# ---- mmul_pcpi_seq ----
Fig. 1: mmul_pcpi_seq, port wiring
The bar under the picture is 20 um long.
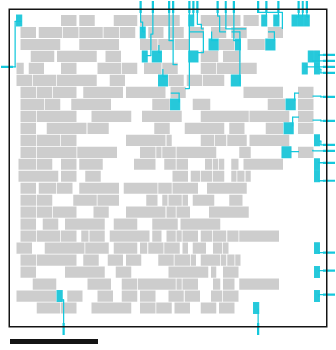

### src/rtl/mmul_pcpi_seq.sv
// PCPI-side sequencer for the NxN systolic matrix-multiply coprocessor.
// It decodes custom-0 instructions, issues operand writes, and steps the array through one compute pass.
module mmul_pcpi_seq #(
  parameter int N      = 3,
  parameter int DATA_W = 16
) (
  input  logic              clk,
  input  logic              resetn,
  input  logic              pcpi_valid,
  input  logic [31:0]       pcpi_insn,
  output logic              pcpi_wr,
  output logic [31:0]       pcpi_rd,
  output logic              pcpi_wait,
  output logic              pcpi_ready,
  output logic              cfg_we,
  output logic [4:0]        cfg_addr,
  output logic [DATA_W-1:0] cfg_data,
  output logic              arr_clr,
  output logic              arr_en,
  output logic [3:0]        arr_step,
  input  logic [N*N-1:0]    res_bits,
  output logic              busy
);

  localparam int LAST_ADDR = 3*N*N;
  localparam int LAST_STEP = 3*N-2;

  typedef enum logic [2:0] {
    S_IDLE, S_WRITE, S_CLR, S_RUN, S_LATCH, S_RESP, S_HOLD
  } state_t;

  state_t            r_state, w_next;
  logic [4:0]        r_addr;
  logic [DATA_W-1:0] r_data;
  logic              r_wr;
  logic [3:0]        r_step;
  logic [N*N-1:0]    r_res;
  logic              r_done;

  logic       w_match;
  logic [2:0] w_f3;
  logic       w_last;
  logic       w_unused;
  logic [31:0] w_status;

  assign w_f3     = pcpi_insn[14:12];
  assign w_match  = pcpi_valid && (pcpi_insn[6:0] == 7'b0001011) &&
                    (w_f3 == 3'b000 || w_f3 == 3'b101 || w_f3 == 3'b111);
  assign w_last   = (r_step == 4'(LAST_STEP));
  assign w_unused = pcpi_insn[31];
  assign w_status = {r_done, {(31-N*N){1'b0}}, r_res};

  always_ff @(posedge clk or negedge resetn) begin
    if (!resetn) r_state <= S_IDLE;
    else         r_state <= w_next;
  end

  always_comb begin
    w_next = r_state;
    case (r_state)
      S_IDLE: if (w_match) begin
        case (w_f3)
          3'b000:  w_next = S_WRITE;
          3'b101:  w_next = S_RESP;
          default: w_next = S_CLR;
        endcase
      end
      S_WRITE: w_next = S_RESP;
      S_CLR:   w_next = S_RUN;
      S_RUN:   if (w_last) w_next = S_LATCH;
      S_LATCH: w_next = S_RESP;
      S_RESP:  w_next = S_HOLD;
      default: w_next = S_IDLE;
    endcase
  end

  always_comb begin
    pcpi_wr    = 1'b0;
    pcpi_rd    = 32'd0;
    pcpi_wait  = 1'b0;
    pcpi_ready = 1'b0;
    cfg_we     = 1'b0;
    arr_clr    = 1'b0;
    arr_en     = 1'b0;
    busy       = 1'b0;
    case (r_state)
      S_WRITE: cfg_we = (r_addr <= 5'(LAST_ADDR));
      S_CLR: begin
        arr_clr   = 1'b1;
        pcpi_wait = 1'b1;
      end
      S_RUN: begin
        arr_en    = 1'b1;
        busy      = 1'b1;
        pcpi_wait = 1'b1;
      end
      S_LATCH: pcpi_wait = 1'b1;
      S_RESP: begin
        pcpi_ready = 1'b1;
        pcpi_wr    = 1'b1;
        pcpi_rd    = r_wr ? 32'd0 : w_status;
      end
      default: ;
    endcase
  end

  // Operand capture, feed counter and result/status bookkeeping.
  always_ff @(posedge clk or negedge resetn) begin
    if (!resetn) begin
      r_addr <= '0;
      r_data <= '0;
      r_wr   <= 1'b0;
      r_step <= '0;
      r_res  <= '0;
      r_done <= 1'b0;
    end else begin
      case (r_state)
        S_IDLE: if (w_match) begin
          r_wr <= (w_f3 == 3'b000);
          if (w_f3 == 3'b000) begin
            r_addr <= pcpi_insn[11:7];
            r_data <= pcpi_insn[15 +: DATA_W];
          end
        end
        S_WRITE: r_done <= 1'b0;
        S_CLR:   r_step <= '0;
        S_RUN:   if (!w_last) r_step <= r_step + 4'd1;
        S_LATCH: begin
          r_res  <= res_bits;
          r_done <= 1'b1;
        end
        default: ;
      endcase
    end
  end

  assign cfg_addr = r_addr;
  assign cfg_data = r_data;
  assign arr_step = r_step;

endmodule
### config.mk
export PLATFORM = sky130hd
export DESIGN_NAME = mmul_pcpi_seq
export DESIGN_NICKNAME = d
export VERILOG_FILES = /design/src/rtl/mmul_pcpi_seq.sv
export SDC_FILE = /design/constraint.sdc
export NUM_CORES = 1
export LEC_CHECK = 0
export CORE_UTILIZATION = 43
export CTS_BUF_LIST = sky130_fd_sc_hd__clkbuf_4 sky130_fd_sc_hd__clkbuf_8 sky130_fd_sc_hd__clkbuf_16
export DETAILED_ROUTE_END_ITERATION = 10
export PLACE_DENSITY = 0.82
export SYNTH_ARGS = -nofsm -noshare
export SYNTH_HDL_FRONTEND = slang
export SYNTH_SLANG_ARGS = --single-unit
### constraint.sdc
create_clock -name clk -period 3.4 [get_ports clk]
set_input_delay 0.51 -clock clk [delete_from_list [all_inputs] [get_ports clk]]
set_output_delay 0.51 -clock clk [all_outputs]
set_load 0.02 [all_outputs]
# ---- conv_window_gen ----
$ cat src/rtl/conv_window_gen.sv
// -----------------------------------------------------------------------------
// conv_window_gen
//
// K x K sliding-window generator for the PE convolution datapath.
// It keeps a shift history of the raster pixel stream, (K-1) full lines plus
// K pixels. It presents the K x K data window next to a K x K weight window.
// The weight window is loaded through a daisy chain shared with neighbouring
// PEs.
//
// Ports
//   clk        rising-edge clock
//   rst        asynchronous, active-high reset
//   d_in       pixel data (N bits)
//   en_in      pixel accept strobe, one pixel per high cycle
//   sof        start of frame; only honoured together with en_in
//   w_in       weight chain input (M bits)
//   w_conf     weight shift enable
//   w_out      weight chain output towards the next PE
//   w_ready    K*K weights loaded by the current w_conf burst
//   win_valid  one-cycle pulse: d_grp holds a window that lies within one line
//   d_grp      data window; tap (r,c) = pixel of age r*LINES+c, tap (0,0) in MSBs
//   w_grp      weight window; weight tap 0 in MSBs
// -----------------------------------------------------------------------------
module conv_window_gen #(
   parameter int K     = 3,
   parameter int LINES = 16,
   parameter int N     = 4,
   parameter int M     = 4
) (
   input  logic             clk,
   input  logic             rst,
   input  logic [N-1:0]     d_in,
   input  logic             en_in,
   input  logic             sof,
   input  logic [M-1:0]     w_in,
   input  logic             w_conf,
   output logic [M-1:0]     w_out,
   output logic             w_ready,
   output logic             win_valid,
   output logic [K*K*N-1:0] d_grp,
   output logic [K*K*M-1:0] w_grp
);

   localparam int KK    = K * K;
   localparam int DEPTH = (K - 1) * LINES + K;
   localparam int CW    = (LINES > 1) ? $clog2(LINES) : 1;
   localparam int RW    = $clog2(K);
   localparam int WCW   = $clog2(KK + 1);

   localparam logic [CW-1:0]  COL_LAST  = CW'(LINES - 1);
   localparam logic [CW-1:0]  COL_MIN   = CW'(K - 1);
   localparam logic [RW-1:0]  ROW_LAST  = RW'(K - 1);
   localparam logic [WCW-1:0] WCNT_FULL = WCW'(KK);

   // Pixel history: hist_p0[a] holds the pixel of age a.
   logic [N-1:0]   hist_p0 [DEPTH];
   logic [M-1:0]   wtap_p0 [KK];

   // col/row hold the position the next accepted pixel will take.
   logic [CW-1:0]  col, col_eff, col_nxt;
   logic [RW-1:0]  row, row_eff, row_nxt;
   logic           hit;
   logic [WCW-1:0] w_cnt, w_cnt_nxt;
   logic           w_conf_q;

   // Position bookkeeping for the pixel presented this cycle.
   always_comb begin
      col_eff = sof ? '0 : col;
      row_eff = sof ? '0 : row;
      // Requiring col >= K-1 suppresses windows that straddle a line wrap.
      hit     = (row_eff >= ROW_LAST) && (col_eff >= COL_MIN);
      col_nxt = col_eff + 1'b1;
      row_nxt = row_eff;
      if (col_eff == COL_LAST) begin
         col_nxt = '0;
         if (row_eff != ROW_LAST) begin
            row_nxt = row_eff + 1'b1;
         end
      end
   end

   // A burst count restarts at 1 on the first cycle of every new w_conf burst.
   always_comb begin
      w_cnt_nxt = w_cnt;
      if (w_conf) begin
         if (!w_conf_q) begin
            w_cnt_nxt = WCW'(1);
         end else if (w_cnt != WCNT_FULL) begin
            w_cnt_nxt = w_cnt + 1'b1;
         end
      end
   end

   // ---- stage p0: pixel history and position counters ----
   always_ff @(posedge clk or posedge rst) begin
      if (rst) begin
         for (int i = 0; i < DEPTH; i++) begin
            hist_p0[i] <= '0;
         end
         col       <= '0;
         row       <= '0;
         win_valid <= 1'b0;
      end else begin
         win_valid <= en_in & hit;
         if (en_in) begin
            hist_p0[0] <= d_in;
            for (int i = 1; i < DEPTH; i++) begin
               hist_p0[i] <= hist_p0[i-1];
            end
            col <= col_nxt;
            row <= row_nxt;
         end
      end
   end

   // ---- stage p0: weight chain and load status ----
   always_ff @(posedge clk or posedge rst) begin
      if (rst) begin
         for (int j = 0; j < KK; j++) begin
            wtap_p0[j] <= '0;
         end
         w_out    <= '0;
         w_cnt    <= '0;
         w_conf_q <= 1'b0;
         w_ready  <= 1'b0;
      end else begin
         w_conf_q <= w_conf;
         w_cnt    <= w_cnt_nxt;
         w_ready  <= (w_cnt_nxt == WCNT_FULL);
         if (w_conf) begin
            wtap_p0[0] <= w_in;
            for (int j = 1; j < KK; j++) begin
               wtap_p0[j] <= wtap_p0[j-1];
            end
            w_out <= wtap_p0[KK-1];
         end
      end
   end

   // Window taps are fixed slices of the history; tap (0,0) lands in the MSBs.
   for (genvar r = 0; r < K; r++) begin : g_row
      for (genvar c = 0; c < K; c++) begin : g_col
         assign d_grp[(KK-1-(r*K+c))*N +: N] = hist_p0[r*LINES+c];
      end
   end

   for (genvar j = 0; j < KK; j++) begin : g_wtap
      assign w_grp[(KK-1-j)*M +: M] = wtap_p0[j];
   end

endmodule

$ cat config.mk
export PLATFORM = sky130hd
export DESIGN_NAME = conv_window_gen
export DESIGN_NICKNAME = d
export VERILOG_FILES = /design/src/rtl/conv_window_gen.sv
export SDC_FILE = /design/constraint.sdc
export NUM_CORES = 1
export LEC_CHECK = 0
export CAP_MARGIN = 10
export CORE_AREA = 10 10 112 165
export CTS_BUF_LIST = sky130_fd_sc_hd__clkbuf_8 sky130_fd_sc_hd__clkbuf_16
export CTS_CLUSTER_DIAMETER = 120
export DETAILED_ROUTE_END_ITERATION = 10
export DIE_AREA = 0 0 122 175
export PLACE_DENSITY = 0.84
export SLEW_MARGIN = 40
export SYNTH_ARGS = -nofsm -noshare
export SYNTH_HDL_FRONTEND = slang
export SYNTH_SLANG_ARGS = --single-unit
export TNS_END_PERCENT = 10
$ cat constraint.sdc
create_clock -name clk -period 5.25 [get_ports clk]
set_input_delay 0.525 -clock clk [delete_from_list [all_inputs] [get_ports clk]]
set_output_delay 0.525 -clock clk [all_outputs]
set_load 0.01 [all_outputs]
# ---- fetch_controller ----
===== src/rtl/fetch_controller.sv =====
// -----------------------------------------------------------------------------
// fetch_controller
//
// Instruction fetch front end. It issues one instruction-memory request at a
// time and places each returned word, together with its address, into a
// two-entry FIFO that feeds decode. Branch and jump redirects flush the FIFO
// and move the fetch PC to the new target. If a redirect arrives while a
// request is still outstanding, the controller waits for that response in
// DRAIN and then throws it away.
//
// Optional feature: define FETCH_CTRL_MISALIGN_TRAP_EN to report misaligned
// redirect targets.
//   - Defined: a redirect whose target has bits [1:0] != 0 pulses
//     misalign_trap, flushes the FIFO and parks the controller in HOLD. It
//     stays there until an aligned redirect arrives.
//   - Undefined: the misalign_trap port does not exist, and redirect targets
//     are silently aligned down to a word boundary.
//
// Parameters
//   RESET_PC   first fetch address after reset
//   BUF_DEPTH  instruction buffer entries (only 2 is supported)
//
// Ports
//   clk            clock; all state changes on the rising edge
//   reset          asynchronous active-low reset
//   imem_req       request pending towards instruction memory
//   imem_addr      fetch address, stable while imem_req is high
//   imem_ack       imem_rdata valid for the pending request
//   imem_rdata     instruction word returned by memory
//   redirect_valid branch/jump redirect request
//   redirect_pc    redirect target
//   if_valid       FIFO head holds a valid instruction
//   if_ready       decode accepts the head entry this cycle
//   if_instr       head instruction
//   if_pc          head instruction address
//   misalign_trap  one-cycle pulse on a misaligned redirect (macro builds only)
// -----------------------------------------------------------------------------
module fetch_controller #(
    parameter logic [31:0] RESET_PC  = 32'h0000_0000,
    parameter int          BUF_DEPTH = 2
) (
    input  logic        clk,
    input  logic        reset,
    output logic        imem_req,
    output logic [31:0] imem_addr,
    input  logic        imem_ack,
    input  logic [31:0] imem_rdata,
    input  logic        redirect_valid,
    input  logic [31:0] redirect_pc,
    output logic        if_valid,
    input  logic        if_ready,
    output logic [31:0] if_instr,
    output logic [31:0] if_pc
`ifdef FETCH_CTRL_MISALIGN_TRAP_EN
    ,
    output logic        misalign_trap
`endif
);

    localparam logic [1:0] DEPTH = 2'(BUF_DEPTH);

    typedef enum logic [1:0] {
        IDLE  = 2'd0,
        FETCH = 2'd1,
        DRAIN = 2'd2,
        HOLD  = 2'd3
    } state_t;

    state_t      state;
    state_t      state_nxt;
    logic [31:0] pc;
    logic [31:0] pc_nxt;
    logic [31:0] drain_addr;   // address of the request being drained

    logic [31:0] buf_instr [2];
    logic [31:0] buf_pc    [2];
    logic [1:0]  count;
    logic [1:0]  count_nxt;
    logic        rd_ptr;
    logic        wr_ptr;

    logic        wr_en;
    logic        pop;
    logic        redir_bad;    // redirect target is misaligned
    logic        trap_pend;    // parked in HOLD waiting for an aligned redirect
    logic [31:0] redir_target;

`ifdef FETCH_CTRL_MISALIGN_TRAP_EN
    assign redir_target = redirect_pc;
    assign redir_bad    = redirect_valid & (redirect_pc[1:0] != 2'b00);

    always_ff @(posedge clk or negedge reset) begin
        if (!reset) begin
            misalign_trap <= 1'b0;
            trap_pend     <= 1'b0;
        end else begin
            misalign_trap <= redir_bad;
            if (redirect_valid)
                trap_pend <= redir_bad;
        end
    end
`else
    // Masking keeps every target bit in the expression while forcing word
    // alignment.
    assign redir_target = redirect_pc & 32'hFFFF_FFFC;
    assign redir_bad    = 1'b0;
    assign trap_pend    = 1'b0;
`endif

    // A redirect flushes the FIFO, so any pop in the same cycle is ignored.
    assign pop       = if_valid & if_ready & ~redirect_valid;
    assign count_nxt = count + {1'b0, wr_en} - {1'b0, pop};

    assign imem_req  = (state == FETCH) || (state == DRAIN);
    assign imem_addr = (state == DRAIN) ? drain_addr : pc;
    assign if_valid  = (count != 2'd0);
    assign if_instr  = buf_instr[rd_ptr];
    assign if_pc     = buf_pc[rd_ptr];

    // Next-state, next-PC and buffer write enable
    always_comb begin
        state_nxt = state;
        pc_nxt    = pc;
        wr_en     = 1'b0;

        unique case (state)
            IDLE: state_nxt = FETCH;
            FETCH: begin
                if (imem_ack && !redirect_valid) begin
                    wr_en  = 1'b1;
                    pc_nxt = pc + 32'd4;
                    // Keep fetching only if a slot stays free after this
                    // cycle's write and pop.
                    if ((count + 2'd1 - {1'b0, pop}) >= DEPTH)
                        state_nxt = HOLD;
                    else
                        state_nxt = FETCH;
                end
            end
            DRAIN: begin
                if (imem_ack)
                    state_nxt = trap_pend ? HOLD : FETCH;
            end
            HOLD: begin
                // Resume as soon as decode frees a slot: either occupancy is
                // already below depth or a pop is happening now.
                if (!trap_pend && ((count < DEPTH) || pop))
                    state_nxt = FETCH;
            end
            default: state_nxt = IDLE;
        endcase

        if (redirect_valid) begin
            pc_nxt = redir_target;
            // An outstanding request must still complete; its data is
            // discarded in DRAIN.
            if (((state == FETCH) || (state == DRAIN)) && !imem_ack)
                state_nxt = DRAIN;
            else
                state_nxt = redir_bad ? HOLD : FETCH;
        end
    end

    always_ff @(posedge clk or negedge reset) begin
        if (!reset) begin
            state      <= IDLE;
            pc         <= RESET_PC;
            drain_addr <= 32'd0;
        end else begin
            state <= state_nxt;
            pc    <= pc_nxt;
            if (redirect_valid && (state == FETCH) && !imem_ack)
                drain_addr <= pc;
        end
    end

    // Instruction FIFO
    always_ff @(posedge clk or negedge reset) begin
        if (!reset) begin
            count  <= 2'd0;
            rd_ptr <= 1'b0;
            wr_ptr <= 1'b0;
            for (int i = 0; i < 2; i++) begin
                buf_instr[i] <= 32'd0;
                buf_pc[i]    <= 32'd0;
            end
        end else if (redirect_valid) begin
            count  <= 2'd0;
            rd_ptr <= 1'b0;
            wr_ptr <= 1'b0;
        end else begin
            count <= count_nxt;
            if (wr_en) begin
                buf_instr[wr_ptr] <= imem_rdata;
                buf_pc[wr_ptr]    <= pc;
                wr_ptr            <= ~wr_ptr;
            end
            if (pop)
                rd_ptr <= ~rd_ptr;
        end
    end

endmodule


===== config.mk =====
export PLATFORM = sky130hd
export DESIGN_NAME = fetch_controller
export DESIGN_NICKNAME = d
export VERILOG_FILES = /design/src/rtl/fetch_controller.sv
export SDC_FILE = /design/constraint.sdc
export NUM_CORES = 1
export LEC_CHECK = 0
export CAP_MARGIN = 20
export CORE_MARGIN = 1
export CORE_UTILIZATION = 31
export CTS_CLUSTER_DIAMETER = 120
export DETAILED_ROUTE_END_ITERATION = 7
export SYNTH_ARGS = -nofsm -noshare
export SYNTH_HDL_FRONTEND = slang
export SYNTH_SLANG_ARGS = --single-unit

===== constraint.sdc =====
create_clock -name clk -period 3.4 [get_ports clk]
set_input_delay 0.51 -clock clk [delete_from_list [all_inputs] [get_ports clk]]
set_output_delay 0.51 -clock clk [all_outputs]
set_load 0.01 [all_outputs]

# ---- prog_mem_loader ----
$ cat src/rtl/prog_mem_pkg.sv
// prog_mem_pkg
//   Shared constants and types for the program-memory loader slice.
//   DEF_ADDR_W : default width of the memory address bus
//   DEF_DATA_W : default instruction word width (multiple of 8)
//   DEF_DEPTH  : default number of valid memory locations
//   loader_state_e : loader FSM encoding (IDLE, LOAD, WRITE, DONE)
package prog_mem_pkg;

  localparam int DEF_ADDR_W = 11;
  localparam int DEF_DATA_W = 32;
  localparam int DEF_DEPTH  = 32;

  typedef enum logic [1:0] {
    IDLE  = 2'd0,
    LOAD  = 2'd1,
    WRITE = 2'd2,
    DONE  = 2'd3
  } loader_state_e;

endpackage

$ cat src/rtl/prog_mem_loader_word_packer.sv
// word_packer
//   Packs a byte stream MSB-first into a DATA_W-bit word.
//   Ports:
//     clk, rst_n : clock, synchronous active-low reset
//     clr        : restart at byte index 0 (word contents are kept)
//     byte_en    : store s_data this edge
//     s_data     : incoming byte
//     word       : packed word; the first byte of a word ends up in the top byte
//     word_full  : this edge stores the last byte of the word
module word_packer
  import prog_mem_pkg::*;
#(
  parameter int DATA_W = DEF_DATA_W
) (
  input  logic              clk,
  input  logic              rst_n,
  input  logic              clr,
  input  logic              byte_en,
  input  logic [7:0]        s_data,
  output logic [DATA_W-1:0] word,
  output logic              word_full
);

  localparam int BYTES = DATA_W / 8;
  localparam int IDX_W = (BYTES > 1) ? $clog2(BYTES) : 1;
  localparam logic [IDX_W-1:0] LAST_IDX = IDX_W'(BYTES - 1);

  logic [IDX_W-1:0] byte_idx;

  // Combinational so the FSM can leave LOAD on the same edge that
  // stores the last byte, keeping the 4-bytes-plus-1-write cadence.
  assign word_full = byte_en && (byte_idx == LAST_IDX);

  always_ff @(posedge clk) begin
    if (!rst_n) begin
      byte_idx <= '0;
      word     <= '0;
    end else begin
      if (clr) begin
        byte_idx <= '0;
      end else if (byte_en) begin
        byte_idx <= word_full ? '0 : byte_idx + 1'b1;
      end
      // Shifting left places the first byte of a word in the top byte
      // once all bytes have arrived.
      if (byte_en && !clr) begin
        word <= {word[DATA_W-9:0], s_data};
      end
    end
  end

endmodule

$ cat src/rtl/prog_mem_loader.sv
// prog_mem_loader
//   Writer-side loader for the program memory. Accepts bytes over a
//   valid/ready stream, packs them into words and writes each word at
//   consecutive addresses starting from base_addr. busy holds fetch.
//
//   Handshake: a byte transfers on a rising edge where s_valid && s_ready
//   are both high; s_ready is high only in LOAD and does not depend on
//   s_valid; the source must hold s_data stable while s_valid is high.
//
//   Ports:
//     clk, rst_n    : clock, synchronous active-low reset
//     start         : load request, sampled only in IDLE
//     abort         : cancel load in LOAD/WRITE, next edge back to IDLE
//     base_addr     : first write address (latched on start)
//     word_cnt      : number of words (latched on start)
//     s_valid/s_data/s_ready : byte stream
//     wea/addr/din  : memory write port
//     busy          : loader active (fetch hold)
//     done          : one-cycle pulse on completion
//     err_ovf       : one-cycle pulse, request exceeds DEPTH
//     words_written : words written by current/last load
module prog_mem_loader
  import prog_mem_pkg::*;
#(
  parameter int ADDR_W = DEF_ADDR_W,
  parameter int DATA_W = DEF_DATA_W,
  parameter int DEPTH  = DEF_DEPTH
) (
  input  logic              clk,
  input  logic              rst_n,
  input  logic              start,
  input  logic              abort,
  input  logic [ADDR_W-1:0] base_addr,
  input  logic [ADDR_W-1:0] word_cnt,
  input  logic              s_valid,
  input  logic [7:0]        s_data,
  output logic              s_ready,
  output logic              wea,
  output logic [ADDR_W-1:0] addr,
  output logic [DATA_W-1:0] din,
  output logic              busy,
  output logic              done,
  output logic              err_ovf,
  output logic [ADDR_W-1:0] words_written
);

  localparam logic [1:0] S_IDLE  = 2'(IDLE);
  localparam logic [1:0] S_LOAD  = 2'(LOAD);
  localparam logic [1:0] S_WRITE = 2'(WRITE);
  localparam logic [1:0] S_DONE  = 2'(DONE);

  localparam logic [ADDR_W:0] DEPTH_EXT = (ADDR_W+1)'(DEPTH);

  logic [1:0]        state;
  logic [ADDR_W-1:0] remaining;
  logic [ADDR_W:0]   end_sum;
  logic              req_zero;
  logic              req_ovf;
  logic              req_accept;
  logic              byte_en;
  logic              packer_clr;
  logic              word_full;

  // One extra bit so base_addr + word_cnt cannot wrap below DEPTH.
  assign end_sum    = {1'b0, base_addr} + {1'b0, word_cnt};
  assign req_zero   = (word_cnt == '0);
  assign req_ovf    = (end_sum > DEPTH_EXT);
  assign req_accept = (state == S_IDLE) && start && !req_zero && !req_ovf;

  assign s_ready = (state == S_LOAD);
  assign wea     = (state == S_WRITE);
  assign busy    = (state != S_IDLE);

  // An abort in LOAD drops the partial word, so the byte seen on that
  // edge is not stored either.
  assign byte_en    = s_valid && s_ready && !abort;
  assign packer_clr = req_accept
                    || (state == S_WRITE)
                    || ((state == S_LOAD) && abort);

  word_packer #(
    .DATA_W (DATA_W)
  ) u_packer (
    .clk       (clk),
    .rst_n     (rst_n),
    .clr       (packer_clr),
    .byte_en   (byte_en),
    .s_data    (s_data),
    .word      (din),
    .word_full (word_full)
  );

  always_ff @(posedge clk) begin
    if (!rst_n) begin
      state         <= S_IDLE;
      addr          <= '0;
      remaining     <= '0;
      words_written <= '0;
      done          <= 1'b0;
      err_ovf       <= 1'b0;
    end else begin
      done    <= 1'b0;
      err_ovf <= 1'b0;
      case (state)
        S_IDLE: begin
          if (start) begin
            if (req_zero) begin
              // Empty load completes immediately without leaving IDLE.
              done          <= 1'b1;
              words_written <= '0;
            end else if (req_ovf) begin
              err_ovf <= 1'b1;
            end else begin
              addr          <= base_addr;
              remaining     <= word_cnt;
              words_written <= '0;
              state         <= S_LOAD;
            end
          end
        end
        S_LOAD: begin
          if (abort) begin
            state <= S_IDLE;
          end else if (word_full) begin
            state <= S_WRITE;
          end
        end
        S_WRITE: begin
          // The write in this cycle always lands, even when aborting.
          addr          <= addr + 1'b1;
          words_written <= words_written + 1'b1;
          remaining     <= remaining - 1'b1;
          if (abort) begin
            state <= S_IDLE;
          end else if (remaining == ADDR_W'(1)) begin
            state <= S_DONE;
            done  <= 1'b1;
          end else begin
            state <= S_LOAD;
          end
        end
        S_DONE: begin
          state <= S_IDLE;
        end
        default: begin
          state <= S_IDLE;
        end
      endcase
    end
  end

endmodule

$ cat config.mk
export PLATFORM = sky130hd
export DESIGN_NAME = prog_mem_loader
export DESIGN_NICKNAME = d
export VERILOG_FILES = /design/src/rtl/prog_mem_pkg.sv /design/src/rtl/prog_mem_loader_word_packer.sv /design/src/rtl/prog_mem_loader.sv
export SDC_FILE = /design/constraint.sdc
export NUM_CORES = 1
export LEC_CHECK = 0
export CAP_MARGIN = 20
export CORE_UTILIZATION = 50
export DETAILED_ROUTE_END_ITERATION = 10
export MAX_ROUTING_LAYER = met4
export PLACE_DENSITY = 0.84
export SYNTH_ARGS = -nofsm -noshare
export SYNTH_HDL_FRONTEND = slang
export SYNTH_SLANG_ARGS = --single-unit
$ cat constraint.sdc
create_clock -name clk -period 3.9 [get_ports clk]
set_input_delay 0.39 -clock clk [delete_from_list [all_inputs] [get_ports clk]]
set_output_delay 0.39 -clock clk [all_outputs]
set_load 0.02 [all_outputs]
Fig. 2: conv_window_gen, met2 routing
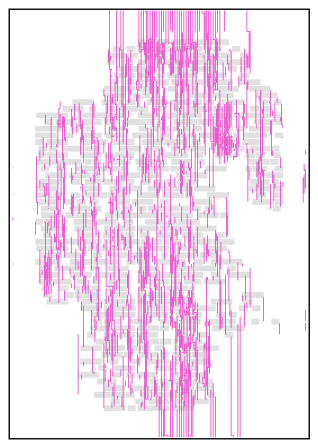
share of all routed wire	57%
main direction	vertical

==> impl_metrics.toml, conv_window_gen <==
# flow metrics
[timing]
hold_viol_final = 0
grt_setup_unrepaired = "no"
skew_ns = 0.00992
setup_violations = 0
setup_tns_ns = 0

[drt]
drcViolationCount = 0
drt-met1-wl_um = 5030
wire_per_inst_um = 17.6
drt_iter0_drc = 184

[cts]
cts_tree = "done"

[synthesis]
ys_area_mm2 = 0.00762
syn_nets = 501
synth_cell_types = 31
area_leaders = "dfrtp_1, mux2_2, buf_4"
yosysWarnings = 0

[critical_path]
reg2reg_slack_ns = 3.65
max_stage_delay_ns = 0.64

[floorplan]
dieHeight_um = 175

[pwr]
pg_comb_mw = 1.08

[run_status]
status = "finished clean"

[cells_and_area]
dominant_cells = "flip-flops and latches"
==> conv_window_gen: cell usage in the layout, fill, tap and decap left out, drive strengths merged, types with 2 or more instances in the layout <==
master           n
a21o             2
a21oi            5
a22o             3
buf              7
clkbuf          19
clkdlybuf4s50   88
clkinv           5
clkinvlp         3
dfrtp          193
ha               5
inv             11
mux2           180
nand2            4
nand2b           3
nor2             4
nor2b            2
nor3             2
nor3b            2
o21ai            3
==> conv_window_gen: routing by layer <==
metal	track usage	up-vias
met1	0.137	1987
met3	0.0294	15
met5	0	-
met4	0.0638	0
met2	0.227	72
li1	-	1764
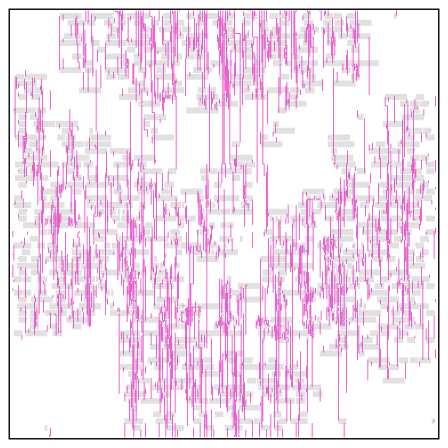
Fig. 3. Met2 routing (fetch_controller).
nets with wire on the layer	803
wire length on this layer	10,300 um

==> impl_metrics.toml, fetch_controller <==
# flow metrics
[cts]
cts.sinks = 190
clkTransAtPathRegs_ns = 0.08
cts-buffers-inserted = 17
cts_resized = 0

[pwr]
seq_power_share = 0.419
finalPower_mw = 8.36

[global_route]
grtUsageTotal = 0.149

[floorplan]
rows = 62

[critical_path]
crit_fanout = 23
crit_family = "buffers and inverters"

[run]
drv_cap = 0

[timing]
setup_violations = 0

[cells_and_area]
top_regs = "buf_instr x64, buf_pc x60"
seq_share = 0.409

[synthesis]
area_leaders = "dfrtp_1, mux2_2, nand2_1"
yosysWarnings = 0

[run_status]
status = "finished clean"
==> fetch_controller: worst paths after layout <==
check / from / to / slack (ns) / cells after the start
setup reg to reg: state[1] / pc[28] / 0.91 / 6
setup / recovery: state[0] / imem_addr[8] / 0.22 / 5
hold reg to reg: buf_pc[4] / buf_pc[4] / 0.48 / 2
hold / removal: reset / buf_pc[23] / 0.07 / 1
max in group asynchronous: reset / buf_pc[45] / 2.45 / 2
min in group clk: buf_pc[4] / buf_pc[4] / 0.48 / 2
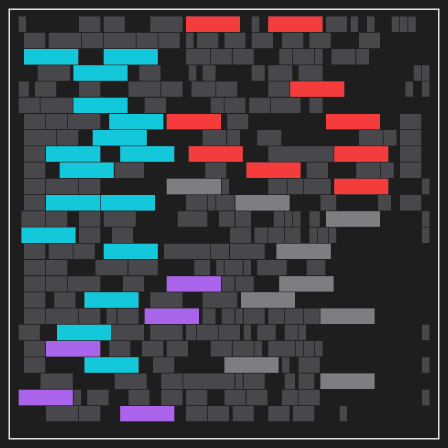
Fig. 4. Where the registers sit (mmul_pcpi_seq).
Other sequential cells in the stronger gray, the rest of the logic in the fainter gray.
color	signal	flops
red	`r_res`	9
cyan	`cfg_data`	16
purple	`cfg_addr`	5
not colored	9

Fig. 5: mmul_pcpi_seq, congestion heat map
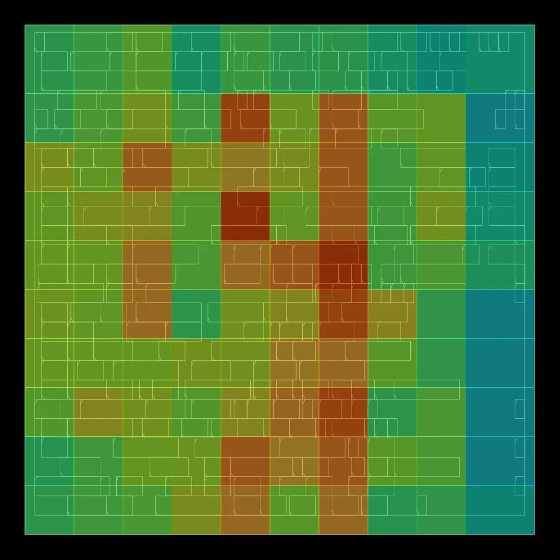
M3 GR Usage: 0.0520
met2 usage: 0.275

About Fig. 1:
color	port	bits	direction	end cells	wire
cyan	`pcpi_rd`	32	output	32	199 um

==> impl_metrics.toml, mmul_pcpi_seq <==
# flow metrics
[cells_and_area]
nonClkBufAreaFrac = 0.285
fillers = 373
flop-count = 39
dominant_cells = "flip-flops and latches"

[floorplan]
die_x_um = 71.8
core-area_mm2 = 0.00469

[synthesis]
area_leaders = "dfrtp_1, mux2_4, buf_4"
ys_sh_xor = 0.00837
yosysWarnings = 0

[timing]
hold_viol_final = 0
tightestPinTransition_ns = 0.870
maxSlewViolCount = 0

[cts]
postCtsSetupBuffers = 0
cts.sinks = 39
clk_path_buf_depth = 2

[critical_path]
reg2reg_depth = 3
crit_family = "simple AND/OR/NAND/NOR gates"

[drt]
drt-met1-wl_um = 1590
routed.top_layer = "met4"

[pwr]
seq_power_share = 0.388
peakVddDrop_mv = 0.247

[global_route]
grt-busiest-layer = "met2"

[run_status]
status = "finished clean"

[place]
gp_congestion = 0.754
## mmul_pcpi_seq: power groups by stage
stage                     clock network [mW]  logic [mW]  registers (mW)
after CTS                              0.397       0.680           0.670
final                                  0.385       0.669           0.669
after floorplan                            0       0.475           0.640
after detailed placement                   0       0.679           0.679
after global placement                     0       0.664           0.670
after global routing                   0.414       0.729           0.690
## mmul_pcpi_seq: cells in the final DEF (no fill, tap or decap), types with 3 or more instances in the layout
master and instances:
clkdlybuf4s50_1 83, dfrtp_1 39, conb_1 22, mux2_4 19
and2_1 11, mux2_2 11, inv_1 9, clkbuf_8 5
o211ai_1 4, nand2_1 4, nor2_1 3
Fig. 6: prog_mem_loader, congestion heat map
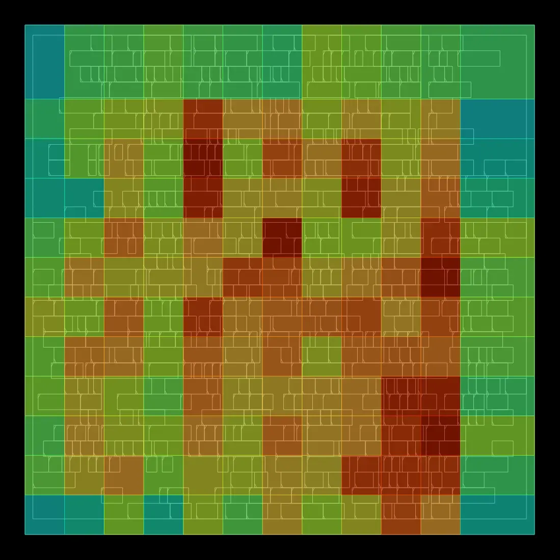
Finished Core Util: 0.689
WL per Instance: 15.4 um
M3 GR Usage: 0.0494
total track usage: 0.281
met1 Resource Use GR: 0.358

==> impl_metrics.toml, prog_mem_loader <==
# flow metrics
[cts]
cts-buffers-inserted = 9
cts.sinks = 71
postCtsSetupBuffers = 0
cts_resized = 0

[floorplan]
die_x_um = 88.8
dieHeight_um = 88.8

[timing]
hold_viol_final = 0
maxSlewViolCount = 0
setup_violations = 0

[cells_and_area]
diodes = 0
seq_share = 0.284
lay_top_count = "nand2_1"
nClkBuffers = 10
nonClkBufAreaFrac = 0.201

[critical_path]
arrival_ns = 3.60
required_ns = 4.14
worst_path_max_delay_cell = "clkdlybuf4s50_1"

[global_route]
overflow = 0
antenna_found_initial = 0
grt-busiest-layer = "met2"

[pwr]
p_int_mw = 1.13

[synthesis]
yosysWarnings = 0
post-synth-top-count-cell = "nand2_1"
adder_share = 0.0584
synth_flops = 71

[drt]
final_antenna_net_count = 0
drt_iter0_drc = 217

[run_status]
status = "finished clean"

[hold_path]
holdPathEnd = "u_packer.word[27]"
## prog_mem_loader: worst max-delay path by stage
| stage | from | endpoint | slack, ns |
|---|---|---|---|
| 2_1_floorplan | base_addr[0] | addr[0] | 0.94 |
| 3_3_place_gp | word_cnt[0] | addr[0] | 0.34 |
| 3_5_place_dp | base_addr[0] | addr[0] | 0.22 |
| 4_1_cts | base_addr[0] | addr[0] | 0.58 |
| 5_1_grt | word_cnt[0] | addr[0] | 0.32 |
| 6_report | base_addr[0] | addr[0] | 0.55 |

# ---- pipe_stall_flush_ctrl_flat ----
Fig. 7: pipe_stall_flush_ctrl_flat, met2 routing
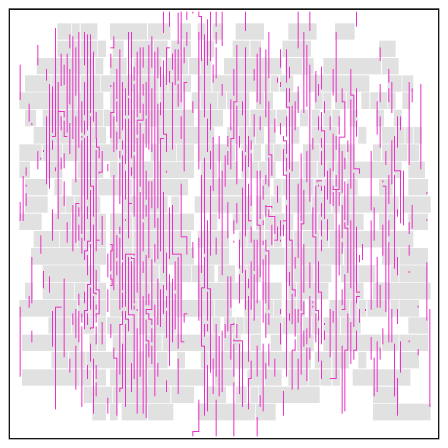

File: src/rtl/pipe_stall_flush_ctrl_if.sv
// Bundles the hazard/stall request inputs and the per-stage enable/flush outputs
// of the pipeline sequencer.
interface pipe_stall_flush_ctrl_if #(
    parameter int CNT_WIDTH = 16
);
    logic                 ld_use_stall;
    logic                 ex_redirect;
    logic                 mc_start;
    logic                 mc_done;
    logic                 dmem_wait;
    logic                 imem_wait;
    logic                 ctrl_clr;
    logic                 pc_en;
    logic                 if_id_en;
    logic                 id_ex_en;
    logic                 ex_mem_en;
    logic                 mem_wb_en;
    logic                 if_id_flush;
    logic                 id_ex_flush;
    logic                 ex_mem_flush;
    logic [1:0]           ctrl_state;
    logic [CNT_WIDTH-1:0] stall_cycles;
    logic                 timeout_err;

    modport master (
        output ld_use_stall, ex_redirect, mc_start, mc_done, dmem_wait, imem_wait, ctrl_clr,
        input  pc_en, if_id_en, id_ex_en, ex_mem_en, mem_wb_en,
        input  if_id_flush, id_ex_flush, ex_mem_flush, ctrl_state, stall_cycles, timeout_err
    );
    modport slave (
        input  ld_use_stall, ex_redirect, mc_start, mc_done, dmem_wait, imem_wait, ctrl_clr,
        output pc_en, if_id_en, id_ex_en, ex_mem_en, mem_wb_en,
        output if_id_flush, id_ex_flush, ex_mem_flush, ctrl_state, stall_cycles, timeout_err
    );
endinterface

File: src/rtl/pipe_stall_flush_ctrl.sv
// Central stall/flush sequencer for the 5-stage core: prioritised per-stage enables and
// flushes, a RUN/MC_WAIT/REDIRECT FSM, a saturating stall counter and a freeze watchdog.
module pipe_stall_flush_ctrl #(
    parameter int FLUSH_CYCLES = 1,
    parameter int CNT_WIDTH    = 16,
    parameter int WDT_LIMIT    = 255
) (
    input  logic                    pipe_ctrl_clk,
    input  logic                    pipe_ctrl_rst,
    pipe_stall_flush_ctrl_if.slave  bus
);
    typedef enum logic [1:0] {RUN = 2'b00, MC_WAIT = 2'b01, REDIRECT = 2'b10} state_t;

    localparam logic [3:0] FC      = 4'(FLUSH_CYCLES);
    localparam int         WDT_W   = $clog2(WDT_LIMIT + 1);
    localparam logic [WDT_W-1:0] WDT_MAX = WDT_W'(WDT_LIMIT);

    state_t               r_state, w_nxt;
    logic [3:0]           r_cnt, w_cnt_nxt;
    logic [CNT_WIDTH-1:0] r_stall;
    logic [WDT_W-1:0]     r_wdt;
    logic                 r_to;
    logic                 w_freeze, w_frozen;
    logic [7:0]           w_ctl;   // {pc,if_id,id_ex,ex_mem,mem_wb en, if_id,id_ex,ex_mem flush}

    assign w_freeze = ((r_state == MC_WAIT) && !bus.mc_done) ||
                      ((r_state == RUN) && bus.mc_start && !bus.mc_done);
    assign w_frozen = bus.dmem_wait || w_freeze;

    always_comb begin
        w_ctl = 8'b11111_000;
        if (!pipe_ctrl_rst)             w_ctl = 8'b00000_000;
        else if (bus.dmem_wait)         w_ctl = 8'b00000_000;
        else if (w_freeze)              w_ctl = 8'b00001_001;
        else if (bus.ex_redirect)       w_ctl = 8'b11111_110;
        else if (r_state == REDIRECT)   w_ctl = 8'b11111_100;
        else if (bus.ld_use_stall)      w_ctl = 8'b00111_010;
        else if (bus.imem_wait)         w_ctl = 8'b01111_100;
    end

    assign {bus.pc_en, bus.if_id_en, bus.id_ex_en, bus.ex_mem_en, bus.mem_wb_en,
            bus.if_id_flush, bus.id_ex_flush, bus.ex_mem_flush} = w_ctl;
    assign bus.ctrl_state   = r_state;
    assign bus.stall_cycles = r_stall;
    assign bus.timeout_err  = r_to;

    always_comb begin
        w_nxt     = r_state;
        w_cnt_nxt = r_cnt;
        if (!bus.dmem_wait) begin
            case (r_state)
                RUN: begin
                    if (bus.mc_start && !bus.mc_done) begin
                        w_nxt = MC_WAIT;
                    end else if (bus.ex_redirect && (FC != 4'd0)) begin
                        w_nxt     = REDIRECT;
                        w_cnt_nxt = FC;
                    end
                end
                MC_WAIT: if (bus.mc_done) w_nxt = RUN;
                REDIRECT: begin
                    if (bus.ex_redirect) begin
                        w_cnt_nxt = FC;
                    end else begin
                        w_cnt_nxt = r_cnt - 4'd1;
                        if (r_cnt == 4'd1) w_nxt = RUN;
                    end
                end
                default: begin
                    w_nxt     = RUN;
                    w_cnt_nxt = 4'd0;
                end
            endcase
        end
    end

    always_ff @(posedge pipe_ctrl_clk or negedge pipe_ctrl_rst) begin
        if (!pipe_ctrl_rst) begin
            r_state <= RUN;
            r_cnt   <= 4'd0;
        end else begin
            r_state <= w_nxt;
            r_cnt   <= w_cnt_nxt;
        end
    end

    // Watchdog saturates at the limit so a long freeze never wraps back below it.
    always_ff @(posedge pipe_ctrl_clk or negedge pipe_ctrl_rst) begin
        if (!pipe_ctrl_rst) begin
            r_stall <= '0;
            r_wdt   <= '0;
            r_to    <= 1'b0;
        end else if (bus.ctrl_clr) begin
            r_stall <= '0;
            r_wdt   <= '0;
            r_to    <= 1'b0;
        end else begin
            if (!bus.pc_en && (r_stall != {CNT_WIDTH{1'b1}})) r_stall <= r_stall + 1'b1;
            if (w_frozen) begin
                if (r_wdt != WDT_MAX)               r_wdt <= r_wdt + 1'b1;
                if (r_wdt == WDT_MAX - 1'b1)        r_to  <= 1'b1;
            end else begin
                r_wdt <= '0;
            end
        end
    end
endmodule

File: src/flat_wrapper.sv
// flat-port wrapper written by rule: the top's interface ports become plain ports
module pipe_stall_flush_ctrl_flat 
#(
    parameter int FLUSH_CYCLES = 1,
    parameter int CNT_WIDTH    = 16,
    parameter int WDT_LIMIT    = 255
)
  (pipe_ctrl_clk, pipe_ctrl_rst, bus_ld_use_stall, bus_ex_redirect, bus_mc_start, bus_mc_done, bus_dmem_wait, bus_imem_wait, bus_ctrl_clr, bus_pc_en, bus_if_id_en, bus_id_ex_en, bus_ex_mem_en, bus_mem_wb_en, bus_if_id_flush, bus_id_ex_flush, bus_ex_mem_flush, bus_ctrl_state, bus_stall_cycles, bus_timeout_err);
  pipe_stall_flush_ctrl_if #(.CNT_WIDTH(CNT_WIDTH)) bus_i ();
  input  logic pipe_ctrl_clk;
  input  logic pipe_ctrl_rst;
  input wire logic [$bits(bus_i.ld_use_stall)-1:0] bus_ld_use_stall;
  input wire logic [$bits(bus_i.ex_redirect)-1:0] bus_ex_redirect;
  input wire logic [$bits(bus_i.mc_start)-1:0] bus_mc_start;
  input wire logic [$bits(bus_i.mc_done)-1:0] bus_mc_done;
  input wire logic [$bits(bus_i.dmem_wait)-1:0] bus_dmem_wait;
  input wire logic [$bits(bus_i.imem_wait)-1:0] bus_imem_wait;
  input wire logic [$bits(bus_i.ctrl_clr)-1:0] bus_ctrl_clr;
  output wire logic [$bits(bus_i.pc_en)-1:0] bus_pc_en;
  output wire logic [$bits(bus_i.if_id_en)-1:0] bus_if_id_en;
  output wire logic [$bits(bus_i.id_ex_en)-1:0] bus_id_ex_en;
  output wire logic [$bits(bus_i.ex_mem_en)-1:0] bus_ex_mem_en;
  output wire logic [$bits(bus_i.mem_wb_en)-1:0] bus_mem_wb_en;
  output wire logic [$bits(bus_i.if_id_flush)-1:0] bus_if_id_flush;
  output wire logic [$bits(bus_i.id_ex_flush)-1:0] bus_id_ex_flush;
  output wire logic [$bits(bus_i.ex_mem_flush)-1:0] bus_ex_mem_flush;
  output wire logic [$bits(bus_i.ctrl_state)-1:0] bus_ctrl_state;
  output wire logic [$bits(bus_i.stall_cycles)-1:0] bus_stall_cycles;
  output wire logic [$bits(bus_i.timeout_err)-1:0] bus_timeout_err;
  assign bus_i.ld_use_stall = bus_ld_use_stall;
  assign bus_i.ex_redirect = bus_ex_redirect;
  assign bus_i.mc_start = bus_mc_start;
  assign bus_i.mc_done = bus_mc_done;
  assign bus_i.dmem_wait = bus_dmem_wait;
  assign bus_i.imem_wait = bus_imem_wait;
  assign bus_i.ctrl_clr = bus_ctrl_clr;
  assign bus_pc_en = bus_i.pc_en;
  assign bus_if_id_en = bus_i.if_id_en;
  assign bus_id_ex_en = bus_i.id_ex_en;
  assign bus_ex_mem_en = bus_i.ex_mem_en;
  assign bus_mem_wb_en = bus_i.mem_wb_en;
  assign bus_if_id_flush = bus_i.if_id_flush;
  assign bus_id_ex_flush = bus_i.id_ex_flush;
  assign bus_ex_mem_flush = bus_i.ex_mem_flush;
  assign bus_ctrl_state = bus_i.ctrl_state;
  assign bus_stall_cycles = bus_i.stall_cycles;
  assign bus_timeout_err = bus_i.timeout_err;
  pipe_stall_flush_ctrl #(.FLUSH_CYCLES(FLUSH_CYCLES), .CNT_WIDTH(CNT_WIDTH), .WDT_LIMIT(WDT_LIMIT)) u_core (.pipe_ctrl_clk(pipe_ctrl_clk), .pipe_ctrl_rst(pipe_ctrl_rst), .bus(bus_i));
endmodule
File: config.mk
export PLATFORM = sky130hd
export DESIGN_NAME = pipe_stall_flush_ctrl_flat
export DESIGN_NICKNAME = d
export VERILOG_FILES = /design/src/rtl/pipe_stall_flush_ctrl_if.sv /design/src/rtl/pipe_stall_flush_ctrl.sv /design/src/flat_wrapper.sv
export SDC_FILE = /design/constraint.sdc
export NUM_CORES = 1
export LEC_CHECK = 0
export ABC_AREA = 1
export CORE_UTILIZATION = 48
export DETAILED_ROUTE_END_ITERATION = 12
export MAX_ROUTING_LAYER = met4
export PLACE_DENSITY = 0.75
export SYNTH_ARGS = -nofsm -noshare
export SYNTH_HDL_FRONTEND = slang
export SYNTH_SLANG_ARGS = --single-unit
File: constraint.sdc
create_clock -name pipe_ctrl_clk -period 1.35 [get_ports pipe_ctrl_clk]
set_input_delay 0.135 -clock pipe_ctrl_clk [delete_from_list [all_inputs] [get_ports pipe_ctrl_clk]]
set_output_delay 0.135 -clock pipe_ctrl_clk [all_outputs]
set_load 0.005 [all_outputs]
# ---- encoder_4to2_seq ----
### src/rtl/encoder_4to2_seq.sv
// encoder_4to2_seq: sticky-pending, valid/ready encoder of N request strobes to a W-bit index.
// Define ENCODER_ROUND_ROBIN_EN for rotating priority; default is fixed lowest-index priority.
module encoder_4to2_seq #(
   parameter int unsigned N = 4,
   parameter int unsigned W = 2
) (
   input  logic         clk,
   input  logic         rst,
   input  logic [N-1:0] req,
   output logic [W-1:0] out_idx,
   output logic         out_valid,
   input  logic         out_ready,
   output logic [N-1:0] pending,
   output logic         drop
);

   if (N < 2 || N > 16) begin : g_bad_n
      $error("encoder_4to2_seq: N must be in 2..16");
   end
   if (W != $clog2(N)) begin : g_bad_w
      $error("encoder_4to2_seq: W must equal clog2(N)");
   end

   typedef enum logic {
      IDLE = 1'b0,
      HOLD = 1'b1
   } state_t;

   state_t       state_q, state_d;
   logic [N-1:0] pending_q, pending_d;
   logic [W-1:0] idx_q, idx_d;
   logic         drop_q, drop_d;
   logic         accept;
   logic [N-1:0] clr;
   logic [N-1:0] rem;
   logic [W-1:0] sel_pend;
   logic [W-1:0] sel_rem;

`ifdef ENCODER_ROUND_ROBIN_EN
   logic [W-1:0] ptr_q, ptr_d;

   // Lowest distance from base+1 (mod N) wins; base itself ranks last.
   function automatic logic [W-1:0] pick(input logic [N-1:0] vec, input logic [W-1:0] base);
      logic [W-1:0] res;
      int unsigned  b;
      int unsigned  d;
      int unsigned  best_d;
      res    = '0;
      b      = 32'(base);
      best_d = N;
      for (int unsigned i = 0; i < N; i++) begin
         d = (i + N - 1 - b) % N;
         if (vec[i] && d < best_d) begin
            best_d = d;
            res    = W'(i);
         end
      end
      return res;
   endfunction

   always_comb begin
      sel_pend = pick(pending_q, ptr_q);
      sel_rem  = pick(rem, idx_q);
   end
`else
   function automatic logic [W-1:0] pick(input logic [N-1:0] vec);
      logic [W-1:0] res;
      logic         found;
      res   = '0;
      found = 1'b0;
      for (int unsigned i = 0; i < N; i++) begin
         if (vec[i] && !found) begin
            res   = W'(i);
            found = 1'b1;
         end
      end
      return res;
   endfunction

   always_comb begin
      sel_pend = pick(pending_q);
      sel_rem  = pick(rem);
   end
`endif

   // New strobes are OR-ed in after the clear, so a re-request on the accept edge survives.
   always_comb begin
      accept = (state_q == HOLD) && out_ready;
      clr    = '0;
      for (int unsigned i = 0; i < N; i++) begin
         clr[i] = accept && (idx_q == W'(i));
      end
      rem       = pending_q & ~clr;
      pending_d = rem | req;
      drop_d    = |(req & rem);
   end

   always_comb begin
      state_d = state_q;
      idx_d   = idx_q;
`ifdef ENCODER_ROUND_ROBIN_EN
      ptr_d   = ptr_q;
`endif
      case (state_q)
         IDLE: begin
            if (|pending_q) begin
               state_d = HOLD;
               idx_d   = sel_pend;
            end
         end
         HOLD: begin
            if (accept) begin
`ifdef ENCODER_ROUND_ROBIN_EN
               ptr_d = idx_q;
`endif
               if (|rem) begin
                  idx_d = sel_rem;
               end else begin
                  state_d = IDLE;
               end
            end
         end
         default: state_d = IDLE;
      endcase
   end

   always_ff @(posedge clk) begin
      if (rst) begin
         state_q   <= IDLE;
         pending_q <= '0;
         idx_q     <= '0;
         drop_q    <= 1'b0;
`ifdef ENCODER_ROUND_ROBIN_EN
         ptr_q     <= W'(N - 1);
`endif
      end else begin
         state_q   <= state_d;
         pending_q <= pending_d;
         idx_q     <= idx_d;
         drop_q    <= drop_d;
`ifdef ENCODER_ROUND_ROBIN_EN
         ptr_q     <= ptr_d;
`endif
      end
   end

   assign out_idx   = idx_q;
   assign out_valid = (state_q == HOLD);
   assign pending   = pending_q;
   assign drop      = drop_q;

endmodule

### config.mk
export PLATFORM = sky130hd
export DESIGN_NAME = encoder_4to2_seq
export DESIGN_NICKNAME = d
export VERILOG_FILES = /design/src/rtl/encoder_4to2_seq.sv
export SDC_FILE = /design/constraint.sdc
export NUM_CORES = 1
export LEC_CHECK = 0
export ABC_CLOCK_PERIOD_IN_PS = 1700
export CORE_AREA = 2 2 39 41
export DETAILED_ROUTE_END_ITERATION = 8
export DIE_AREA = 0 0 41 43
export PLACE_DENSITY_LB_ADDON = 0.1
export SLEW_MARGIN = 20
export SYNTH_ARGS = -nofsm -noshare
export SYNTH_HDL_FRONTEND = slang
export SYNTH_SLANG_ARGS = --single-unit
### constraint.sdc
create_clock -name clk -period 1.7 [get_ports clk]
set_input_delay 0.51 -clock clk [delete_from_list [all_inputs] [get_ports clk]]
set_output_delay 0.51 -clock clk [all_outputs]
set_load 0.005 [all_outputs]
Fig. 8: pipe_stall_flush_ctrl_flat, congestion heat map
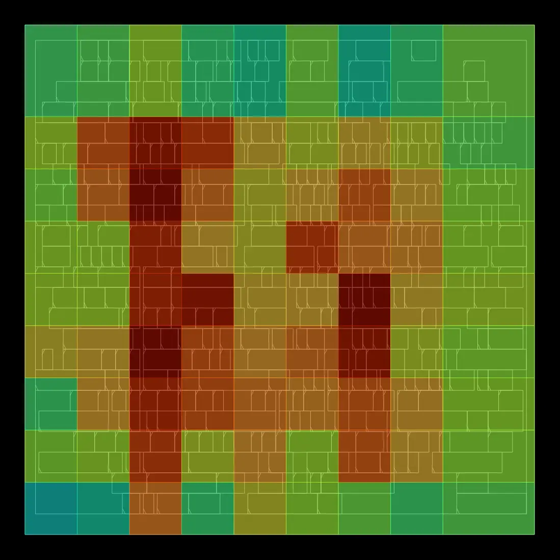
met1 Resource Use GR: 0.328
met2 usage: 0.479
busiest grt layer: met2
Finished Core Util: 0.776

Fig. 9: pipe_stall_flush_ctrl_flat, port wiring
The bar under the picture is 20 um long.
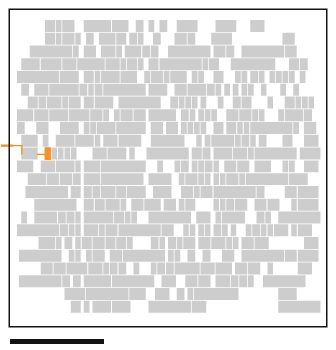
color	port	bits	direction	end cells	wire
orange	`bus_mc_start`	1	input	1	5.80 um
Port Buffer Count: 35
I/O pin cnt: 36

Notes on Fig. 7 above:
share of all routed wire	52%
main direction	vertical
wire length on this layer	3,140 um
longest straight run	29.8 um
nets with wire on the layer	322

==> impl_metrics.toml, pipe_stall_flush_ctrl_flat <==
# flow metrics
[run_status]
status = "finished, violations left"
violations = "setup timing"

[floorplan]
rows = 23

[drt]
via_per_inst = 5.27

[cts]
cts_tree = "done"

[timing]
timing.final.ws_setup_ns = -0.262
setup_violations = 31
grt_setup_unrepaired = "yes"
timing.fmax_mhz = 620

[place]
gp_congestion = 0.929

[cells_and_area]
num-nonclk-buffers = 95
inv_count = 35

[pwr]
p_int_mw = 2.16

[synthesis]
synthTopCellsByCount = "nand2_1, nor2_1, nand3_1"
synth_flops = 31
[pipe_stall_flush_ctrl_flat: what timing repair did]
item	4_1_cts	5_1_grt
pin swaps	14	17
cloned	0	0
hold endpoints to repair	0	0
hold buffers	0	0
buffers inserted	9	9
resized	71	54
endpoints found under the setup margin	51	45
[pipe_stall_flush_ctrl_flat: layer usage]
layer  up-vias  wire length [um]  global-route usage
met4         0               114              0.0984
li1       1107                 -                   -
met5         -                 0                   -
met3        10               337              0.0591
met1      1075              2470               0.328
met2        81              3140               0.479
Fig. 10: encoder_4to2_seq, met2 routing
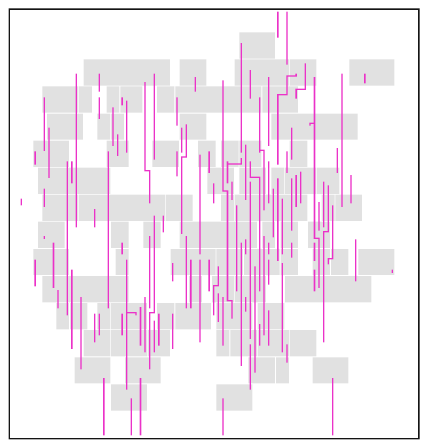
main direction	vertical
longest straight run	16.2 um
nets with wire on the layer	75
wire length on this layer	591 um
share of all routed wire	52%

==> impl_metrics.toml, encoder_4to2_seq <==
# flow metrics
[cells_and_area]
finish.utilization = 0.534
logic_area_um2 = 273
final_cell_mix = "clkdlybuf4s50_1, buf_4, a21oi_1, inv_1, dfxtp_4"
final_cell_area_um2 = 739

[place]
place_ws_ns = -0.217
gp_congestion = 0.743

[pwr]
top_power_group = "registers"
power_sequential_uw = 234
p_int_uw = 388
peakVddDrop_mv = 0.639
clkPwrFrac = 0.272

[synthesis]
simple_gate_share = 0.190
synth_flops = 8

[critical_path]
cp_num_buf_inv = 1
cp_cell_sequence = "clkdlybuf4s50_1"
path_depth = 1

[timing]
setup_tns_ns = 0

[run_status]
status = "finished clean"

[cts]
postCtsSetupBuffers = 0

[hold_path]
holdCritStartpoint = "pending[2]"
holdPathEnd = "pending[2]"

[drt]
via_per_inst = 5.32

[global_route]
grt_pass1_vias = 422

[floorplan]
die_x_um = 41
-- encoder_4to2_seq: per-layer routing --
layer  GRT usage  wire, um  vias to the layer above  share of wire
met1       0.183       500                      239           0.44
met3      0.0942        52                        0          0.045
met5           0         0                        -              0
met2       0.222       591                       12           0.52
met4       0.100         0                        0              0
li1            -         -                      265              -
-- encoder_4to2_seq: tightest hold or removal path, cell delays in order, from the launching register on --
cell and delay (ns):
dfxtp_4 0.36, o21ai_0 0.07, a21oi_1 0.06

# ---- reg_bank_p ----
Fig. 11: reg_bank_p, met2 routing
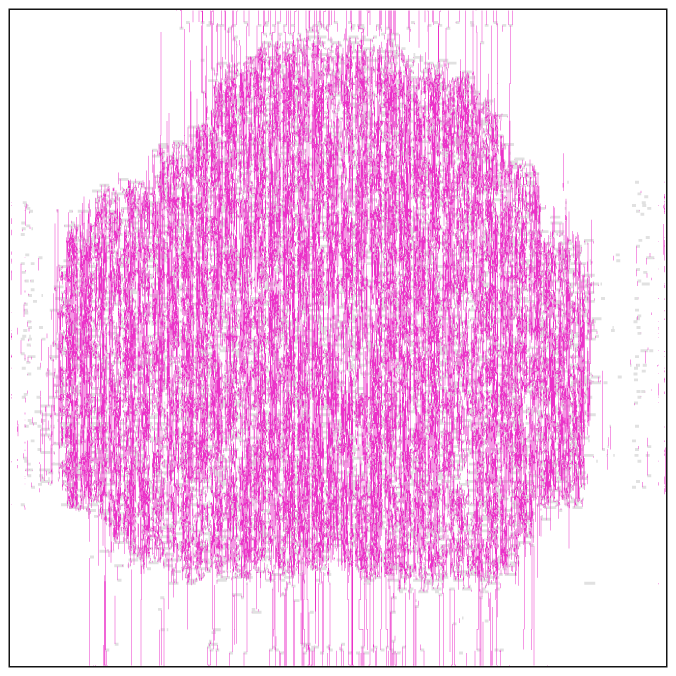

`src/rtl/reg_bank_p_pkg.sv`:
```
// Shared definitions for the operand register bank.
// Holds the port P write-mode encodings and the default bus/bank sizes
// shared with the ALU.
package reg_bank_p_pkg;

    localparam int DEF_DATA_W = 64;
    localparam int DEF_DEPTH  = 16;

    // Port P write modes (endwreg)
    localparam logic [1:0] WMODE_FULL = 2'b00;  // replace whole word
    localparam logic [1:0] WMODE_LO   = 2'b01;  // replace low half only
    localparam logic [1:0] WMODE_HI   = 2'b10;  // replace high half only
    localparam logic [1:0] WMODE_SET  = 2'b11;  // OR data into the word

endpackage

```
`src/rtl/reg_bank_wmerge.sv`:
```
// Port P write merge.
// Purely combinational: given the current register contents, the port P
// write data and the write mode, produce the value the register holds
// after the write.
// Ports:
//   old_val  in   current register contents
//   in_data  in   port P write data
//   mode     in   write mode (WMODE_*)
//   new_val  out  post-write register value
module reg_bank_wmerge
    import reg_bank_p_pkg::*;
#(
    parameter int DATA_W = DEF_DATA_W
) (
    input  logic [DATA_W-1:0] old_val,
    input  logic [DATA_W-1:0] in_data,
    input  logic [1:0]        mode,
    output logic [DATA_W-1:0] new_val
);

    localparam int H = DATA_W / 2;

    always_comb begin
        new_val = in_data;
        case (mode)
            WMODE_FULL: new_val = in_data;
            WMODE_LO:   new_val = {old_val[DATA_W-1:H], in_data[H-1:0]};
            WMODE_HI:   new_val = {in_data[DATA_W-1:H], old_val[H-1:0]};
            WMODE_SET:  new_val = old_val | in_data;
            default:    new_val = in_data;
        endcase
    end

endmodule

```
`src/rtl/reg_bank_p.sv`:
```
// Dual-write-port operand register bank.
// Port P (host) writes with four merge modes; port W (ALU write-back)
// writes full words through a valid/ready handshake and is stalled when
// it targets the same register as a simultaneous port P write.
// Two registered read ports (A, B) with load enable, constant injection
// and same-edge write forwarding; each has a one-cycle valid flag.
// Ports:
//   clock, reset            clock (rising edge), async active-low reset
//   regwen/inA/selwreg/endwreg   port P write
//   wbvalid/wbsel/wbdata/wbready port W write handshake
//   seloutA/B, enrregA/B, cnstA/B read selects, load enables, constants
//   outA/B, rvalidA/B       registered operands and valid flags
module reg_bank_p
    import reg_bank_p_pkg::*;
#(
    parameter int              DATA_W    = DEF_DATA_W,
    parameter int              DEPTH     = DEF_DEPTH,
    parameter logic [DATA_W-1:0] CNST_A  = '0,
    parameter logic [DATA_W-1:0] CNST_B  = {{(DATA_W-1){1'b0}}, 1'b1},
    parameter bit              ZERO_REG0 = 1'b0,
    localparam int             SEL_W     = $clog2(DEPTH)
) (
    input  logic              clock,
    input  logic              reset,
    input  logic              regwen,
    input  logic [DATA_W-1:0] inA,
    input  logic [SEL_W-1:0]  selwreg,
    input  logic [1:0]        endwreg,
    input  logic              wbvalid,
    input  logic [SEL_W-1:0]  wbsel,
    input  logic [DATA_W-1:0] wbdata,
    output logic              wbready,
    input  logic [SEL_W-1:0]  seloutA,
    input  logic [SEL_W-1:0]  seloutB,
    input  logic              enrregA,
    input  logic              enrregB,
    input  logic              cnstA,
    input  logic              cnstB,
    output logic [DATA_W-1:0] outA,
    output logic [DATA_W-1:0] outB,
    output logic              rvalidA,
    output logic              rvalidB
);

    logic [DATA_W-1:0] regs_q [DEPTH];
    logic [DATA_W-1:0] regs_d [DEPTH];
    logic [DATA_W-1:0] p_merged;
    logic              wb_fire;

    logic [DATA_W-1:0] outa_q, outa_d;
    logic [DATA_W-1:0] outb_q, outb_d;
    logic              rvalida_q, rvalida_d;
    logic              rvalidb_q, rvalidb_d;

    // Port P has priority on a same-register collision; port W is held
    // off until the collision clears. Never ready while in reset.
    assign wbready = reset & ~(regwen & wbvalid & (selwreg == wbsel));
    assign wb_fire = wbvalid & wbready;

    reg_bank_wmerge #(
        .DATA_W (DATA_W)
    ) u_wmerge (
        .old_val (regs_q[selwreg]),
        .in_data (inA),
        .mode    (endwreg),
        .new_val (p_merged)
    );

    // Next-state of every register. The read ports sample regs_d rather
    // than regs_q, which gives same-edge forwarding for free, including
    // merged half-word / bit-set results.
    always_comb begin
        for (int i = 0; i < DEPTH; i++) begin
            regs_d[i] = regs_q[i];
            if (wb_fire && (wbsel == SEL_W'(i))) begin
                regs_d[i] = wbdata;
            end
            if (regwen && (selwreg == SEL_W'(i))) begin
                regs_d[i] = p_merged;
            end
        end
        // Hardwired-zero register: writes discarded, reads return 0.
        if (ZERO_REG0) begin
            regs_d[0] = '0;
        end
    end

    always_comb begin
        outa_d    = outa_q;
        outb_d    = outb_q;
        rvalida_d = enrregA;
        rvalidb_d = enrregB;
        if (enrregA) begin
            outa_d = cnstA ? CNST_A : regs_d[seloutA];
        end
        if (enrregB) begin
            outb_d = cnstB ? CNST_B : regs_d[seloutB];
        end
    end

    always_ff @(posedge clock or negedge reset) begin
        if (!reset) begin
            for (int i = 0; i < DEPTH; i++) begin
                regs_q[i] <= '0;
            end
        end else begin
            for (int i = 0; i < DEPTH; i++) begin
                regs_q[i] <= regs_d[i];
            end
        end
    end

    always_ff @(posedge clock or negedge reset) begin
        if (!reset) begin
            outa_q    <= '0;
            outb_q    <= '0;
            rvalida_q <= 1'b0;
            rvalidb_q <= 1'b0;
        end else begin
            outa_q    <= outa_d;
            outb_q    <= outb_d;
            rvalida_q <= rvalida_d;
            rvalidb_q <= rvalidb_d;
        end
    end

    assign outA    = outa_q;
    assign outB    = outb_q;
    assign rvalidA = rvalida_q;
    assign rvalidB = rvalidb_q;

endmodule

```
`config.mk`:
```
export PLATFORM = sky130hd
export DESIGN_NAME = reg_bank_p
export DESIGN_NICKNAME = d
export VERILOG_FILES = /design/src/rtl/reg_bank_p_pkg.sv /design/src/rtl/reg_bank_wmerge.sv /design/src/rtl/reg_bank_p.sv
export SDC_FILE = /design/constraint.sdc
export NUM_CORES = 2
export LEC_CHECK = 0
export ABC_AREA = 1
export CAP_MARGIN = 10
export CORE_MARGIN = 10
export CORE_UTILIZATION = 25
export DETAILED_ROUTE_END_ITERATION = 10
export PLACE_DENSITY = 0.49
export SYNTH_ARGS = -nofsm -noshare
export SYNTH_HDL_FRONTEND = slang
export SYNTH_SLANG_ARGS = --single-unit
```
`constraint.sdc`:
```
create_clock -name clock -period 5.45 [get_ports clock]
set_input_delay 1.09 -clock clock [delete_from_list [all_inputs] [get_ports clock]]
set_output_delay 1.09 -clock clock [all_outputs]
set_load 0.005 [all_outputs]
```
# ---- expgob_sched ----
## src/rtl/expgob_sched.sv

```systemverilog
// -----------------------------------------------------------------------------
// expgob_sched
//
// Round-robin scheduler in front of one shared Exp-Golomb (k=0) serial
// encoder. One requester at a time is granted, its 8-bit symbol is loaded into
// the encoder with a one-cycle active-low start pulse, and the serial code
// bits that come back (MSB first) are collected into a right-aligned code
// word. The collected word is checked against the symbol: the length must be
// 2*floor(log2(dt+1))+1 and the value must equal dt+1. A result is then
// offered on a valid/ready handshake.
//
// Ports
//   clk, rst_n        clock (rising edge) / asynchronous active-low reset
//   req_valid_i       per-requester symbol valid               [N_REQ]
//   req_dt_i          per-requester symbol, k in [8k+7:8k]     [N_REQ*8]
//   req_ready_o       one-hot accept strobe (one cycle)        [N_REQ]
//   enc_dt_o          symbol driven to the encoder             [8]
//   enc_start_n_o     active-low one-cycle encoder load pulse
//   enc_busy_i        encoder busy; enc_cod_i valid while high
//   enc_cod_i         serial code bit, MSB first
//   res_valid_o       result valid, held until res_ready_i
//   res_ready_i       result accept
//   res_id_o          granted requester index                  [3]
//   res_code_o        collected code, right-aligned            [17]
//   res_len_o         number of collected bits, 0..17          [5]
//   res_err_o         job failed (timeout, overflow or bad code)
// -----------------------------------------------------------------------------
module expgob_sched #(
   parameter int N_REQ   = 4,  // number of requesters, 2..8
   parameter int TIMEOUT = 4   // max WAIT cycles before the first busy bit
) (
   input  logic               clk,
   input  logic               rst_n,
   input  logic [N_REQ-1:0]   req_valid_i,
   input  logic [N_REQ*8-1:0] req_dt_i,
   output logic [N_REQ-1:0]   req_ready_o,
   output logic [7:0]         enc_dt_o,
   output logic               enc_start_n_o,
   input  logic               enc_busy_i,
   input  logic               enc_cod_i,
   output logic               res_valid_o,
   input  logic               res_ready_i,
   output logic [2:0]         res_id_o,
   output logic [16:0]        res_code_o,
   output logic [4:0]         res_len_o,
   output logic               res_err_o
);

   localparam int TW = (TIMEOUT > 1) ? $clog2(TIMEOUT + 1) : 1;
   localparam logic [4:0] MAX_LEN = 5'd17;

   typedef enum logic [2:0] {
      IDLE,
      START,
      WAIT,
      SHIFT,
      DONE
   } state_t;

   state_t        state_q, state_d;
   logic [2:0]    last_grant_q, last_grant_d;
   logic [2:0]    id_q, id_d;
   logic [7:0]    dt_q, dt_d;
   logic [16:0]   code_q, code_d;
   logic [4:0]    len_q, len_d;
   logic          err_q, err_d;
   logic [TW-1:0] wait_q, wait_d;

   // Requester vectors padded to the full 8-requester width so that the
   // 3-bit grant index can select into them for any N_REQ.
   logic [7:0]    valid_pad;
   logic [63:0]   dt_pad;
   logic [3:0]    rr_cand;
   logic [2:0]    grant_idx;
   logic          grant_found;

   // Code check of the collected word against the latched symbol.
   logic [8:0]    dt_plus1;
   logic [3:0]    dt_log2;
   logic          chk_fail;

   assign valid_pad = 8'(req_valid_i);
   assign dt_pad    = 64'(req_dt_i);

   function automatic logic [3:0] floor_log2(input logic [8:0] x);
      floor_log2 = '0;
      for (int b = 0; b < 9; b++) begin
         if (x[b]) floor_log2 = 4'(b);
      end
   endfunction

   assign dt_plus1 = {1'b0, dt_q} + 9'd1;
   assign dt_log2  = floor_log2(dt_plus1);
   // Expected length is 2*floor(log2(dt+1))+1, i.e. {log2, 1'b1}.
   assign chk_fail = (len_q != {dt_log2, 1'b1}) || (code_q != {8'b0, dt_plus1});

   // Round-robin search: first valid requester strictly after last_grant,
   // wrapping around, so last_grant itself has lowest priority.
   always_comb begin
      // NOTE: every variable driven here gets a default before any branch,
      // otherwise a path that skips the assignment would infer a latch.
      grant_found = 1'b0;
      grant_idx   = '0;
      rr_cand     = '0;
      for (int i = 1; i <= N_REQ; i++) begin
         rr_cand = 4'(last_grant_q) + 4'(i);
         if (rr_cand >= 4'(N_REQ)) rr_cand = rr_cand - 4'(N_REQ);
         if (!grant_found && valid_pad[rr_cand[2:0]]) begin
            grant_found = 1'b1;
            grant_idx   = rr_cand[2:0];
         end
      end
   end

   // Next-state and control outputs.
   always_comb begin
      state_d       = state_q;
      last_grant_d  = last_grant_q;
      id_d          = id_q;
      dt_d          = dt_q;
      code_d        = code_q;
      len_d         = len_q;
      err_d         = err_q;
      wait_d        = wait_q;
      enc_start_n_o = 1'b1;
      req_ready_o   = '0;

      case (state_q)
         IDLE: begin
            // rst_n gates the strobe so it stays low while reset is applied.
            if (grant_found && rst_n) begin
               for (int k = 0; k < N_REQ; k++) begin
                  if (grant_idx == 3'(k)) req_ready_o[k] = 1'b1;
               end
               id_d    = grant_idx;
               dt_d    = dt_pad[{grant_idx, 3'b000} +: 8];
               code_d  = '0;
               len_d   = '0;
               err_d   = 1'b0;
               wait_d  = '0;
               state_d = START;
            end
         end

         START: begin
            enc_start_n_o = 1'b0;
            state_d       = WAIT;
         end

         WAIT: begin
            if (enc_busy_i) begin
               code_d  = {code_q[15:0], enc_cod_i};
               len_d   = len_q + 5'd1;
               state_d = SHIFT;
            end else if (wait_q == TW'(TIMEOUT - 1)) begin
               // Encoder never answered: fail with an empty code.
               err_d   = 1'b1;
               state_d = DONE;
            end else begin
               wait_d = wait_q + TW'(1);
            end
         end

         SHIFT: begin
            if (!enc_busy_i) begin
               err_d   = chk_fail;
               state_d = DONE;
            end else if (len_q == MAX_LEN) begin
               // An 18th bit cannot be a legal 8-bit symbol code; keep the
               // first 17 bits and drop the rest.
               err_d   = 1'b1;
               state_d = DONE;
            end else begin
               code_d = {code_q[15:0], enc_cod_i};
               len_d  = len_q + 5'd1;
            end
         end

         DONE: begin
            if (res_ready_i) begin
               last_grant_d = id_q;
               state_d      = IDLE;
            end
         end

         default: state_d = IDLE;
      endcase
   end

   always_ff @(posedge clk or negedge rst_n) begin
      if (!rst_n) begin
         state_q      <= IDLE;
         last_grant_q <= 3'(N_REQ - 1);
         id_q         <= '0;
         dt_q         <= '0;
         code_q       <= '0;
         len_q        <= '0;
         err_q        <= 1'b0;
         wait_q       <= '0;
      end else begin
         // NOTE: non-blocking assignments so every register samples the
         // values from before this edge, independent of statement order.
         state_q      <= state_d;
         last_grant_q <= last_grant_d;
         id_q         <= id_d;
         dt_q         <= dt_d;
         code_q       <= code_d;
         len_q        <= len_d;
         err_q        <= err_d;
         wait_q       <= wait_d;
      end
   end

   assign enc_dt_o    = dt_q;
   assign res_valid_o = (state_q == DONE);
   assign res_id_o    = id_q;
   assign res_code_o  = code_q;
   assign res_len_o   = len_q;
   assign res_err_o   = err_q;

endmodule

```

## config.mk

```make
export PLATFORM = sky130hd
export DESIGN_NAME = expgob_sched
export DESIGN_NICKNAME = d
export VERILOG_FILES = /design/src/rtl/expgob_sched.sv
export SDC_FILE = /design/constraint.sdc
export NUM_CORES = 1
export LEC_CHECK = 0
export CORE_MARGIN = 2
export CORE_UTILIZATION = 40
export DETAILED_ROUTE_END_ITERATION = 8
export PLACE_DENSITY = 0.68
export SETUP_SLACK_MARGIN = 0.02
export SLEW_MARGIN = 20
export SYNTH_ARGS = -nofsm -noshare
export SYNTH_HDL_FRONTEND = slang
export SYNTH_SLANG_ARGS = --single-unit
```

## constraint.sdc

```tcl
create_clock -name clk -period 6.9 [get_ports clk]
set_clock_uncertainty 0.1 [all_clocks]
set_input_delay 1.38 -clock clk [delete_from_list [all_inputs] [get_ports clk]]
set_output_delay 1.38 -clock clk [all_outputs]
set_load 0.05 [all_outputs]
```

# ---- sync_ram_master ----
<file path="src/rtl/sync_ram_master.sv">
// Request/response initiator for a 1-cycle-latency synchronous RAM.
// Reads return in order through a show-ahead response FIFO, and credits prevent FIFO overflow.
module sync_ram_master #(
    parameter int ADDR_W    = 3,
    parameter int DATA_W    = 8,
    parameter int RSP_DEPTH = 4
) (
    input  logic              clk,
    input  logic              rst_n,
    input  logic              req_valid,
    output logic              req_ready,
    input  logic              req_we,
    input  logic [ADDR_W-1:0] req_addr,
    input  logic [DATA_W-1:0] req_wdata,
    output logic              rsp_valid,
    input  logic              rsp_ready,
    output logic [DATA_W-1:0] rsp_rdata,
    output logic              ram_we,
    output logic [ADDR_W-1:0] ram_addr,
    output logic [DATA_W-1:0] ram_din,
    input  logic [DATA_W-1:0] ram_dout
);

    localparam int PTR_W = $clog2(RSP_DEPTH);
    // Wide enough for a full FIFO plus both pipeline stages.
    localparam int CNT_W = PTR_W + 2;

    logic              s1_rd_reg;
    logic              s2_rd_reg;
    logic [PTR_W-1:0]  wr_ptr_reg;
    logic [PTR_W-1:0]  rd_ptr_reg;
    logic [CNT_W-1:0]  count_reg;
    logic [DATA_W-1:0] mem_reg [RSP_DEPTH];

    logic              accept;
    logic              push;
    logic              pop;
    logic [CNT_W-1:0]  credit_used;

    // Every read in flight has a reserved slot, so a capture never finds the FIFO full.
    assign credit_used = count_reg + CNT_W'(s1_rd_reg) + CNT_W'(s2_rd_reg);
    assign req_ready   = credit_used < CNT_W'(RSP_DEPTH);
    assign accept      = req_valid & req_ready;
    assign push        = s2_rd_reg;
    assign pop         = rsp_valid & rsp_ready;
    assign rsp_valid   = (count_reg != '0);
    assign rsp_rdata   = mem_reg[rd_ptr_reg];

    always_ff @(posedge clk or negedge rst_n) begin
        if (!rst_n) begin
            ram_we    <= 1'b0;
            ram_addr  <= '0;
            ram_din   <= '0;
            s1_rd_reg <= 1'b0;
            s2_rd_reg <= 1'b0;
        end else begin
            if (accept) begin
                ram_we    <= req_we;
                ram_addr  <= req_addr;
                ram_din   <= req_wdata;
                s1_rd_reg <= ~req_we;
            end else begin
                ram_we    <= 1'b0;
                s1_rd_reg <= 1'b0;
            end
            s2_rd_reg <= s1_rd_reg;
        end
    end

    always_ff @(posedge clk or negedge rst_n) begin
        if (!rst_n) begin
            wr_ptr_reg <= '0;
            rd_ptr_reg <= '0;
            count_reg  <= '0;
            for (int i = 0; i < RSP_DEPTH; i++) begin
                mem_reg[i] <= '0;
            end
        end else begin
            if (push) begin
                mem_reg[wr_ptr_reg] <= ram_dout;
                wr_ptr_reg          <= wr_ptr_reg + PTR_W'(1);
            end
            if (pop) begin
                rd_ptr_reg <= rd_ptr_reg + PTR_W'(1);
            end
            case ({push, pop})
                2'b10:   count_reg <= count_reg + CNT_W'(1);
                2'b01:   count_reg <= count_reg - CNT_W'(1);
                default: count_reg <= count_reg;
            endcase
        end
    end

endmodule
</file>
<file path="config.mk">
export PLATFORM = sky130hd
export DESIGN_NAME = sync_ram_master
export DESIGN_NICKNAME = d
export VERILOG_FILES = /design/src/rtl/sync_ram_master.sv
export SDC_FILE = /design/constraint.sdc
export NUM_CORES = 1
export LEC_CHECK = 0
export ABC_AREA = 1
export CELL_PAD_IN_SITES_DETAIL_PLACEMENT = 0
export CELL_PAD_IN_SITES_GLOBAL_PLACEMENT = 1
export CORE_MARGIN = 10
export CORE_UTILIZATION = 30
export CTS_BUF_LIST = sky130_fd_sc_hd__clkbuf_2 sky130_fd_sc_hd__clkbuf_4 sky130_fd_sc_hd__clkbuf_8
export DETAILED_ROUTE_END_ITERATION = 8
export MAX_ROUTING_LAYER = met4
export PLACE_DENSITY = 0.65
export REMOVE_ABC_BUFFERS = 1
export SETUP_SLACK_MARGIN = 0.2
export SYNTH_ARGS = -nofsm -noshare
export SYNTH_HDL_FRONTEND = slang
export SYNTH_SLANG_ARGS = --single-unit
export TNS_END_PERCENT = 5
</file>
<file path="constraint.sdc">
create_clock -name clk -period 2.3 [get_ports clk]
set_input_delay 0.575 -clock clk [delete_from_list [all_inputs] [get_ports clk]]
set_output_delay 0.575 -clock clk [all_outputs]
set_load 0.02 [all_outputs]
</file>
# ---- hex7seg_decoder ----
### config.mk
export PLATFORM = sky130hd
export DESIGN_NAME = hex7seg_decoder
export DESIGN_NICKNAME = d
export VERILOG_FILES = /design/src/rtl/hex7seg_pkg.sv /design/src/rtl/hex7seg_lut.sv /design/src/rtl/hex7seg_decoder.sv
export SDC_FILE = /design/constraint.sdc
export NUM_CORES = 1
export LEC_CHECK = 0
export CAP_MARGIN = 5
export CORE_AREA = 4 4 41 43
export CTS_CLUSTER_DIAMETER = 80
export DETAILED_ROUTE_END_ITERATION = 12
export DIE_AREA = 0 0 45 47
export HOLD_SLACK_MARGIN = 0.1
export SLEW_MARGIN = 20
export SYNTH_ARGS = -nofsm -noshare
export SYNTH_HDL_FRONTEND = slang
export SYNTH_SLANG_ARGS = --single-unit
### constraint.sdc
create_clock -name clk -period 0.8 [get_ports clk]
set_input_delay 0.12 -clock clk [delete_from_list [all_inputs] [get_ports clk]]
set_output_delay 0.12 -clock clk [all_outputs]
set_load 0.03 [all_outputs]
### src/rtl/hex7seg_pkg.sv
// ============================================================================
// Module  : hex7seg_pkg
// Brief   : Segment-pattern type and hex glyph constants, {a..g}, a = MSB,
//           expressed in lit-high sense.
// Rev     : 1.0
// ============================================================================
`default_nettype none

package hex7seg_pkg;

    typedef logic [6:0] seg_t;

    localparam seg_t SEG_0   = 7'b1111110;
    localparam seg_t SEG_1   = 7'b0110000;
    localparam seg_t SEG_2   = 7'b1101101;
    localparam seg_t SEG_3   = 7'b1111001;
    localparam seg_t SEG_4   = 7'b0110011;
    localparam seg_t SEG_5   = 7'b1011011;
    localparam seg_t SEG_6   = 7'b1011111;
    localparam seg_t SEG_7   = 7'b1110000;
    localparam seg_t SEG_8   = 7'b1111111;
    localparam seg_t SEG_9   = 7'b1111011;
    localparam seg_t SEG_A   = 7'b1110111;
    // b and d are lowercase glyphs so they differ from 8 and 0
    localparam seg_t SEG_B   = 7'b0011111;
    localparam seg_t SEG_C   = 7'b1001110;
    localparam seg_t SEG_D   = 7'b0111101;
    localparam seg_t SEG_E   = 7'b1001111;
    localparam seg_t SEG_F   = 7'b1000111;
    localparam seg_t SEG_OFF = 7'b0000000;

endpackage

`default_nettype wire

### src/rtl/hex7seg_lut.sv
// ============================================================================
// Module  : hex7seg_lut
// Brief   : Combinational nibble -> {a..g} and dot, lit-high sense.
// Rev     : 1.0
// ============================================================================
`default_nettype none

module hex7seg_lut
    import hex7seg_pkg::*;
(
    input  logic [3:0] i_nibble,
    output seg_t       o_seg,
    output logic       o_dot
);

    always_comb begin
        o_seg = SEG_OFF;
        case (i_nibble)
            4'h0: o_seg = SEG_0;
            4'h1: o_seg = SEG_1;
            4'h2: o_seg = SEG_2;
            4'h3: o_seg = SEG_3;
            4'h4: o_seg = SEG_4;
            4'h5: o_seg = SEG_5;
            4'h6: o_seg = SEG_6;
            4'h7: o_seg = SEG_7;
            4'h8: o_seg = SEG_8;
            4'h9: o_seg = SEG_9;
            4'hA: o_seg = SEG_A;
            4'hB: o_seg = SEG_B;
            4'hC: o_seg = SEG_C;
            4'hD: o_seg = SEG_D;
            4'hE: o_seg = SEG_E;
            4'hF: o_seg = SEG_F;
            default: o_seg = SEG_OFF;
        endcase
    end

    // Dot flags a non-decimal digit (10..15)
    assign o_dot = (i_nibble > 4'd9);

endmodule

`default_nettype wire

### src/rtl/hex7seg_decoder.sv
// ============================================================================
// Module  : hex7seg_decoder
// Brief   : Registered hex-to-seven-segment decoder with decimal-point flag
//           and selectable output polarity.
// Rev     : 1.0
// ============================================================================
`default_nettype none

module hex7seg_decoder
    import hex7seg_pkg::*;
#(
    parameter bit ACTIVE_LOW = 1'b0
) (
    input  logic       clk,
    input  logic       rst,
    input  logic [3:0] in,
    output logic       a,
    output logic       b,
    output logic       c,
    output logic       d,
    output logic       e,
    output logic       f,
    output logic       g,
    output logic       dot
);

    // Off level per polarity; XOR with it also performs the inversion
    localparam logic [7:0] C_OFF = {8{ACTIVE_LOW}};

    seg_t       w_seg;
    logic       w_dot;
    logic [7:0] w_drive;
    logic [7:0] r_out;

    hex7seg_lut u_lut (
        .i_nibble (in),
        .o_seg    (w_seg),
        .o_dot    (w_dot)
    );

    assign w_drive = {w_seg, w_dot} ^ C_OFF;

    always_ff @(posedge clk or posedge rst) begin
        if (rst) begin
            r_out <= C_OFF;
        end else begin
            r_out <= w_drive;
        end
    end

    assign {a, b, c, d, e, f, g, dot} = r_out;

endmodule

`default_nettype wire


## Gallery

Met2 routing.
(a)
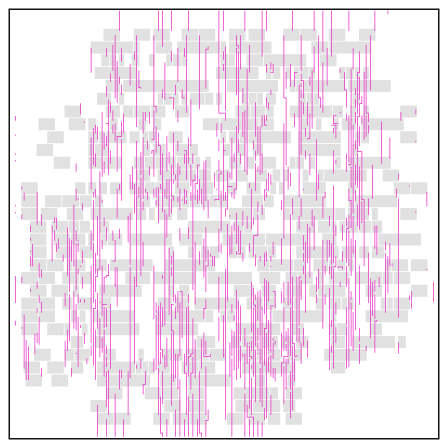
(b)
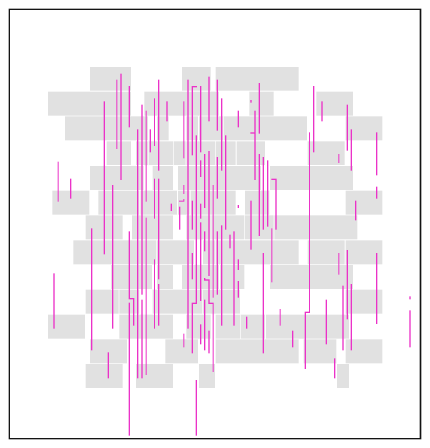
(c)
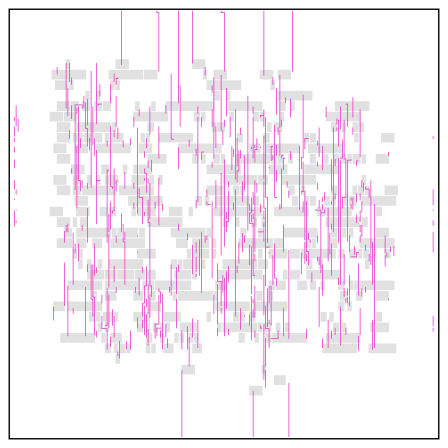
(c) is sync_ram_master.
(a) is expgob_sched.
(b) is hex7seg_decoder.

Key to (b):
share of all routed wire	58%
nets with wire on the layer	72
wire length on this layer	628 um
main direction	vertical
longest straight run	27.2 um

Fig. 12: hex7seg_decoder, met1 routing
Supply wires on this layer in gray.
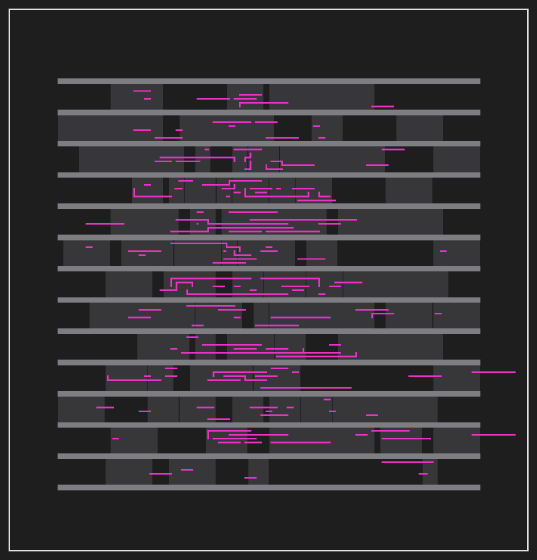
nets with wire on the layer	65
share of all routed wire	31%
longest straight run	13.8 um

==> impl_metrics.toml, hex7seg_decoder <==
# flow metrics
[run_status]
status = "finished, violations left"
violations = "setup timing"

[pwr]
clkPwrFrac = 0.253

[cells_and_area]
diodes = 0
flop-count = 8
syn2layout_area_growth_pct = 72.9
flop_area_um2 = 200

[synthesis]
yosysTopAreaCell = "dfrtp_1"
synth_cell_types = 18

[hold_path]
hp-class = "in2async"

[critical_path]
max_stage_delay_ns = 0.44
path_depth = 5

[timing]
timing.final.ws_setup_ns = -0.105
tightestPinTransition_ns = 0.285
setup_violations = 11
[hex7seg_decoder: final timing paths]
check,to,slack (ns)
worst min-delay path,r_out[6],0.11
worst max-delay path,r_out[4],-0.10
min in group clk,r_out[2],0.27
max in group asynchronous,r_out[1],0.47
[hex7seg_decoder: per-layer routing]
layer  vias to the layer above  track usage  wire (um)
met3                         3       0.0230         85
met4                         0       0.0936         23
li1                        203            -          -
met2                        20        0.254        627
met1                       204        0.107        336
met5                         -            0          0
Fig. 13: expgob_sched, port wiring
The bar under the picture is 20 um long.
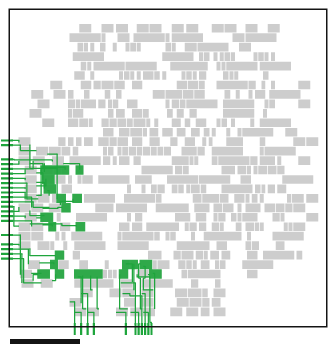
color	port	bits	direction	end cells	wire
green	`req_dt_i`	32	input	22	496 um

Fig. 14: expgob_sched, congestion heat map
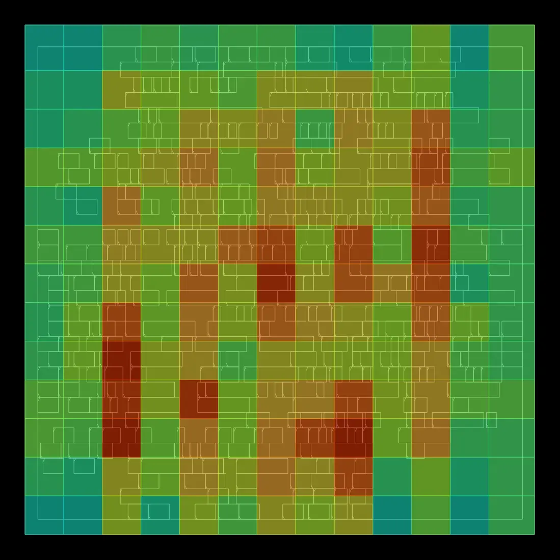
WL per Instance: 14.9 um
M3 GR Usage: 0.0365
met2 usage: 0.294

==> impl_metrics.toml, expgob_sched <==
# flow metrics
[critical_path]
reg2reg_slack_ns = 3.30
cp_cell_sequence = "clkdlybuf4s50_1 > mux4_1 > nor2_1 > a21oi_1 > o311a_1 > nand2b_1 > nor2_1 > clkdlybuf4s50_1"
crit_path_end = "req_ready_o[2]"
worstSetupStartpointType = "input port"

[run_status]
status = "finished clean"

[place]
place_inst = 519
detailed_place.area_mm2 = 0.00386

[timing]
maxSlewViolCount = 0
slew_headroom = 0.502
setup_tns_ns = 0
timing.fmax_mhz = 164

[floorplan]
dieArea_mm2 = 0.00827
fp_util = 0.415

[synthesis]
ys_area_mm2 = 0.00302
yosys_cells = 361

[cts]
root_buffer = "clkbuf_8"

[pwr]
finalPower_mw = 1.83
p_int_uw = 920
top_power_group = "combinational logic"

[cells_and_area]
logic_area_mm2 = 0.00178

[global_route]
grtUsageTotal = 0.192
grt_pass1_vias = 2660

[drt]
drcViolationCount = 0
-- expgob_sched: cell usage after synthesis (4+ instances only) --
cell type,count
dfrtp_1,41
and2_1,7
o221ai_1,8
nand3_1,8
nand2_1,63
xnor2_1,10
o21ai_0,31
ha_1,7
a31oi_1,4
a21oi_1,15
a211o_1,4
and3_1,5
nand4_1,4
a211oi_1,4
inv_1,13
o211ai_1,8
nand2b_1,6
nor2b_1,12
or3_1,4
clkbuf_1,19
buf_2,4
mux2i_1,9
nor2_1,19
Fig. 15: sync_ram_master, met1 routing
Supply wires on this layer in gray.
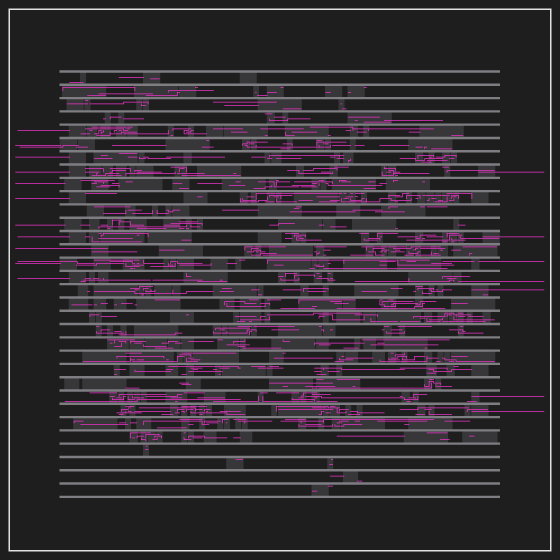
share of all routed wire	48%
main direction	horizontal
nets with wire on the layer	333

==> impl_metrics.toml, sync_ram_master <==
# flow metrics
[run_status]
status = "finished clean"

[synthesis]
syn_area_mm2 = 0.00246
area_leaders = "dfrtp_1, nand2_1, o21ai_0"

[pwr]
peakVddDrop_mv = 0.666

[cells_and_area]
logic_area_um2 = 955

[critical_path]
arrival_ns = 1.51

[drt]
vias = 1984
drt_iter0_drc = 92
drt-met1-wl_um = 2870

[cts]
cts-buffers-inserted = 5
cts.sinks = 54

[global_route]
grt_max_degree = 55

[timing]
grt_setup_unrepaired = "yes"
hold_viol_final = 0

[place]
place_inst = 430
-- sync_ram_master: layout make-up --
cell class	instances	area share
flip-flops and latches	54	0.427
multi-input cells	191	0.302
repair buffers	62	0.180
well taps	102	0.0403
inverters	22	0.0261
clock buffers	5	0.0217
clock inverters	2	0.00316
-- sync_ram_master: synthesized netlist by cell type (all sizes together) --
master and number:
a21oi 2, buf 12, clkbuf 1, dfrtp 54, ha 8, inv 22, nand2 74, nand3 4
nand4 11, nor2 26, o21ai 52, o22ai 9, xnor2 2, xor2 3
Fig. 16: reg_bank_p, port wiring
The bar under the picture is 200 um long.
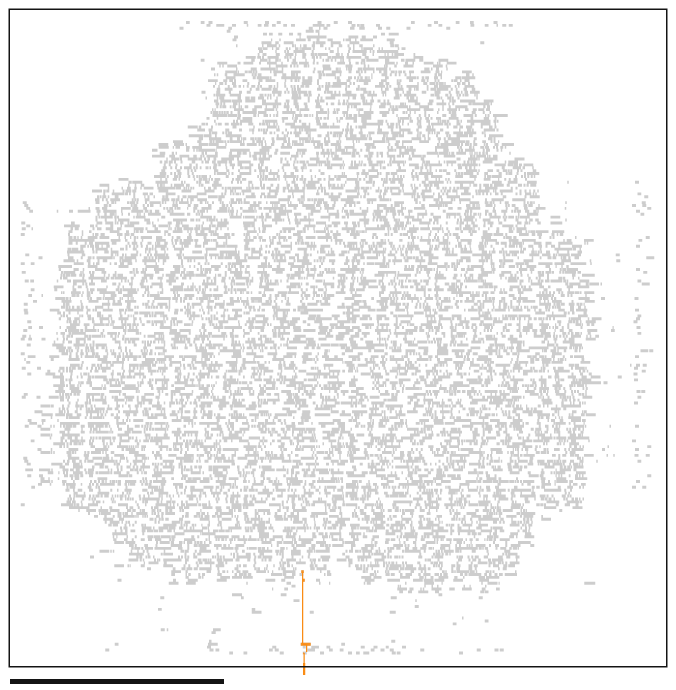
color	port	bits	direction	end cells	wire
orange	`enrregB`	1	input	3	91.1 um
Port Buffer Count: 284
I/O pin cnt: 285

About Fig. 11:
longest straight run	126 um
nets with wire on the layer	9,683
wire length on this layer	227 mm
share of all routed wire	42%
main direction	vertical
routed wire length: 536,000 um
met2 usage: 0.403
Vias: 107,000

==> impl_metrics.toml, reg_bank_p <==
# flow metrics
[cts]
root_buffer = "clkbuf_16"
cts_resized = 0

[floorplan]
taps = 4730
rows = 218

[critical_path]
reg2reg_to = "outA[30]"
crit_top_cell = "nand2_1"
crit_path_end = "wbready"

[run]
drv_cap = 0

[cells_and_area]
clk_share = 0.0525
final_cell_area_mm2 = 0.102
nonClkBufAreaFrac = 0.0708
fillers = 39100
comb_area_frac = 0.528
inv_count = 125
lay_top_count = "nand3_1"

[drt]
drcViolationCount = 0
first_pass_iters = 9
wire_per_inst_um = 29.6

[synthesis]
syn_nets = 13800
synth_cell_types = 27

[run_status]
status = "finished clean"

[global_route]
antenna_found_initial = 18
use_met1 = 0.345
[reg_bank_p: where the power goes]
group          switching (mW)  leakage (nW)  internal, mW
clock network            4.73          2.66          6.51
registers                1.28          13.6          10.7
logic                    7.13          26.0          4.16
total                    13.1          42.2          21.4
[reg_bank_p: per-stage QoR]
| stage | hold WS [ns] | cells |
|---|---|---|
| 2_1_floorplan | 0.473 | 13700 |
| 4_1_cts | 0.169 | 18100 |
| 6_report | 0.140 | 18100 |
| 3_5_place_dp | 0.464 | 17800 |
| 5_1_grt | 0.177 | 18100 |
| 3_3_place_gp | 0.467 | 17800 |

# ---- ps2_direction_decoder ----
Fig. 17: ps2_direction_decoder, congestion heat map
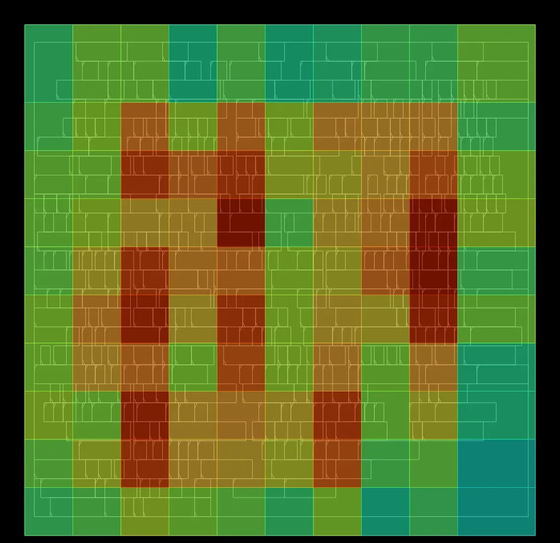

## config.mk

```make
export PLATFORM = sky130hd
export DESIGN_NAME = ps2_direction_decoder
export DESIGN_NICKNAME = d
export VERILOG_FILES = /design/src/rtl/ps2_direction_decoder.sv
export SDC_FILE = /design/constraint.sdc
export NUM_CORES = 1
export LEC_CHECK = 0
export ABC_AREA = 1
export CAP_MARGIN = 20
export CORE_UTILIZATION = 55
export CTS_CLUSTER_DIAMETER = 150
export CTS_CLUSTER_SIZE = 8
export DETAILED_ROUTE_END_ITERATION = 8
export HOLD_SLACK_MARGIN = 0.03
export PLACE_DENSITY_LB_ADDON = 0.25
export SYNTH_ARGS = -nofsm -noshare
export SYNTH_HDL_FRONTEND = slang
export SYNTH_SLANG_ARGS = --single-unit
```

## constraint.sdc

```tcl
create_clock -name clk -period 1.8 [get_ports clk]
set_clock_uncertainty 0.05 [all_clocks]
set_input_delay 0.36 -clock clk [delete_from_list [all_inputs] [get_ports clk]]
set_output_delay 0.36 -clock clk [all_outputs]
set_load 0.1 [all_outputs]
```

## src/rtl/ps2_direction_decoder.sv

```systemverilog
// PS/2 keyboard receiver and scan-code decoder.
// It turns make/break codes for WASD and the arrow keys into a held one-hot
// direction for the snake game. A Space make code produces a start pulse.
module ps2_direction_decoder #(
  parameter int TIMEOUT_CYCLES = 50_000
) (
  input  logic       clk,
  input  logic       reset,
  input  logic       ps2_clk,
  input  logic       ps2_dat,
  output logic [3:0] dirOut,
  output logic       start_pulse,
  output logic       byte_valid,
  output logic [7:0] byte_out,
  output logic       frame_err
);

  typedef enum logic [1:0] {
    IDLE,
    DATA,
    PARITY,
    STOP
  } rx_state_t;

  localparam logic [15:0] TIMEOUT_LIM = 16'(TIMEOUT_CYCLES);

  localparam logic [3:0] DIR_UP    = 4'b1000;
  localparam logic [3:0] DIR_DOWN  = 4'b0100;
  localparam logic [3:0] DIR_LEFT  = 4'b0010;
  localparam logic [3:0] DIR_RIGHT = 4'b0001;

  logic       clk_s1, clk_s2, clk_prev;
  logic       dat_s1, dat_s2;
  logic       fall_q;
  logic       sample_dat;
  logic [15:0] idle_cnt;
  logic       timeout_hit;

  rx_state_t  state;
  logic [2:0] bit_cnt;
  logic [7:0] shift_reg;
  logic       parity_bit;

  logic       ext;
  logic       brk;
  logic [3:0] key_dir;
  logic       is_space;

  // Two-flop synchronisers and the falling-edge register. They idle at 1,
  // so reset cannot manufacture a false edge.
  always_ff @(posedge clk) begin
    if (!reset) begin
      clk_s1     <= 1'b1;
      clk_s2     <= 1'b1;
      clk_prev   <= 1'b1;
      dat_s1     <= 1'b1;
      dat_s2     <= 1'b1;
      fall_q     <= 1'b0;
      sample_dat <= 1'b1;
    end else begin
      clk_s1     <= ps2_clk;
      clk_s2     <= clk_s1;
      clk_prev   <= clk_s2;
      dat_s1     <= ps2_dat;
      dat_s2     <= dat_s1;
      fall_q     <= clk_prev & ~clk_s2;
      sample_dat <= dat_s2;
    end
  end

  // Counts clocks since the last PS/2 falling edge and saturates at the top.
  always_ff @(posedge clk) begin
    if (!reset) begin
      idle_cnt <= '0;
    end else if (fall_q) begin
      idle_cnt <= '0;
    end else if (idle_cnt != 16'hFFFF) begin
      idle_cnt <= idle_cnt + 16'd1;
    end
  end

  assign timeout_hit = (idle_cnt >= TIMEOUT_LIM);

  // Frame receiver. It takes one bit per detected falling edge. An edge takes
  // priority over a timeout that occurs in the same cycle.
  always_ff @(posedge clk) begin
    if (!reset) begin
      state      <= IDLE;
      bit_cnt    <= '0;
      shift_reg  <= '0;
      parity_bit <= 1'b0;
      byte_valid <= 1'b0;
      byte_out   <= '0;
      frame_err  <= 1'b0;
    end else begin
      byte_valid <= 1'b0;
      frame_err  <= 1'b0;
      if (fall_q) begin
        case (state)
          IDLE: begin
            if (!sample_dat) begin
              state   <= DATA;
              bit_cnt <= '0;
            end else begin
              frame_err <= 1'b1;
            end
          end
          DATA: begin
            shift_reg <= {sample_dat, shift_reg[7:1]};
            bit_cnt   <= bit_cnt + 3'd1;
            if (bit_cnt == 3'd7) begin
              state <= PARITY;
            end
          end
          PARITY: begin
            parity_bit <= sample_dat;
            state      <= STOP;
          end
          STOP: begin
            if (sample_dat && (^{shift_reg, parity_bit})) begin
              byte_valid <= 1'b1;
              byte_out   <= shift_reg;
            end else begin
              frame_err <= 1'b1;
            end
            state <= IDLE;
          end
          default: state <= IDLE;
        endcase
      end else if (state != IDLE && timeout_hit) begin
        state     <= IDLE;
        frame_err <= 1'b1;
      end
    end
  end

  // Maps the current byte to a direction or to Space. Extended and plain
  // codes must match their own key. For example, keypad 8 is not up.
  always_comb begin
    key_dir  = 4'b0000;
    is_space = 1'b0;
    case (byte_out)
      8'h75: if (ext)  key_dir = DIR_UP;
      8'h1D: if (!ext) key_dir = DIR_UP;
      8'h72: if (ext)  key_dir = DIR_DOWN;
      8'h1B: if (!ext) key_dir = DIR_DOWN;
      8'h6B: if (ext)  key_dir = DIR_LEFT;
      8'h1C: if (!ext) key_dir = DIR_LEFT;
      8'h74: if (ext)  key_dir = DIR_RIGHT;
      8'h23: if (!ext) key_dir = DIR_RIGHT;
      8'h29: if (!ext) is_space = 1'b1;
      default: ;
    endcase
  end

  // Scan-code decoder. It tracks the E0/F0 prefixes and updates the held
  // direction one cycle after each good byte.
  always_ff @(posedge clk) begin
    if (!reset) begin
      ext         <= 1'b0;
      brk         <= 1'b0;
      dirOut      <= 4'b0000;
      start_pulse <= 1'b0;
    end else begin
      start_pulse <= 1'b0;
      if (byte_valid) begin
        if (byte_out == 8'hE0) begin
          ext <= 1'b1;
        end else if (byte_out == 8'hF0) begin
          brk <= 1'b1;
        end else begin
          ext <= 1'b0;
          brk <= 1'b0;
          if (brk) begin
            if (key_dir != 4'b0000 && dirOut == key_dir) begin
              dirOut <= 4'b0000;
            end
          end else begin
            if (key_dir != 4'b0000) begin
              dirOut <= key_dir;
            end
            if (is_space) begin
              start_pulse <= 1'b1;
            end
          end
        end
      end
    end
  end

endmodule

```

# ---- mips_cpu_muldiv ----
<file path="config.mk">
export PLATFORM = sky130hd
export DESIGN_NAME = mips_cpu_muldiv
export DESIGN_NICKNAME = d
export VERILOG_FILES = /design/src/rtl/mips_cpu_muldiv.sv
export SDC_FILE = /design/constraint.sdc
export NUM_CORES = 1
export LEC_CHECK = 0
export CAP_MARGIN = 20
export CORE_MARGIN = 4
export CORE_UTILIZATION = 57
export DETAILED_ROUTE_END_ITERATION = 10
export PLACE_DENSITY_LB_ADDON = 0.3
export REMOVE_ABC_BUFFERS = 1
export SYNTH_ARGS = -nofsm -noshare
export SYNTH_HDL_FRONTEND = slang
export SYNTH_SLANG_ARGS = --single-unit
</file>
<file path="constraint.sdc">
create_clock -name clk -period 6.76 [get_ports clk]
set_input_delay 1.352 -clock clk [delete_from_list [all_inputs] [get_ports clk]]
set_output_delay 1.352 -clock clk [all_outputs]
set_load 0.1 [all_outputs]
</file>
<file path="src/rtl/mips_cpu_muldiv.sv">
// mips_cpu_muldiv: iterative HI/LO multiply/divide unit (MULT, MULTU, DIV, DIVU, MTHI, MTLO).
// Latency: start sampled at edge E0, result on hi/lo with a done pulse after edge E32.
//          A new start is accepted in the done cycle.
// Backpressure: none. start is ignored while busy=1. MTHI/MTLO writes are ignored while busy=1
//               or when start is asserted in the same cycle.
// Ports: clk, reset (sync, active-high); start/op/op_a/op_b launch an operation;
//        hi_we/lo_we/wdata give direct HI/LO writes; busy/done report status; hi/lo hold the results.
module mips_cpu_muldiv (
   input  logic        clk,
   input  logic        reset,
   input  logic        start,
   input  logic [1:0]  op,
   input  logic [31:0] op_a,
   input  logic [31:0] op_b,
   input  logic        hi_we,
   input  logic        lo_we,
   input  logic [31:0] wdata,
   output logic        busy,
   output logic        done,
   output logic [31:0] hi,
   output logic [31:0] lo
);

   typedef enum logic {S_IDLE, S_RUN} state_t;

   state_t      r_state, w_state_nxt;
   logic [5:0]  r_cnt;
   logic        r_is_div;
   logic        r_neg_q;       // negate product / quotient at the end
   logic        r_neg_r;       // negate remainder (dividend was negative)
   logic [31:0] r_acc;         // product high half / partial remainder
   logic [31:0] r_q;           // multiplier shifting out / dividend shifting into quotient
   logic [31:0] r_m;           // multiplicand magnitude / divisor magnitude
   logic [31:0] r_a;           // raw dividend, returned as remainder on divide by zero
   logic [31:0] r_hi, r_lo;
   logic        r_done;

   logic        w_start, w_last;
   logic        w_signed, w_a_neg, w_b_neg;
   logic [31:0] w_a_mag, w_b_mag;
   logic [32:0] w_sum, w_shl;
   logic [33:0] w_diff;
   logic [31:0] w_acc_nxt, w_q_nxt;
   logic [63:0] w_prod, w_prod_s;
   logic [31:0] w_quo, w_rem;

   assign w_start = (r_state == S_IDLE) && start;
   assign w_last  = (r_state == S_RUN) && (r_cnt == 6'd31);

   // FSM state register
   always_ff @(posedge clk) begin
      if (reset) r_state <= S_IDLE;
      else       r_state <= w_state_nxt;
   end

   always_comb begin
      w_state_nxt = r_state;
      case (r_state)
         S_IDLE: if (start)            w_state_nxt = S_RUN;
         S_RUN:  if (r_cnt == 6'd31)   w_state_nxt = S_IDLE;
         default:                      w_state_nxt = S_IDLE;
      endcase
   end

   // Signed ops (MULT, DIV) have op[0]=0; the core always works on magnitudes.
   assign w_signed = ~op[0];
   assign w_a_neg  = w_signed & op_a[31];
   assign w_b_neg  = w_signed & op_b[31];
   assign w_a_mag  = w_a_neg ? -op_a : op_a;
   assign w_b_mag  = w_b_neg ? -op_b : op_b;

   // One iteration of shift-add multiply or restoring divide.
   // Multiply: {acc,q} shifts right, adding m to the top half when the multiplier LSB is set.
   // Divide: {acc,q} shifts left one bit, trial-subtract m and keep the difference if it is non-negative.
   assign w_sum  = {1'b0, r_acc} + (r_q[0] ? {1'b0, r_m} : 33'd0);
   assign w_shl  = {r_acc, r_q[31]};
   assign w_diff = {1'b0, w_shl} - {2'b00, r_m};

   always_comb begin
      w_acc_nxt = w_sum[32:1];
      w_q_nxt   = {w_sum[0], r_q[31:1]};
      if (r_is_div) begin
         // Restored value fits 32 bits because it is below the divisor.
         w_acc_nxt = w_diff[33] ? w_shl[31:0] : w_diff[31:0];
         w_q_nxt   = {r_q[30:0], ~w_diff[33]};
      end
   end

   assign w_prod   = {w_acc_nxt, w_q_nxt};
   assign w_prod_s = r_neg_q ? -w_prod : w_prod;
   assign w_quo    = r_neg_q ? -w_q_nxt : w_q_nxt;
   assign w_rem    = r_neg_r ? -w_acc_nxt : w_acc_nxt;

   always_ff @(posedge clk) begin
      if (reset) begin
         r_cnt    <= 6'd0;
         r_is_div <= 1'b0;
         r_neg_q  <= 1'b0;
         r_neg_r  <= 1'b0;
         r_acc    <= 32'd0;
         r_q      <= 32'd0;
         r_m      <= 32'd0;
         r_a      <= 32'd0;
         r_hi     <= 32'd0;
         r_lo     <= 32'd0;
         r_done   <= 1'b0;
      end else begin
         r_done <= 1'b0;
         if (w_start) begin
            r_cnt    <= 6'd0;
            r_is_div <= op[1];
            r_neg_q  <= w_a_neg ^ w_b_neg;
            r_neg_r  <= w_a_neg;
            r_acc    <= 32'd0;
            r_q      <= op[1] ? w_a_mag : w_b_mag;
            r_m      <= op[1] ? w_b_mag : w_a_mag;
            r_a      <= op_a;
         end else if (r_state == S_RUN) begin
            r_acc <= w_acc_nxt;
            r_q   <= w_q_nxt;
            r_cnt <= r_cnt + 6'd1;
            if (w_last) begin
               r_done <= 1'b1;
               if (!r_is_div) begin
                  r_hi <= w_prod_s[63:32];
                  r_lo <= w_prod_s[31:0];
               end else if (r_m == 32'd0) begin
                  // Divide by zero: all-ones quotient, dividend passed through untouched.
                  r_hi <= r_a;
                  r_lo <= 32'hFFFF_FFFF;
               end else begin
                  r_hi <= w_rem;
                  r_lo <= w_quo;
               end
            end
         end else begin
            if (hi_we) r_hi <= wdata;
            if (lo_we) r_lo <= wdata;
         end
      end
   end

   assign busy = (r_state == S_RUN);
   assign done = r_done;
   assign hi   = r_hi;
   assign lo   = r_lo;

endmodule

</file>
Fig. 18: mips_cpu_muldiv, met1 routing
Supply wires on this layer in gray.
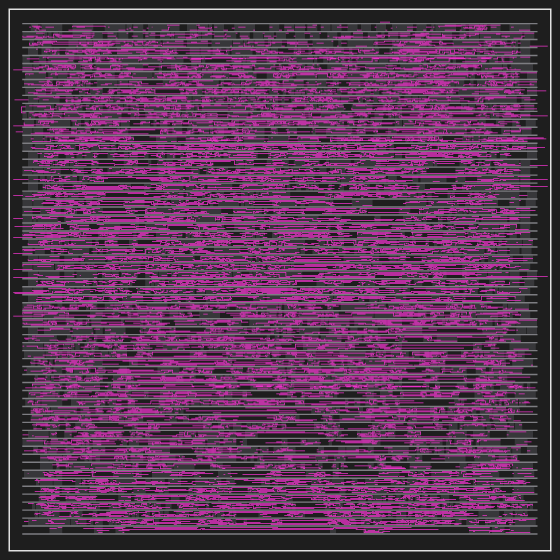
nets with wire on the layer	2,512
share of all routed wire	41%
longest straight run	52.4 um

Fig. 19: mips_cpu_muldiv, congestion heat map
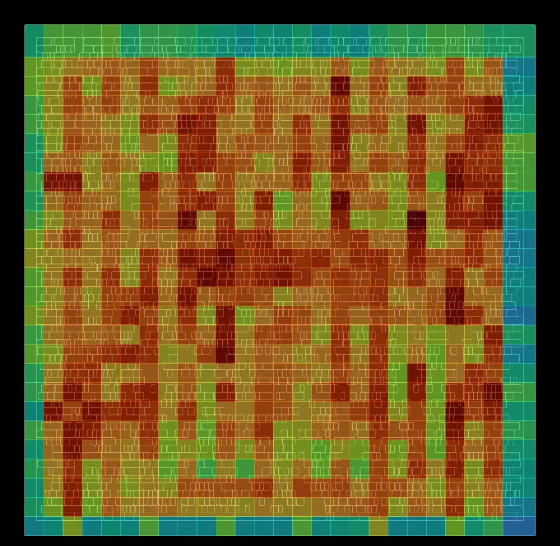
Finished Core Util: 0.668
met2 usage: 0.596
WL per Instance: 23.9 um

==> impl_metrics.toml, mips_cpu_muldiv <==
# flow metrics
[drt]
drcViolationCount = 0
via_per_inst = 6.76

[timing]
hold_viol_final = 0
holdWs_ns = 0.454

[floorplan]
die_x_um = 184

[run_status]
status = "finished clean"

[global_route]
grtUsageMet3 = 0.0624
grtUsageTotal = 0.390

[cells_and_area]
logic_gates = 2014
drive_gt1_frac = 0.0621
comb_area_frac = 0.621
flop-count = 203

[synthesis]
post-synth-top-count-cell = "nand2_1"
synth_cell_types = 95
edf_count = 0
ys_sh_xor = 0.0931
synth_flops = 203
syn_area_mm2 = 0.0177
syn_inst = 2458

[critical_path]
crit_fanout = 11
required_ns = 7.20
max_stage_delay_ns = 0.58
cp_num_buf_inv = 2

[cts]
postCtsSetupBuffers = 0
clk_latency_ns = 0.55
cts-buffers-inserted = 26

[run]
warnings = 25

[pwr]
pg_comb_mw = 1.72

[place]
dp_hpwl_um = 52800
## mips_cpu_muldiv: metrics by stage
step | cells | setup WS [ns] | TNS [ns] | util
2_1_floorplan | 2284 | -2.65 | -220.96 | -
4_1_cts | 2942 | 0.589 | 0 | 0.668
3_5_place_dp | 2897 | 0.621 | 0 | 0.639
5_1_grt | 2942 | 0.0854 | 0 | 0.668
6_report | 2942 | 0.340 | 0 | 0.668
3_3_place_gp | 2896 | 0.414 | 0 | 0.639
Fig. 20: ps2_direction_decoder, met1 routing
Supply wires on this layer in gray.
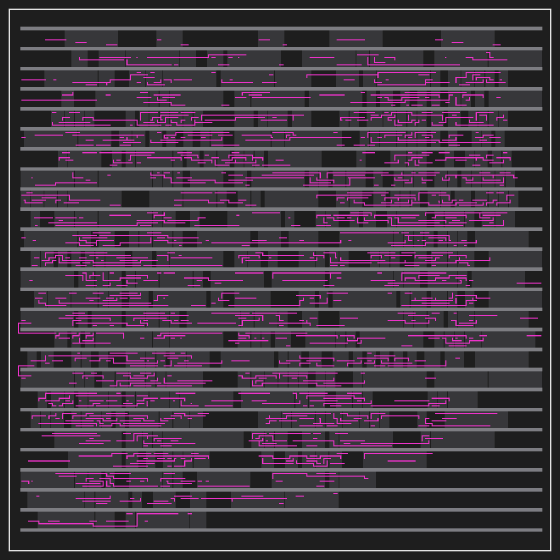
nets with wire on the layer	424
main direction	horizontal
longest straight run	17.5 um
met1 Resource Use GR: 0.271
Vias: 2,610

## Picture notes: Fig. 17
Finished Core Util: 0.729
WL per Instance: 11.6 um
busiest grt layer: met2
total track usage: 0.237
M3 GR Usage: 0.0428

==> impl_metrics.toml, ps2_direction_decoder <==
# flow metrics
[synthesis]
ys_async_sr_fraction = 0
yosysTopAreaCell = "dfxtp_1"
syn_area_mm2 = 0.00279
simple_gate_share = 0.360
edf_count = 0
synthAoiAreaFrac = 0.100

[critical_path]
reg2reg_depth = 10
crit_type = "reg2reg"
crit_family = "simple AND/OR/NAND/NOR gates"
arrival_ns = 1.90
cp_cell_sequence = "ha_4 > nand2_2 > nor2_2 > nand4_2 > nor2_4 > nand4_4 > nor2_4 > inv_2 > a21oi_1 > nor3_1"

[drt]
drt_wl_total_um = 5890
routed.top_layer = "met4"
first_pass_iters = 4
final_antenna_net_count = 0

[cells_and_area]
diodes = 0
syn2layout_area_growth_pct = 25.9
lay_top_count = "nand2_1"
final_cell_mix = "nand2_1, inv_1, nor2_1, dfxtp_1, a21oi_1"

[run_status]
status = "finished clean"

[floorplan]
core-area_mm2 = 0.00482

[pwr]
p_comb_frac = 0.039
finalPower_mw = 2.12

[timing]
period_used_share = 0.975
tightestPinTransition_ns = 0.413
fin_crit_ns = 1.75
hold_viol_final = 0

[place]
portBuffers = 18

[cts]
clk_path_buf_depth = 2

[hold_path]
holdCritStartpoint = "clk_prev"
ps2_direction_decoder: metal layers:
metal,up-vias,GRT usage
met2,45,0.426
met4,0,0.107
met1,1191,0.271
met3,13,0.0428
met5,-,0
li1,1361,-
ps2_direction_decoder: final cells by class:
type	instances	area, um^2	share of cell area
Clock buffer	7	86.3	0.0246
Clock inverter	1	30.0	0.00855
Inverter	56	213	0.0605
Multi-Input combinational cell	292	1550	0.441
Sequential cell	54	1110	0.317
Tap cell	67	83.8	0.0239
Timing Repair Buffer	32	435	0.124

# ---- stripe ----
<file path="config.mk">
export PLATFORM = sky130hd
export DESIGN_NAME = stripe
export DESIGN_NICKNAME = d
export VERILOG_FILES = /design/src/rtl/stripe_pkg.sv /design/src/rtl/stripe.sv
export SDC_FILE = /design/constraint.sdc
export NUM_CORES = 1
export LEC_CHECK = 0
export ABC_AREA = 1
export CORE_UTILIZATION = 38
export DETAILED_ROUTE_END_ITERATION = 10
export PLACE_DENSITY = 0.66
export RECOVER_POWER = 25
export SYNTH_ARGS = -nofsm -noshare
export SYNTH_HDL_FRONTEND = slang
export SYNTH_SLANG_ARGS = --single-unit
</file>
<file path="constraint.sdc">
create_clock -name clk_2f -period 2 [get_ports clk_2f]
set_clock_uncertainty 0.15 [all_clocks]
set_input_delay 0.5 -clock clk_2f [delete_from_list [all_inputs] [get_ports clk_2f]]
set_output_delay 0.5 -clock clk_2f [all_outputs]
set_load 0.03 [all_outputs]
</file>
<file path="src/rtl/stripe_pkg.sv">
// ============================================================================
// Module      : stripe_pkg
// Description : Shared constants and state encoding for the stripe block.
// Revision    : 1.0 - initial release
// ============================================================================
`default_nettype none

package stripe_pkg;

  localparam int c_DATA_W      = 32;
  localparam int c_PAIR_CNT_W  = 16;

  typedef logic [0:0] state_t;

  localparam state_t c_ST_IDLE = 1'b0;
  localparam state_t c_ST_HALF = 1'b1;

endpackage : stripe_pkg

`default_nettype wire

</file>
<file path="src/rtl/stripe.sv">
// ============================================================================
// Module      : stripe
// Description : Splits a serial word stream into two registered lanes
//               (even word on lane0, odd word on lane1) at half the rate.
// Config      : STRIPE_PAD_EN - flushed half-pairs carry PAD_WORD on lane1.
// Revision    : 1.0 - initial release
// ============================================================================
`default_nettype none

module stripe
  import stripe_pkg::*;
#(
  parameter int                DATA_W   = c_DATA_W,
  parameter logic [DATA_W-1:0] PAD_WORD = '0
) (
  input  logic                    clk_2f,
  input  logic                    reset,
  input  logic [DATA_W-1:0]       dataIn,
  input  logic                    validIn,
  output logic [DATA_W-1:0]       lane0,
  output logic [DATA_W-1:0]       lane1,
  output logic                    valid0,
  output logic                    valid1,
  output logic [c_PAIR_CNT_W-1:0] pair_count
);

`ifdef STRIPE_PAD_EN
  localparam logic c_PAD_EN = 1'b1;
`else
  localparam logic c_PAD_EN = 1'b0;
`endif

  state_t                  r_state;
  state_t                  w_state_nxt;
  logic [DATA_W-1:0]       r_stage;
  logic [DATA_W-1:0]       r_lane0;
  logic [DATA_W-1:0]       r_lane1;
  logic                    r_valid0;
  logic                    r_valid1;
  logic                    r_hold;
  logic [c_PAIR_CNT_W-1:0] r_pair_count;

  logic                    w_stage_load;
  logic                    w_emit;
  logic                    w_full;
  logic [DATA_W-1:0]       w_lane1_nxt;
  logic                    w_valid1_nxt;

  // State register
  always_ff @(posedge clk_2f) begin
    if (!reset) begin
      r_state <= c_ST_IDLE;
    end else begin
      r_state <= w_state_nxt;
    end
  end

  // Next-state logic
  always_comb begin
    w_state_nxt = r_state;
    case (r_state)
      c_ST_IDLE: if (validIn) w_state_nxt = c_ST_HALF;
      c_ST_HALF: w_state_nxt = c_ST_IDLE;
      default:   w_state_nxt = c_ST_IDLE;
    endcase
  end

  // Output decode: every HALF cycle emits, full pair or flush
  always_comb begin
    w_stage_load = 1'b0;
    w_emit       = 1'b0;
    w_full       = 1'b0;
    case (r_state)
      c_ST_IDLE: w_stage_load = validIn;
      c_ST_HALF: begin
        w_emit = 1'b1;
        w_full = validIn;
      end
      default: ;
    endcase
  end

  always_comb begin
    w_lane1_nxt  = r_lane1;
    w_valid1_nxt = 1'b0;
    if (w_full) begin
      w_lane1_nxt  = dataIn;
      w_valid1_nxt = 1'b1;
    end else if (c_PAD_EN) begin
      w_lane1_nxt  = PAD_WORD;
      w_valid1_nxt = 1'b1;
    end
  end

  always_ff @(posedge clk_2f) begin
    if (!reset) begin
      r_stage <= '0;
    end else if (w_stage_load) begin
      r_stage <= dataIn;
    end
  end

  // A new emission always wins over the hold countdown and restarts it
  always_ff @(posedge clk_2f) begin
    if (!reset) begin
      r_lane0      <= '0;
      r_lane1      <= '0;
      r_valid0     <= 1'b0;
      r_valid1     <= 1'b0;
      r_hold       <= 1'b0;
      r_pair_count <= '0;
    end else if (w_emit) begin
      r_lane0      <= r_stage;
      r_lane1      <= w_lane1_nxt;
      r_valid0     <= 1'b1;
      r_valid1     <= w_valid1_nxt;
      r_hold       <= 1'b0;
      r_pair_count <= r_pair_count + 1'b1;
    end else if (r_valid0 || r_valid1) begin
      if (r_hold) begin
        r_valid0 <= 1'b0;
        r_valid1 <= 1'b0;
        r_hold   <= 1'b0;
      end else begin
        r_hold   <= 1'b1;
      end
    end
  end

  assign lane0      = r_lane0;
  assign lane1      = r_lane1;
  assign valid0     = r_valid0;
  assign valid1     = r_valid1;
  assign pair_count = r_pair_count;

endmodule : stripe

`default_nettype wire

</file>
Fig. 21: stripe, congestion heat map
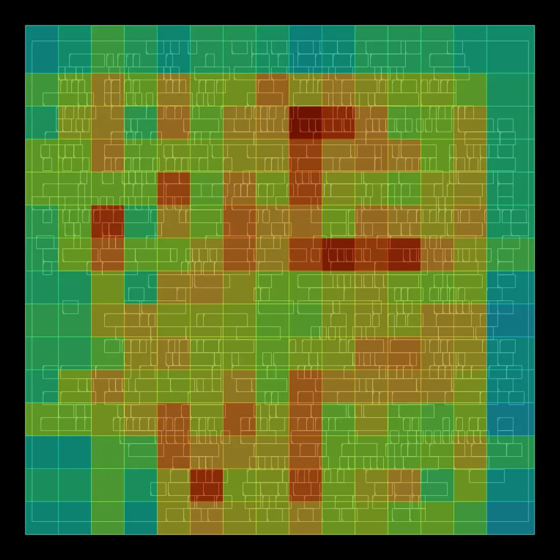
met1 Resource Use GR: 0.246
Finished Core Util: 0.570

Fig. 22: stripe, met2 routing
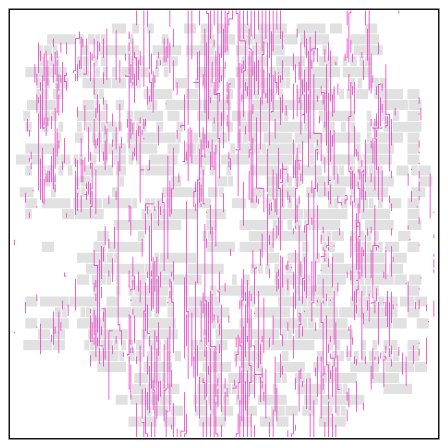
longest straight run	40.8 um
share of all routed wire	47%

Fig. 23: stripe, port wiring
The bar under the picture is 20 um long.
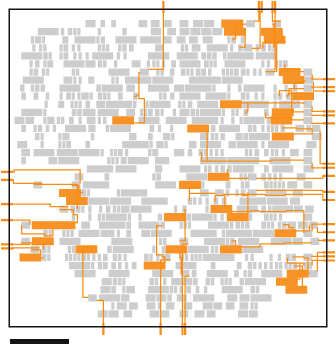
color	port	bits	direction	end cells	wire
orange	`lane0`	32	output	32	947 um
Port Buffer Count: 116
I/O pin cnt: 117

## cell type report
type                            count  area (um^2)
Timing Repair Buffer              132         1170
Clock buffer                       19          432
Inverter                           17         63.8
Tap cell                          136          170
Sequential cell                   116         2320
Multi-Input combinational cell    384         1640
Fill cell                        1060         4490
Clock inverter                     13          173
## flip-flops by register name, summed over array words and instances, names as in the netlist
register	count
pair_count	16
lane0	32
valid1	1
r_hold	1
r_stage	32
valid0	1
lane1	32
r_state	1
==> impl_metrics.toml <==
# flow metrics
[drt]
drt_wl_total_um = 10800
drcViolationCount = 0

[run_status]
status = "finished clean"

[cts]
cts_resized = 84
clkTransAtPathRegs_ns = 0.06
cts_tree = "done"

[timing]
hold_viol_final = 0
holdWs_ns = 0.258

[pwr]
p_int_mw = 4.64
p_comb_frac = 0.106
leakage_nw = 2.77

[place]
detailed_place.area_mm2 = 0.00551

[floorplan]
die_x_um = 107

[critical_path]
endpoint_kind = "primary output"
r2r-start = "r_state"

[run]
drv_cap = 0

[synthesis]
ys_sh_mux = 0


==> notes/layouts.md <==
Pictures saved along the way, in no particular order.

Met2 routing.
panel A
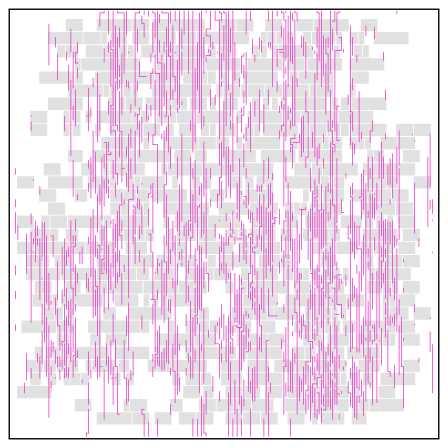
panel B
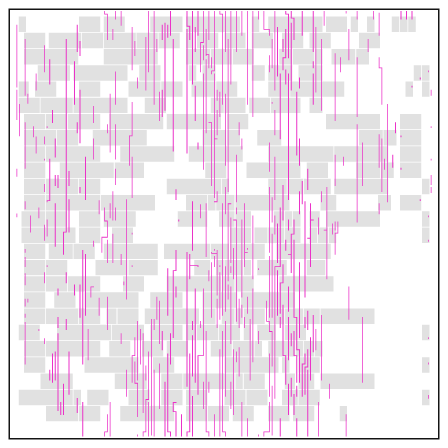
panel C
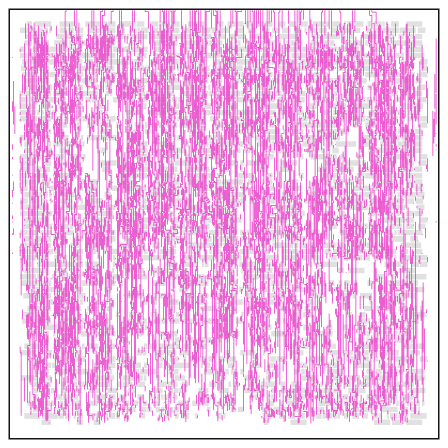
panel D
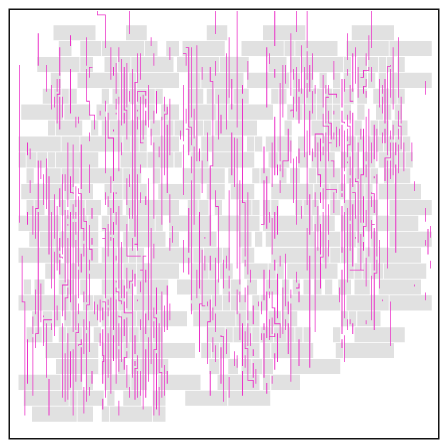
For mips_cpu_muldiv, see panel C.
For prog_mem_loader, see panel A.
For mmul_pcpi_seq, see panel B.
For ps2_direction_decoder, see panel D.

Key to panel D:
main direction	vertical
nets with wire on the layer	355


==> screenshots <==
Where the registers sit.
Other sequential cells in the stronger gray, the rest of the logic in the fainter gray.
shot_01.png
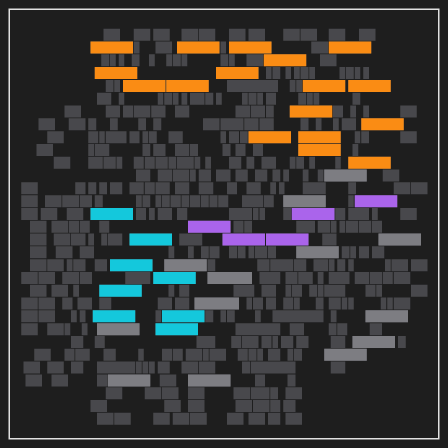
shot_02.png
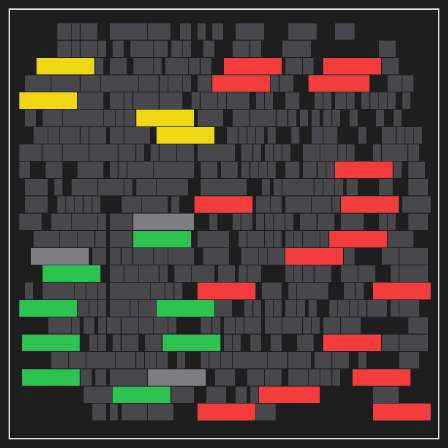
shot_03.png
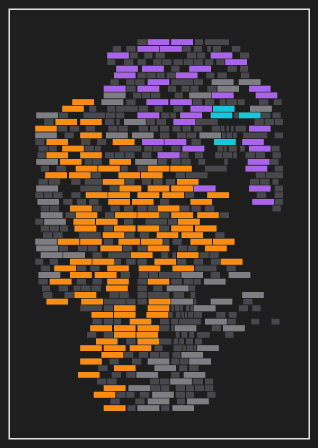
shot_04.png
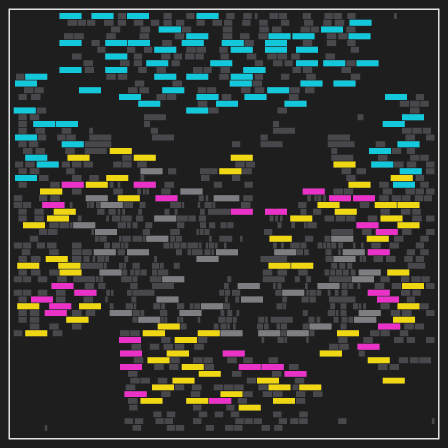
shot_05.png
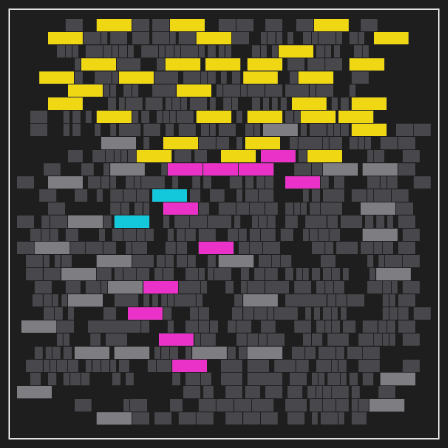
shot_06.png
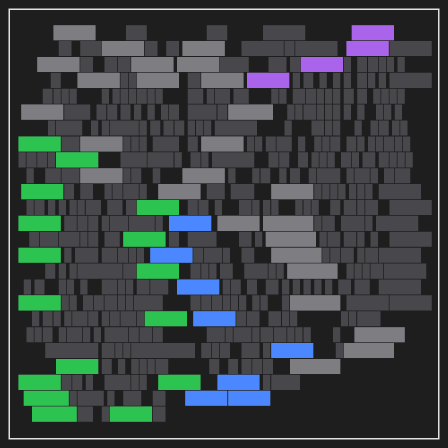
shot_01.png: expgob_sched
shot_06.png: ps2_direction_decoder
shot_04.png: fetch_controller
shot_02.png: pipe_stall_flush_ctrl_flat
shot_05.png: prog_mem_loader
shot_03.png: conv_window_gen

No activity file was given, so power comes from the tool's default toggle rates.
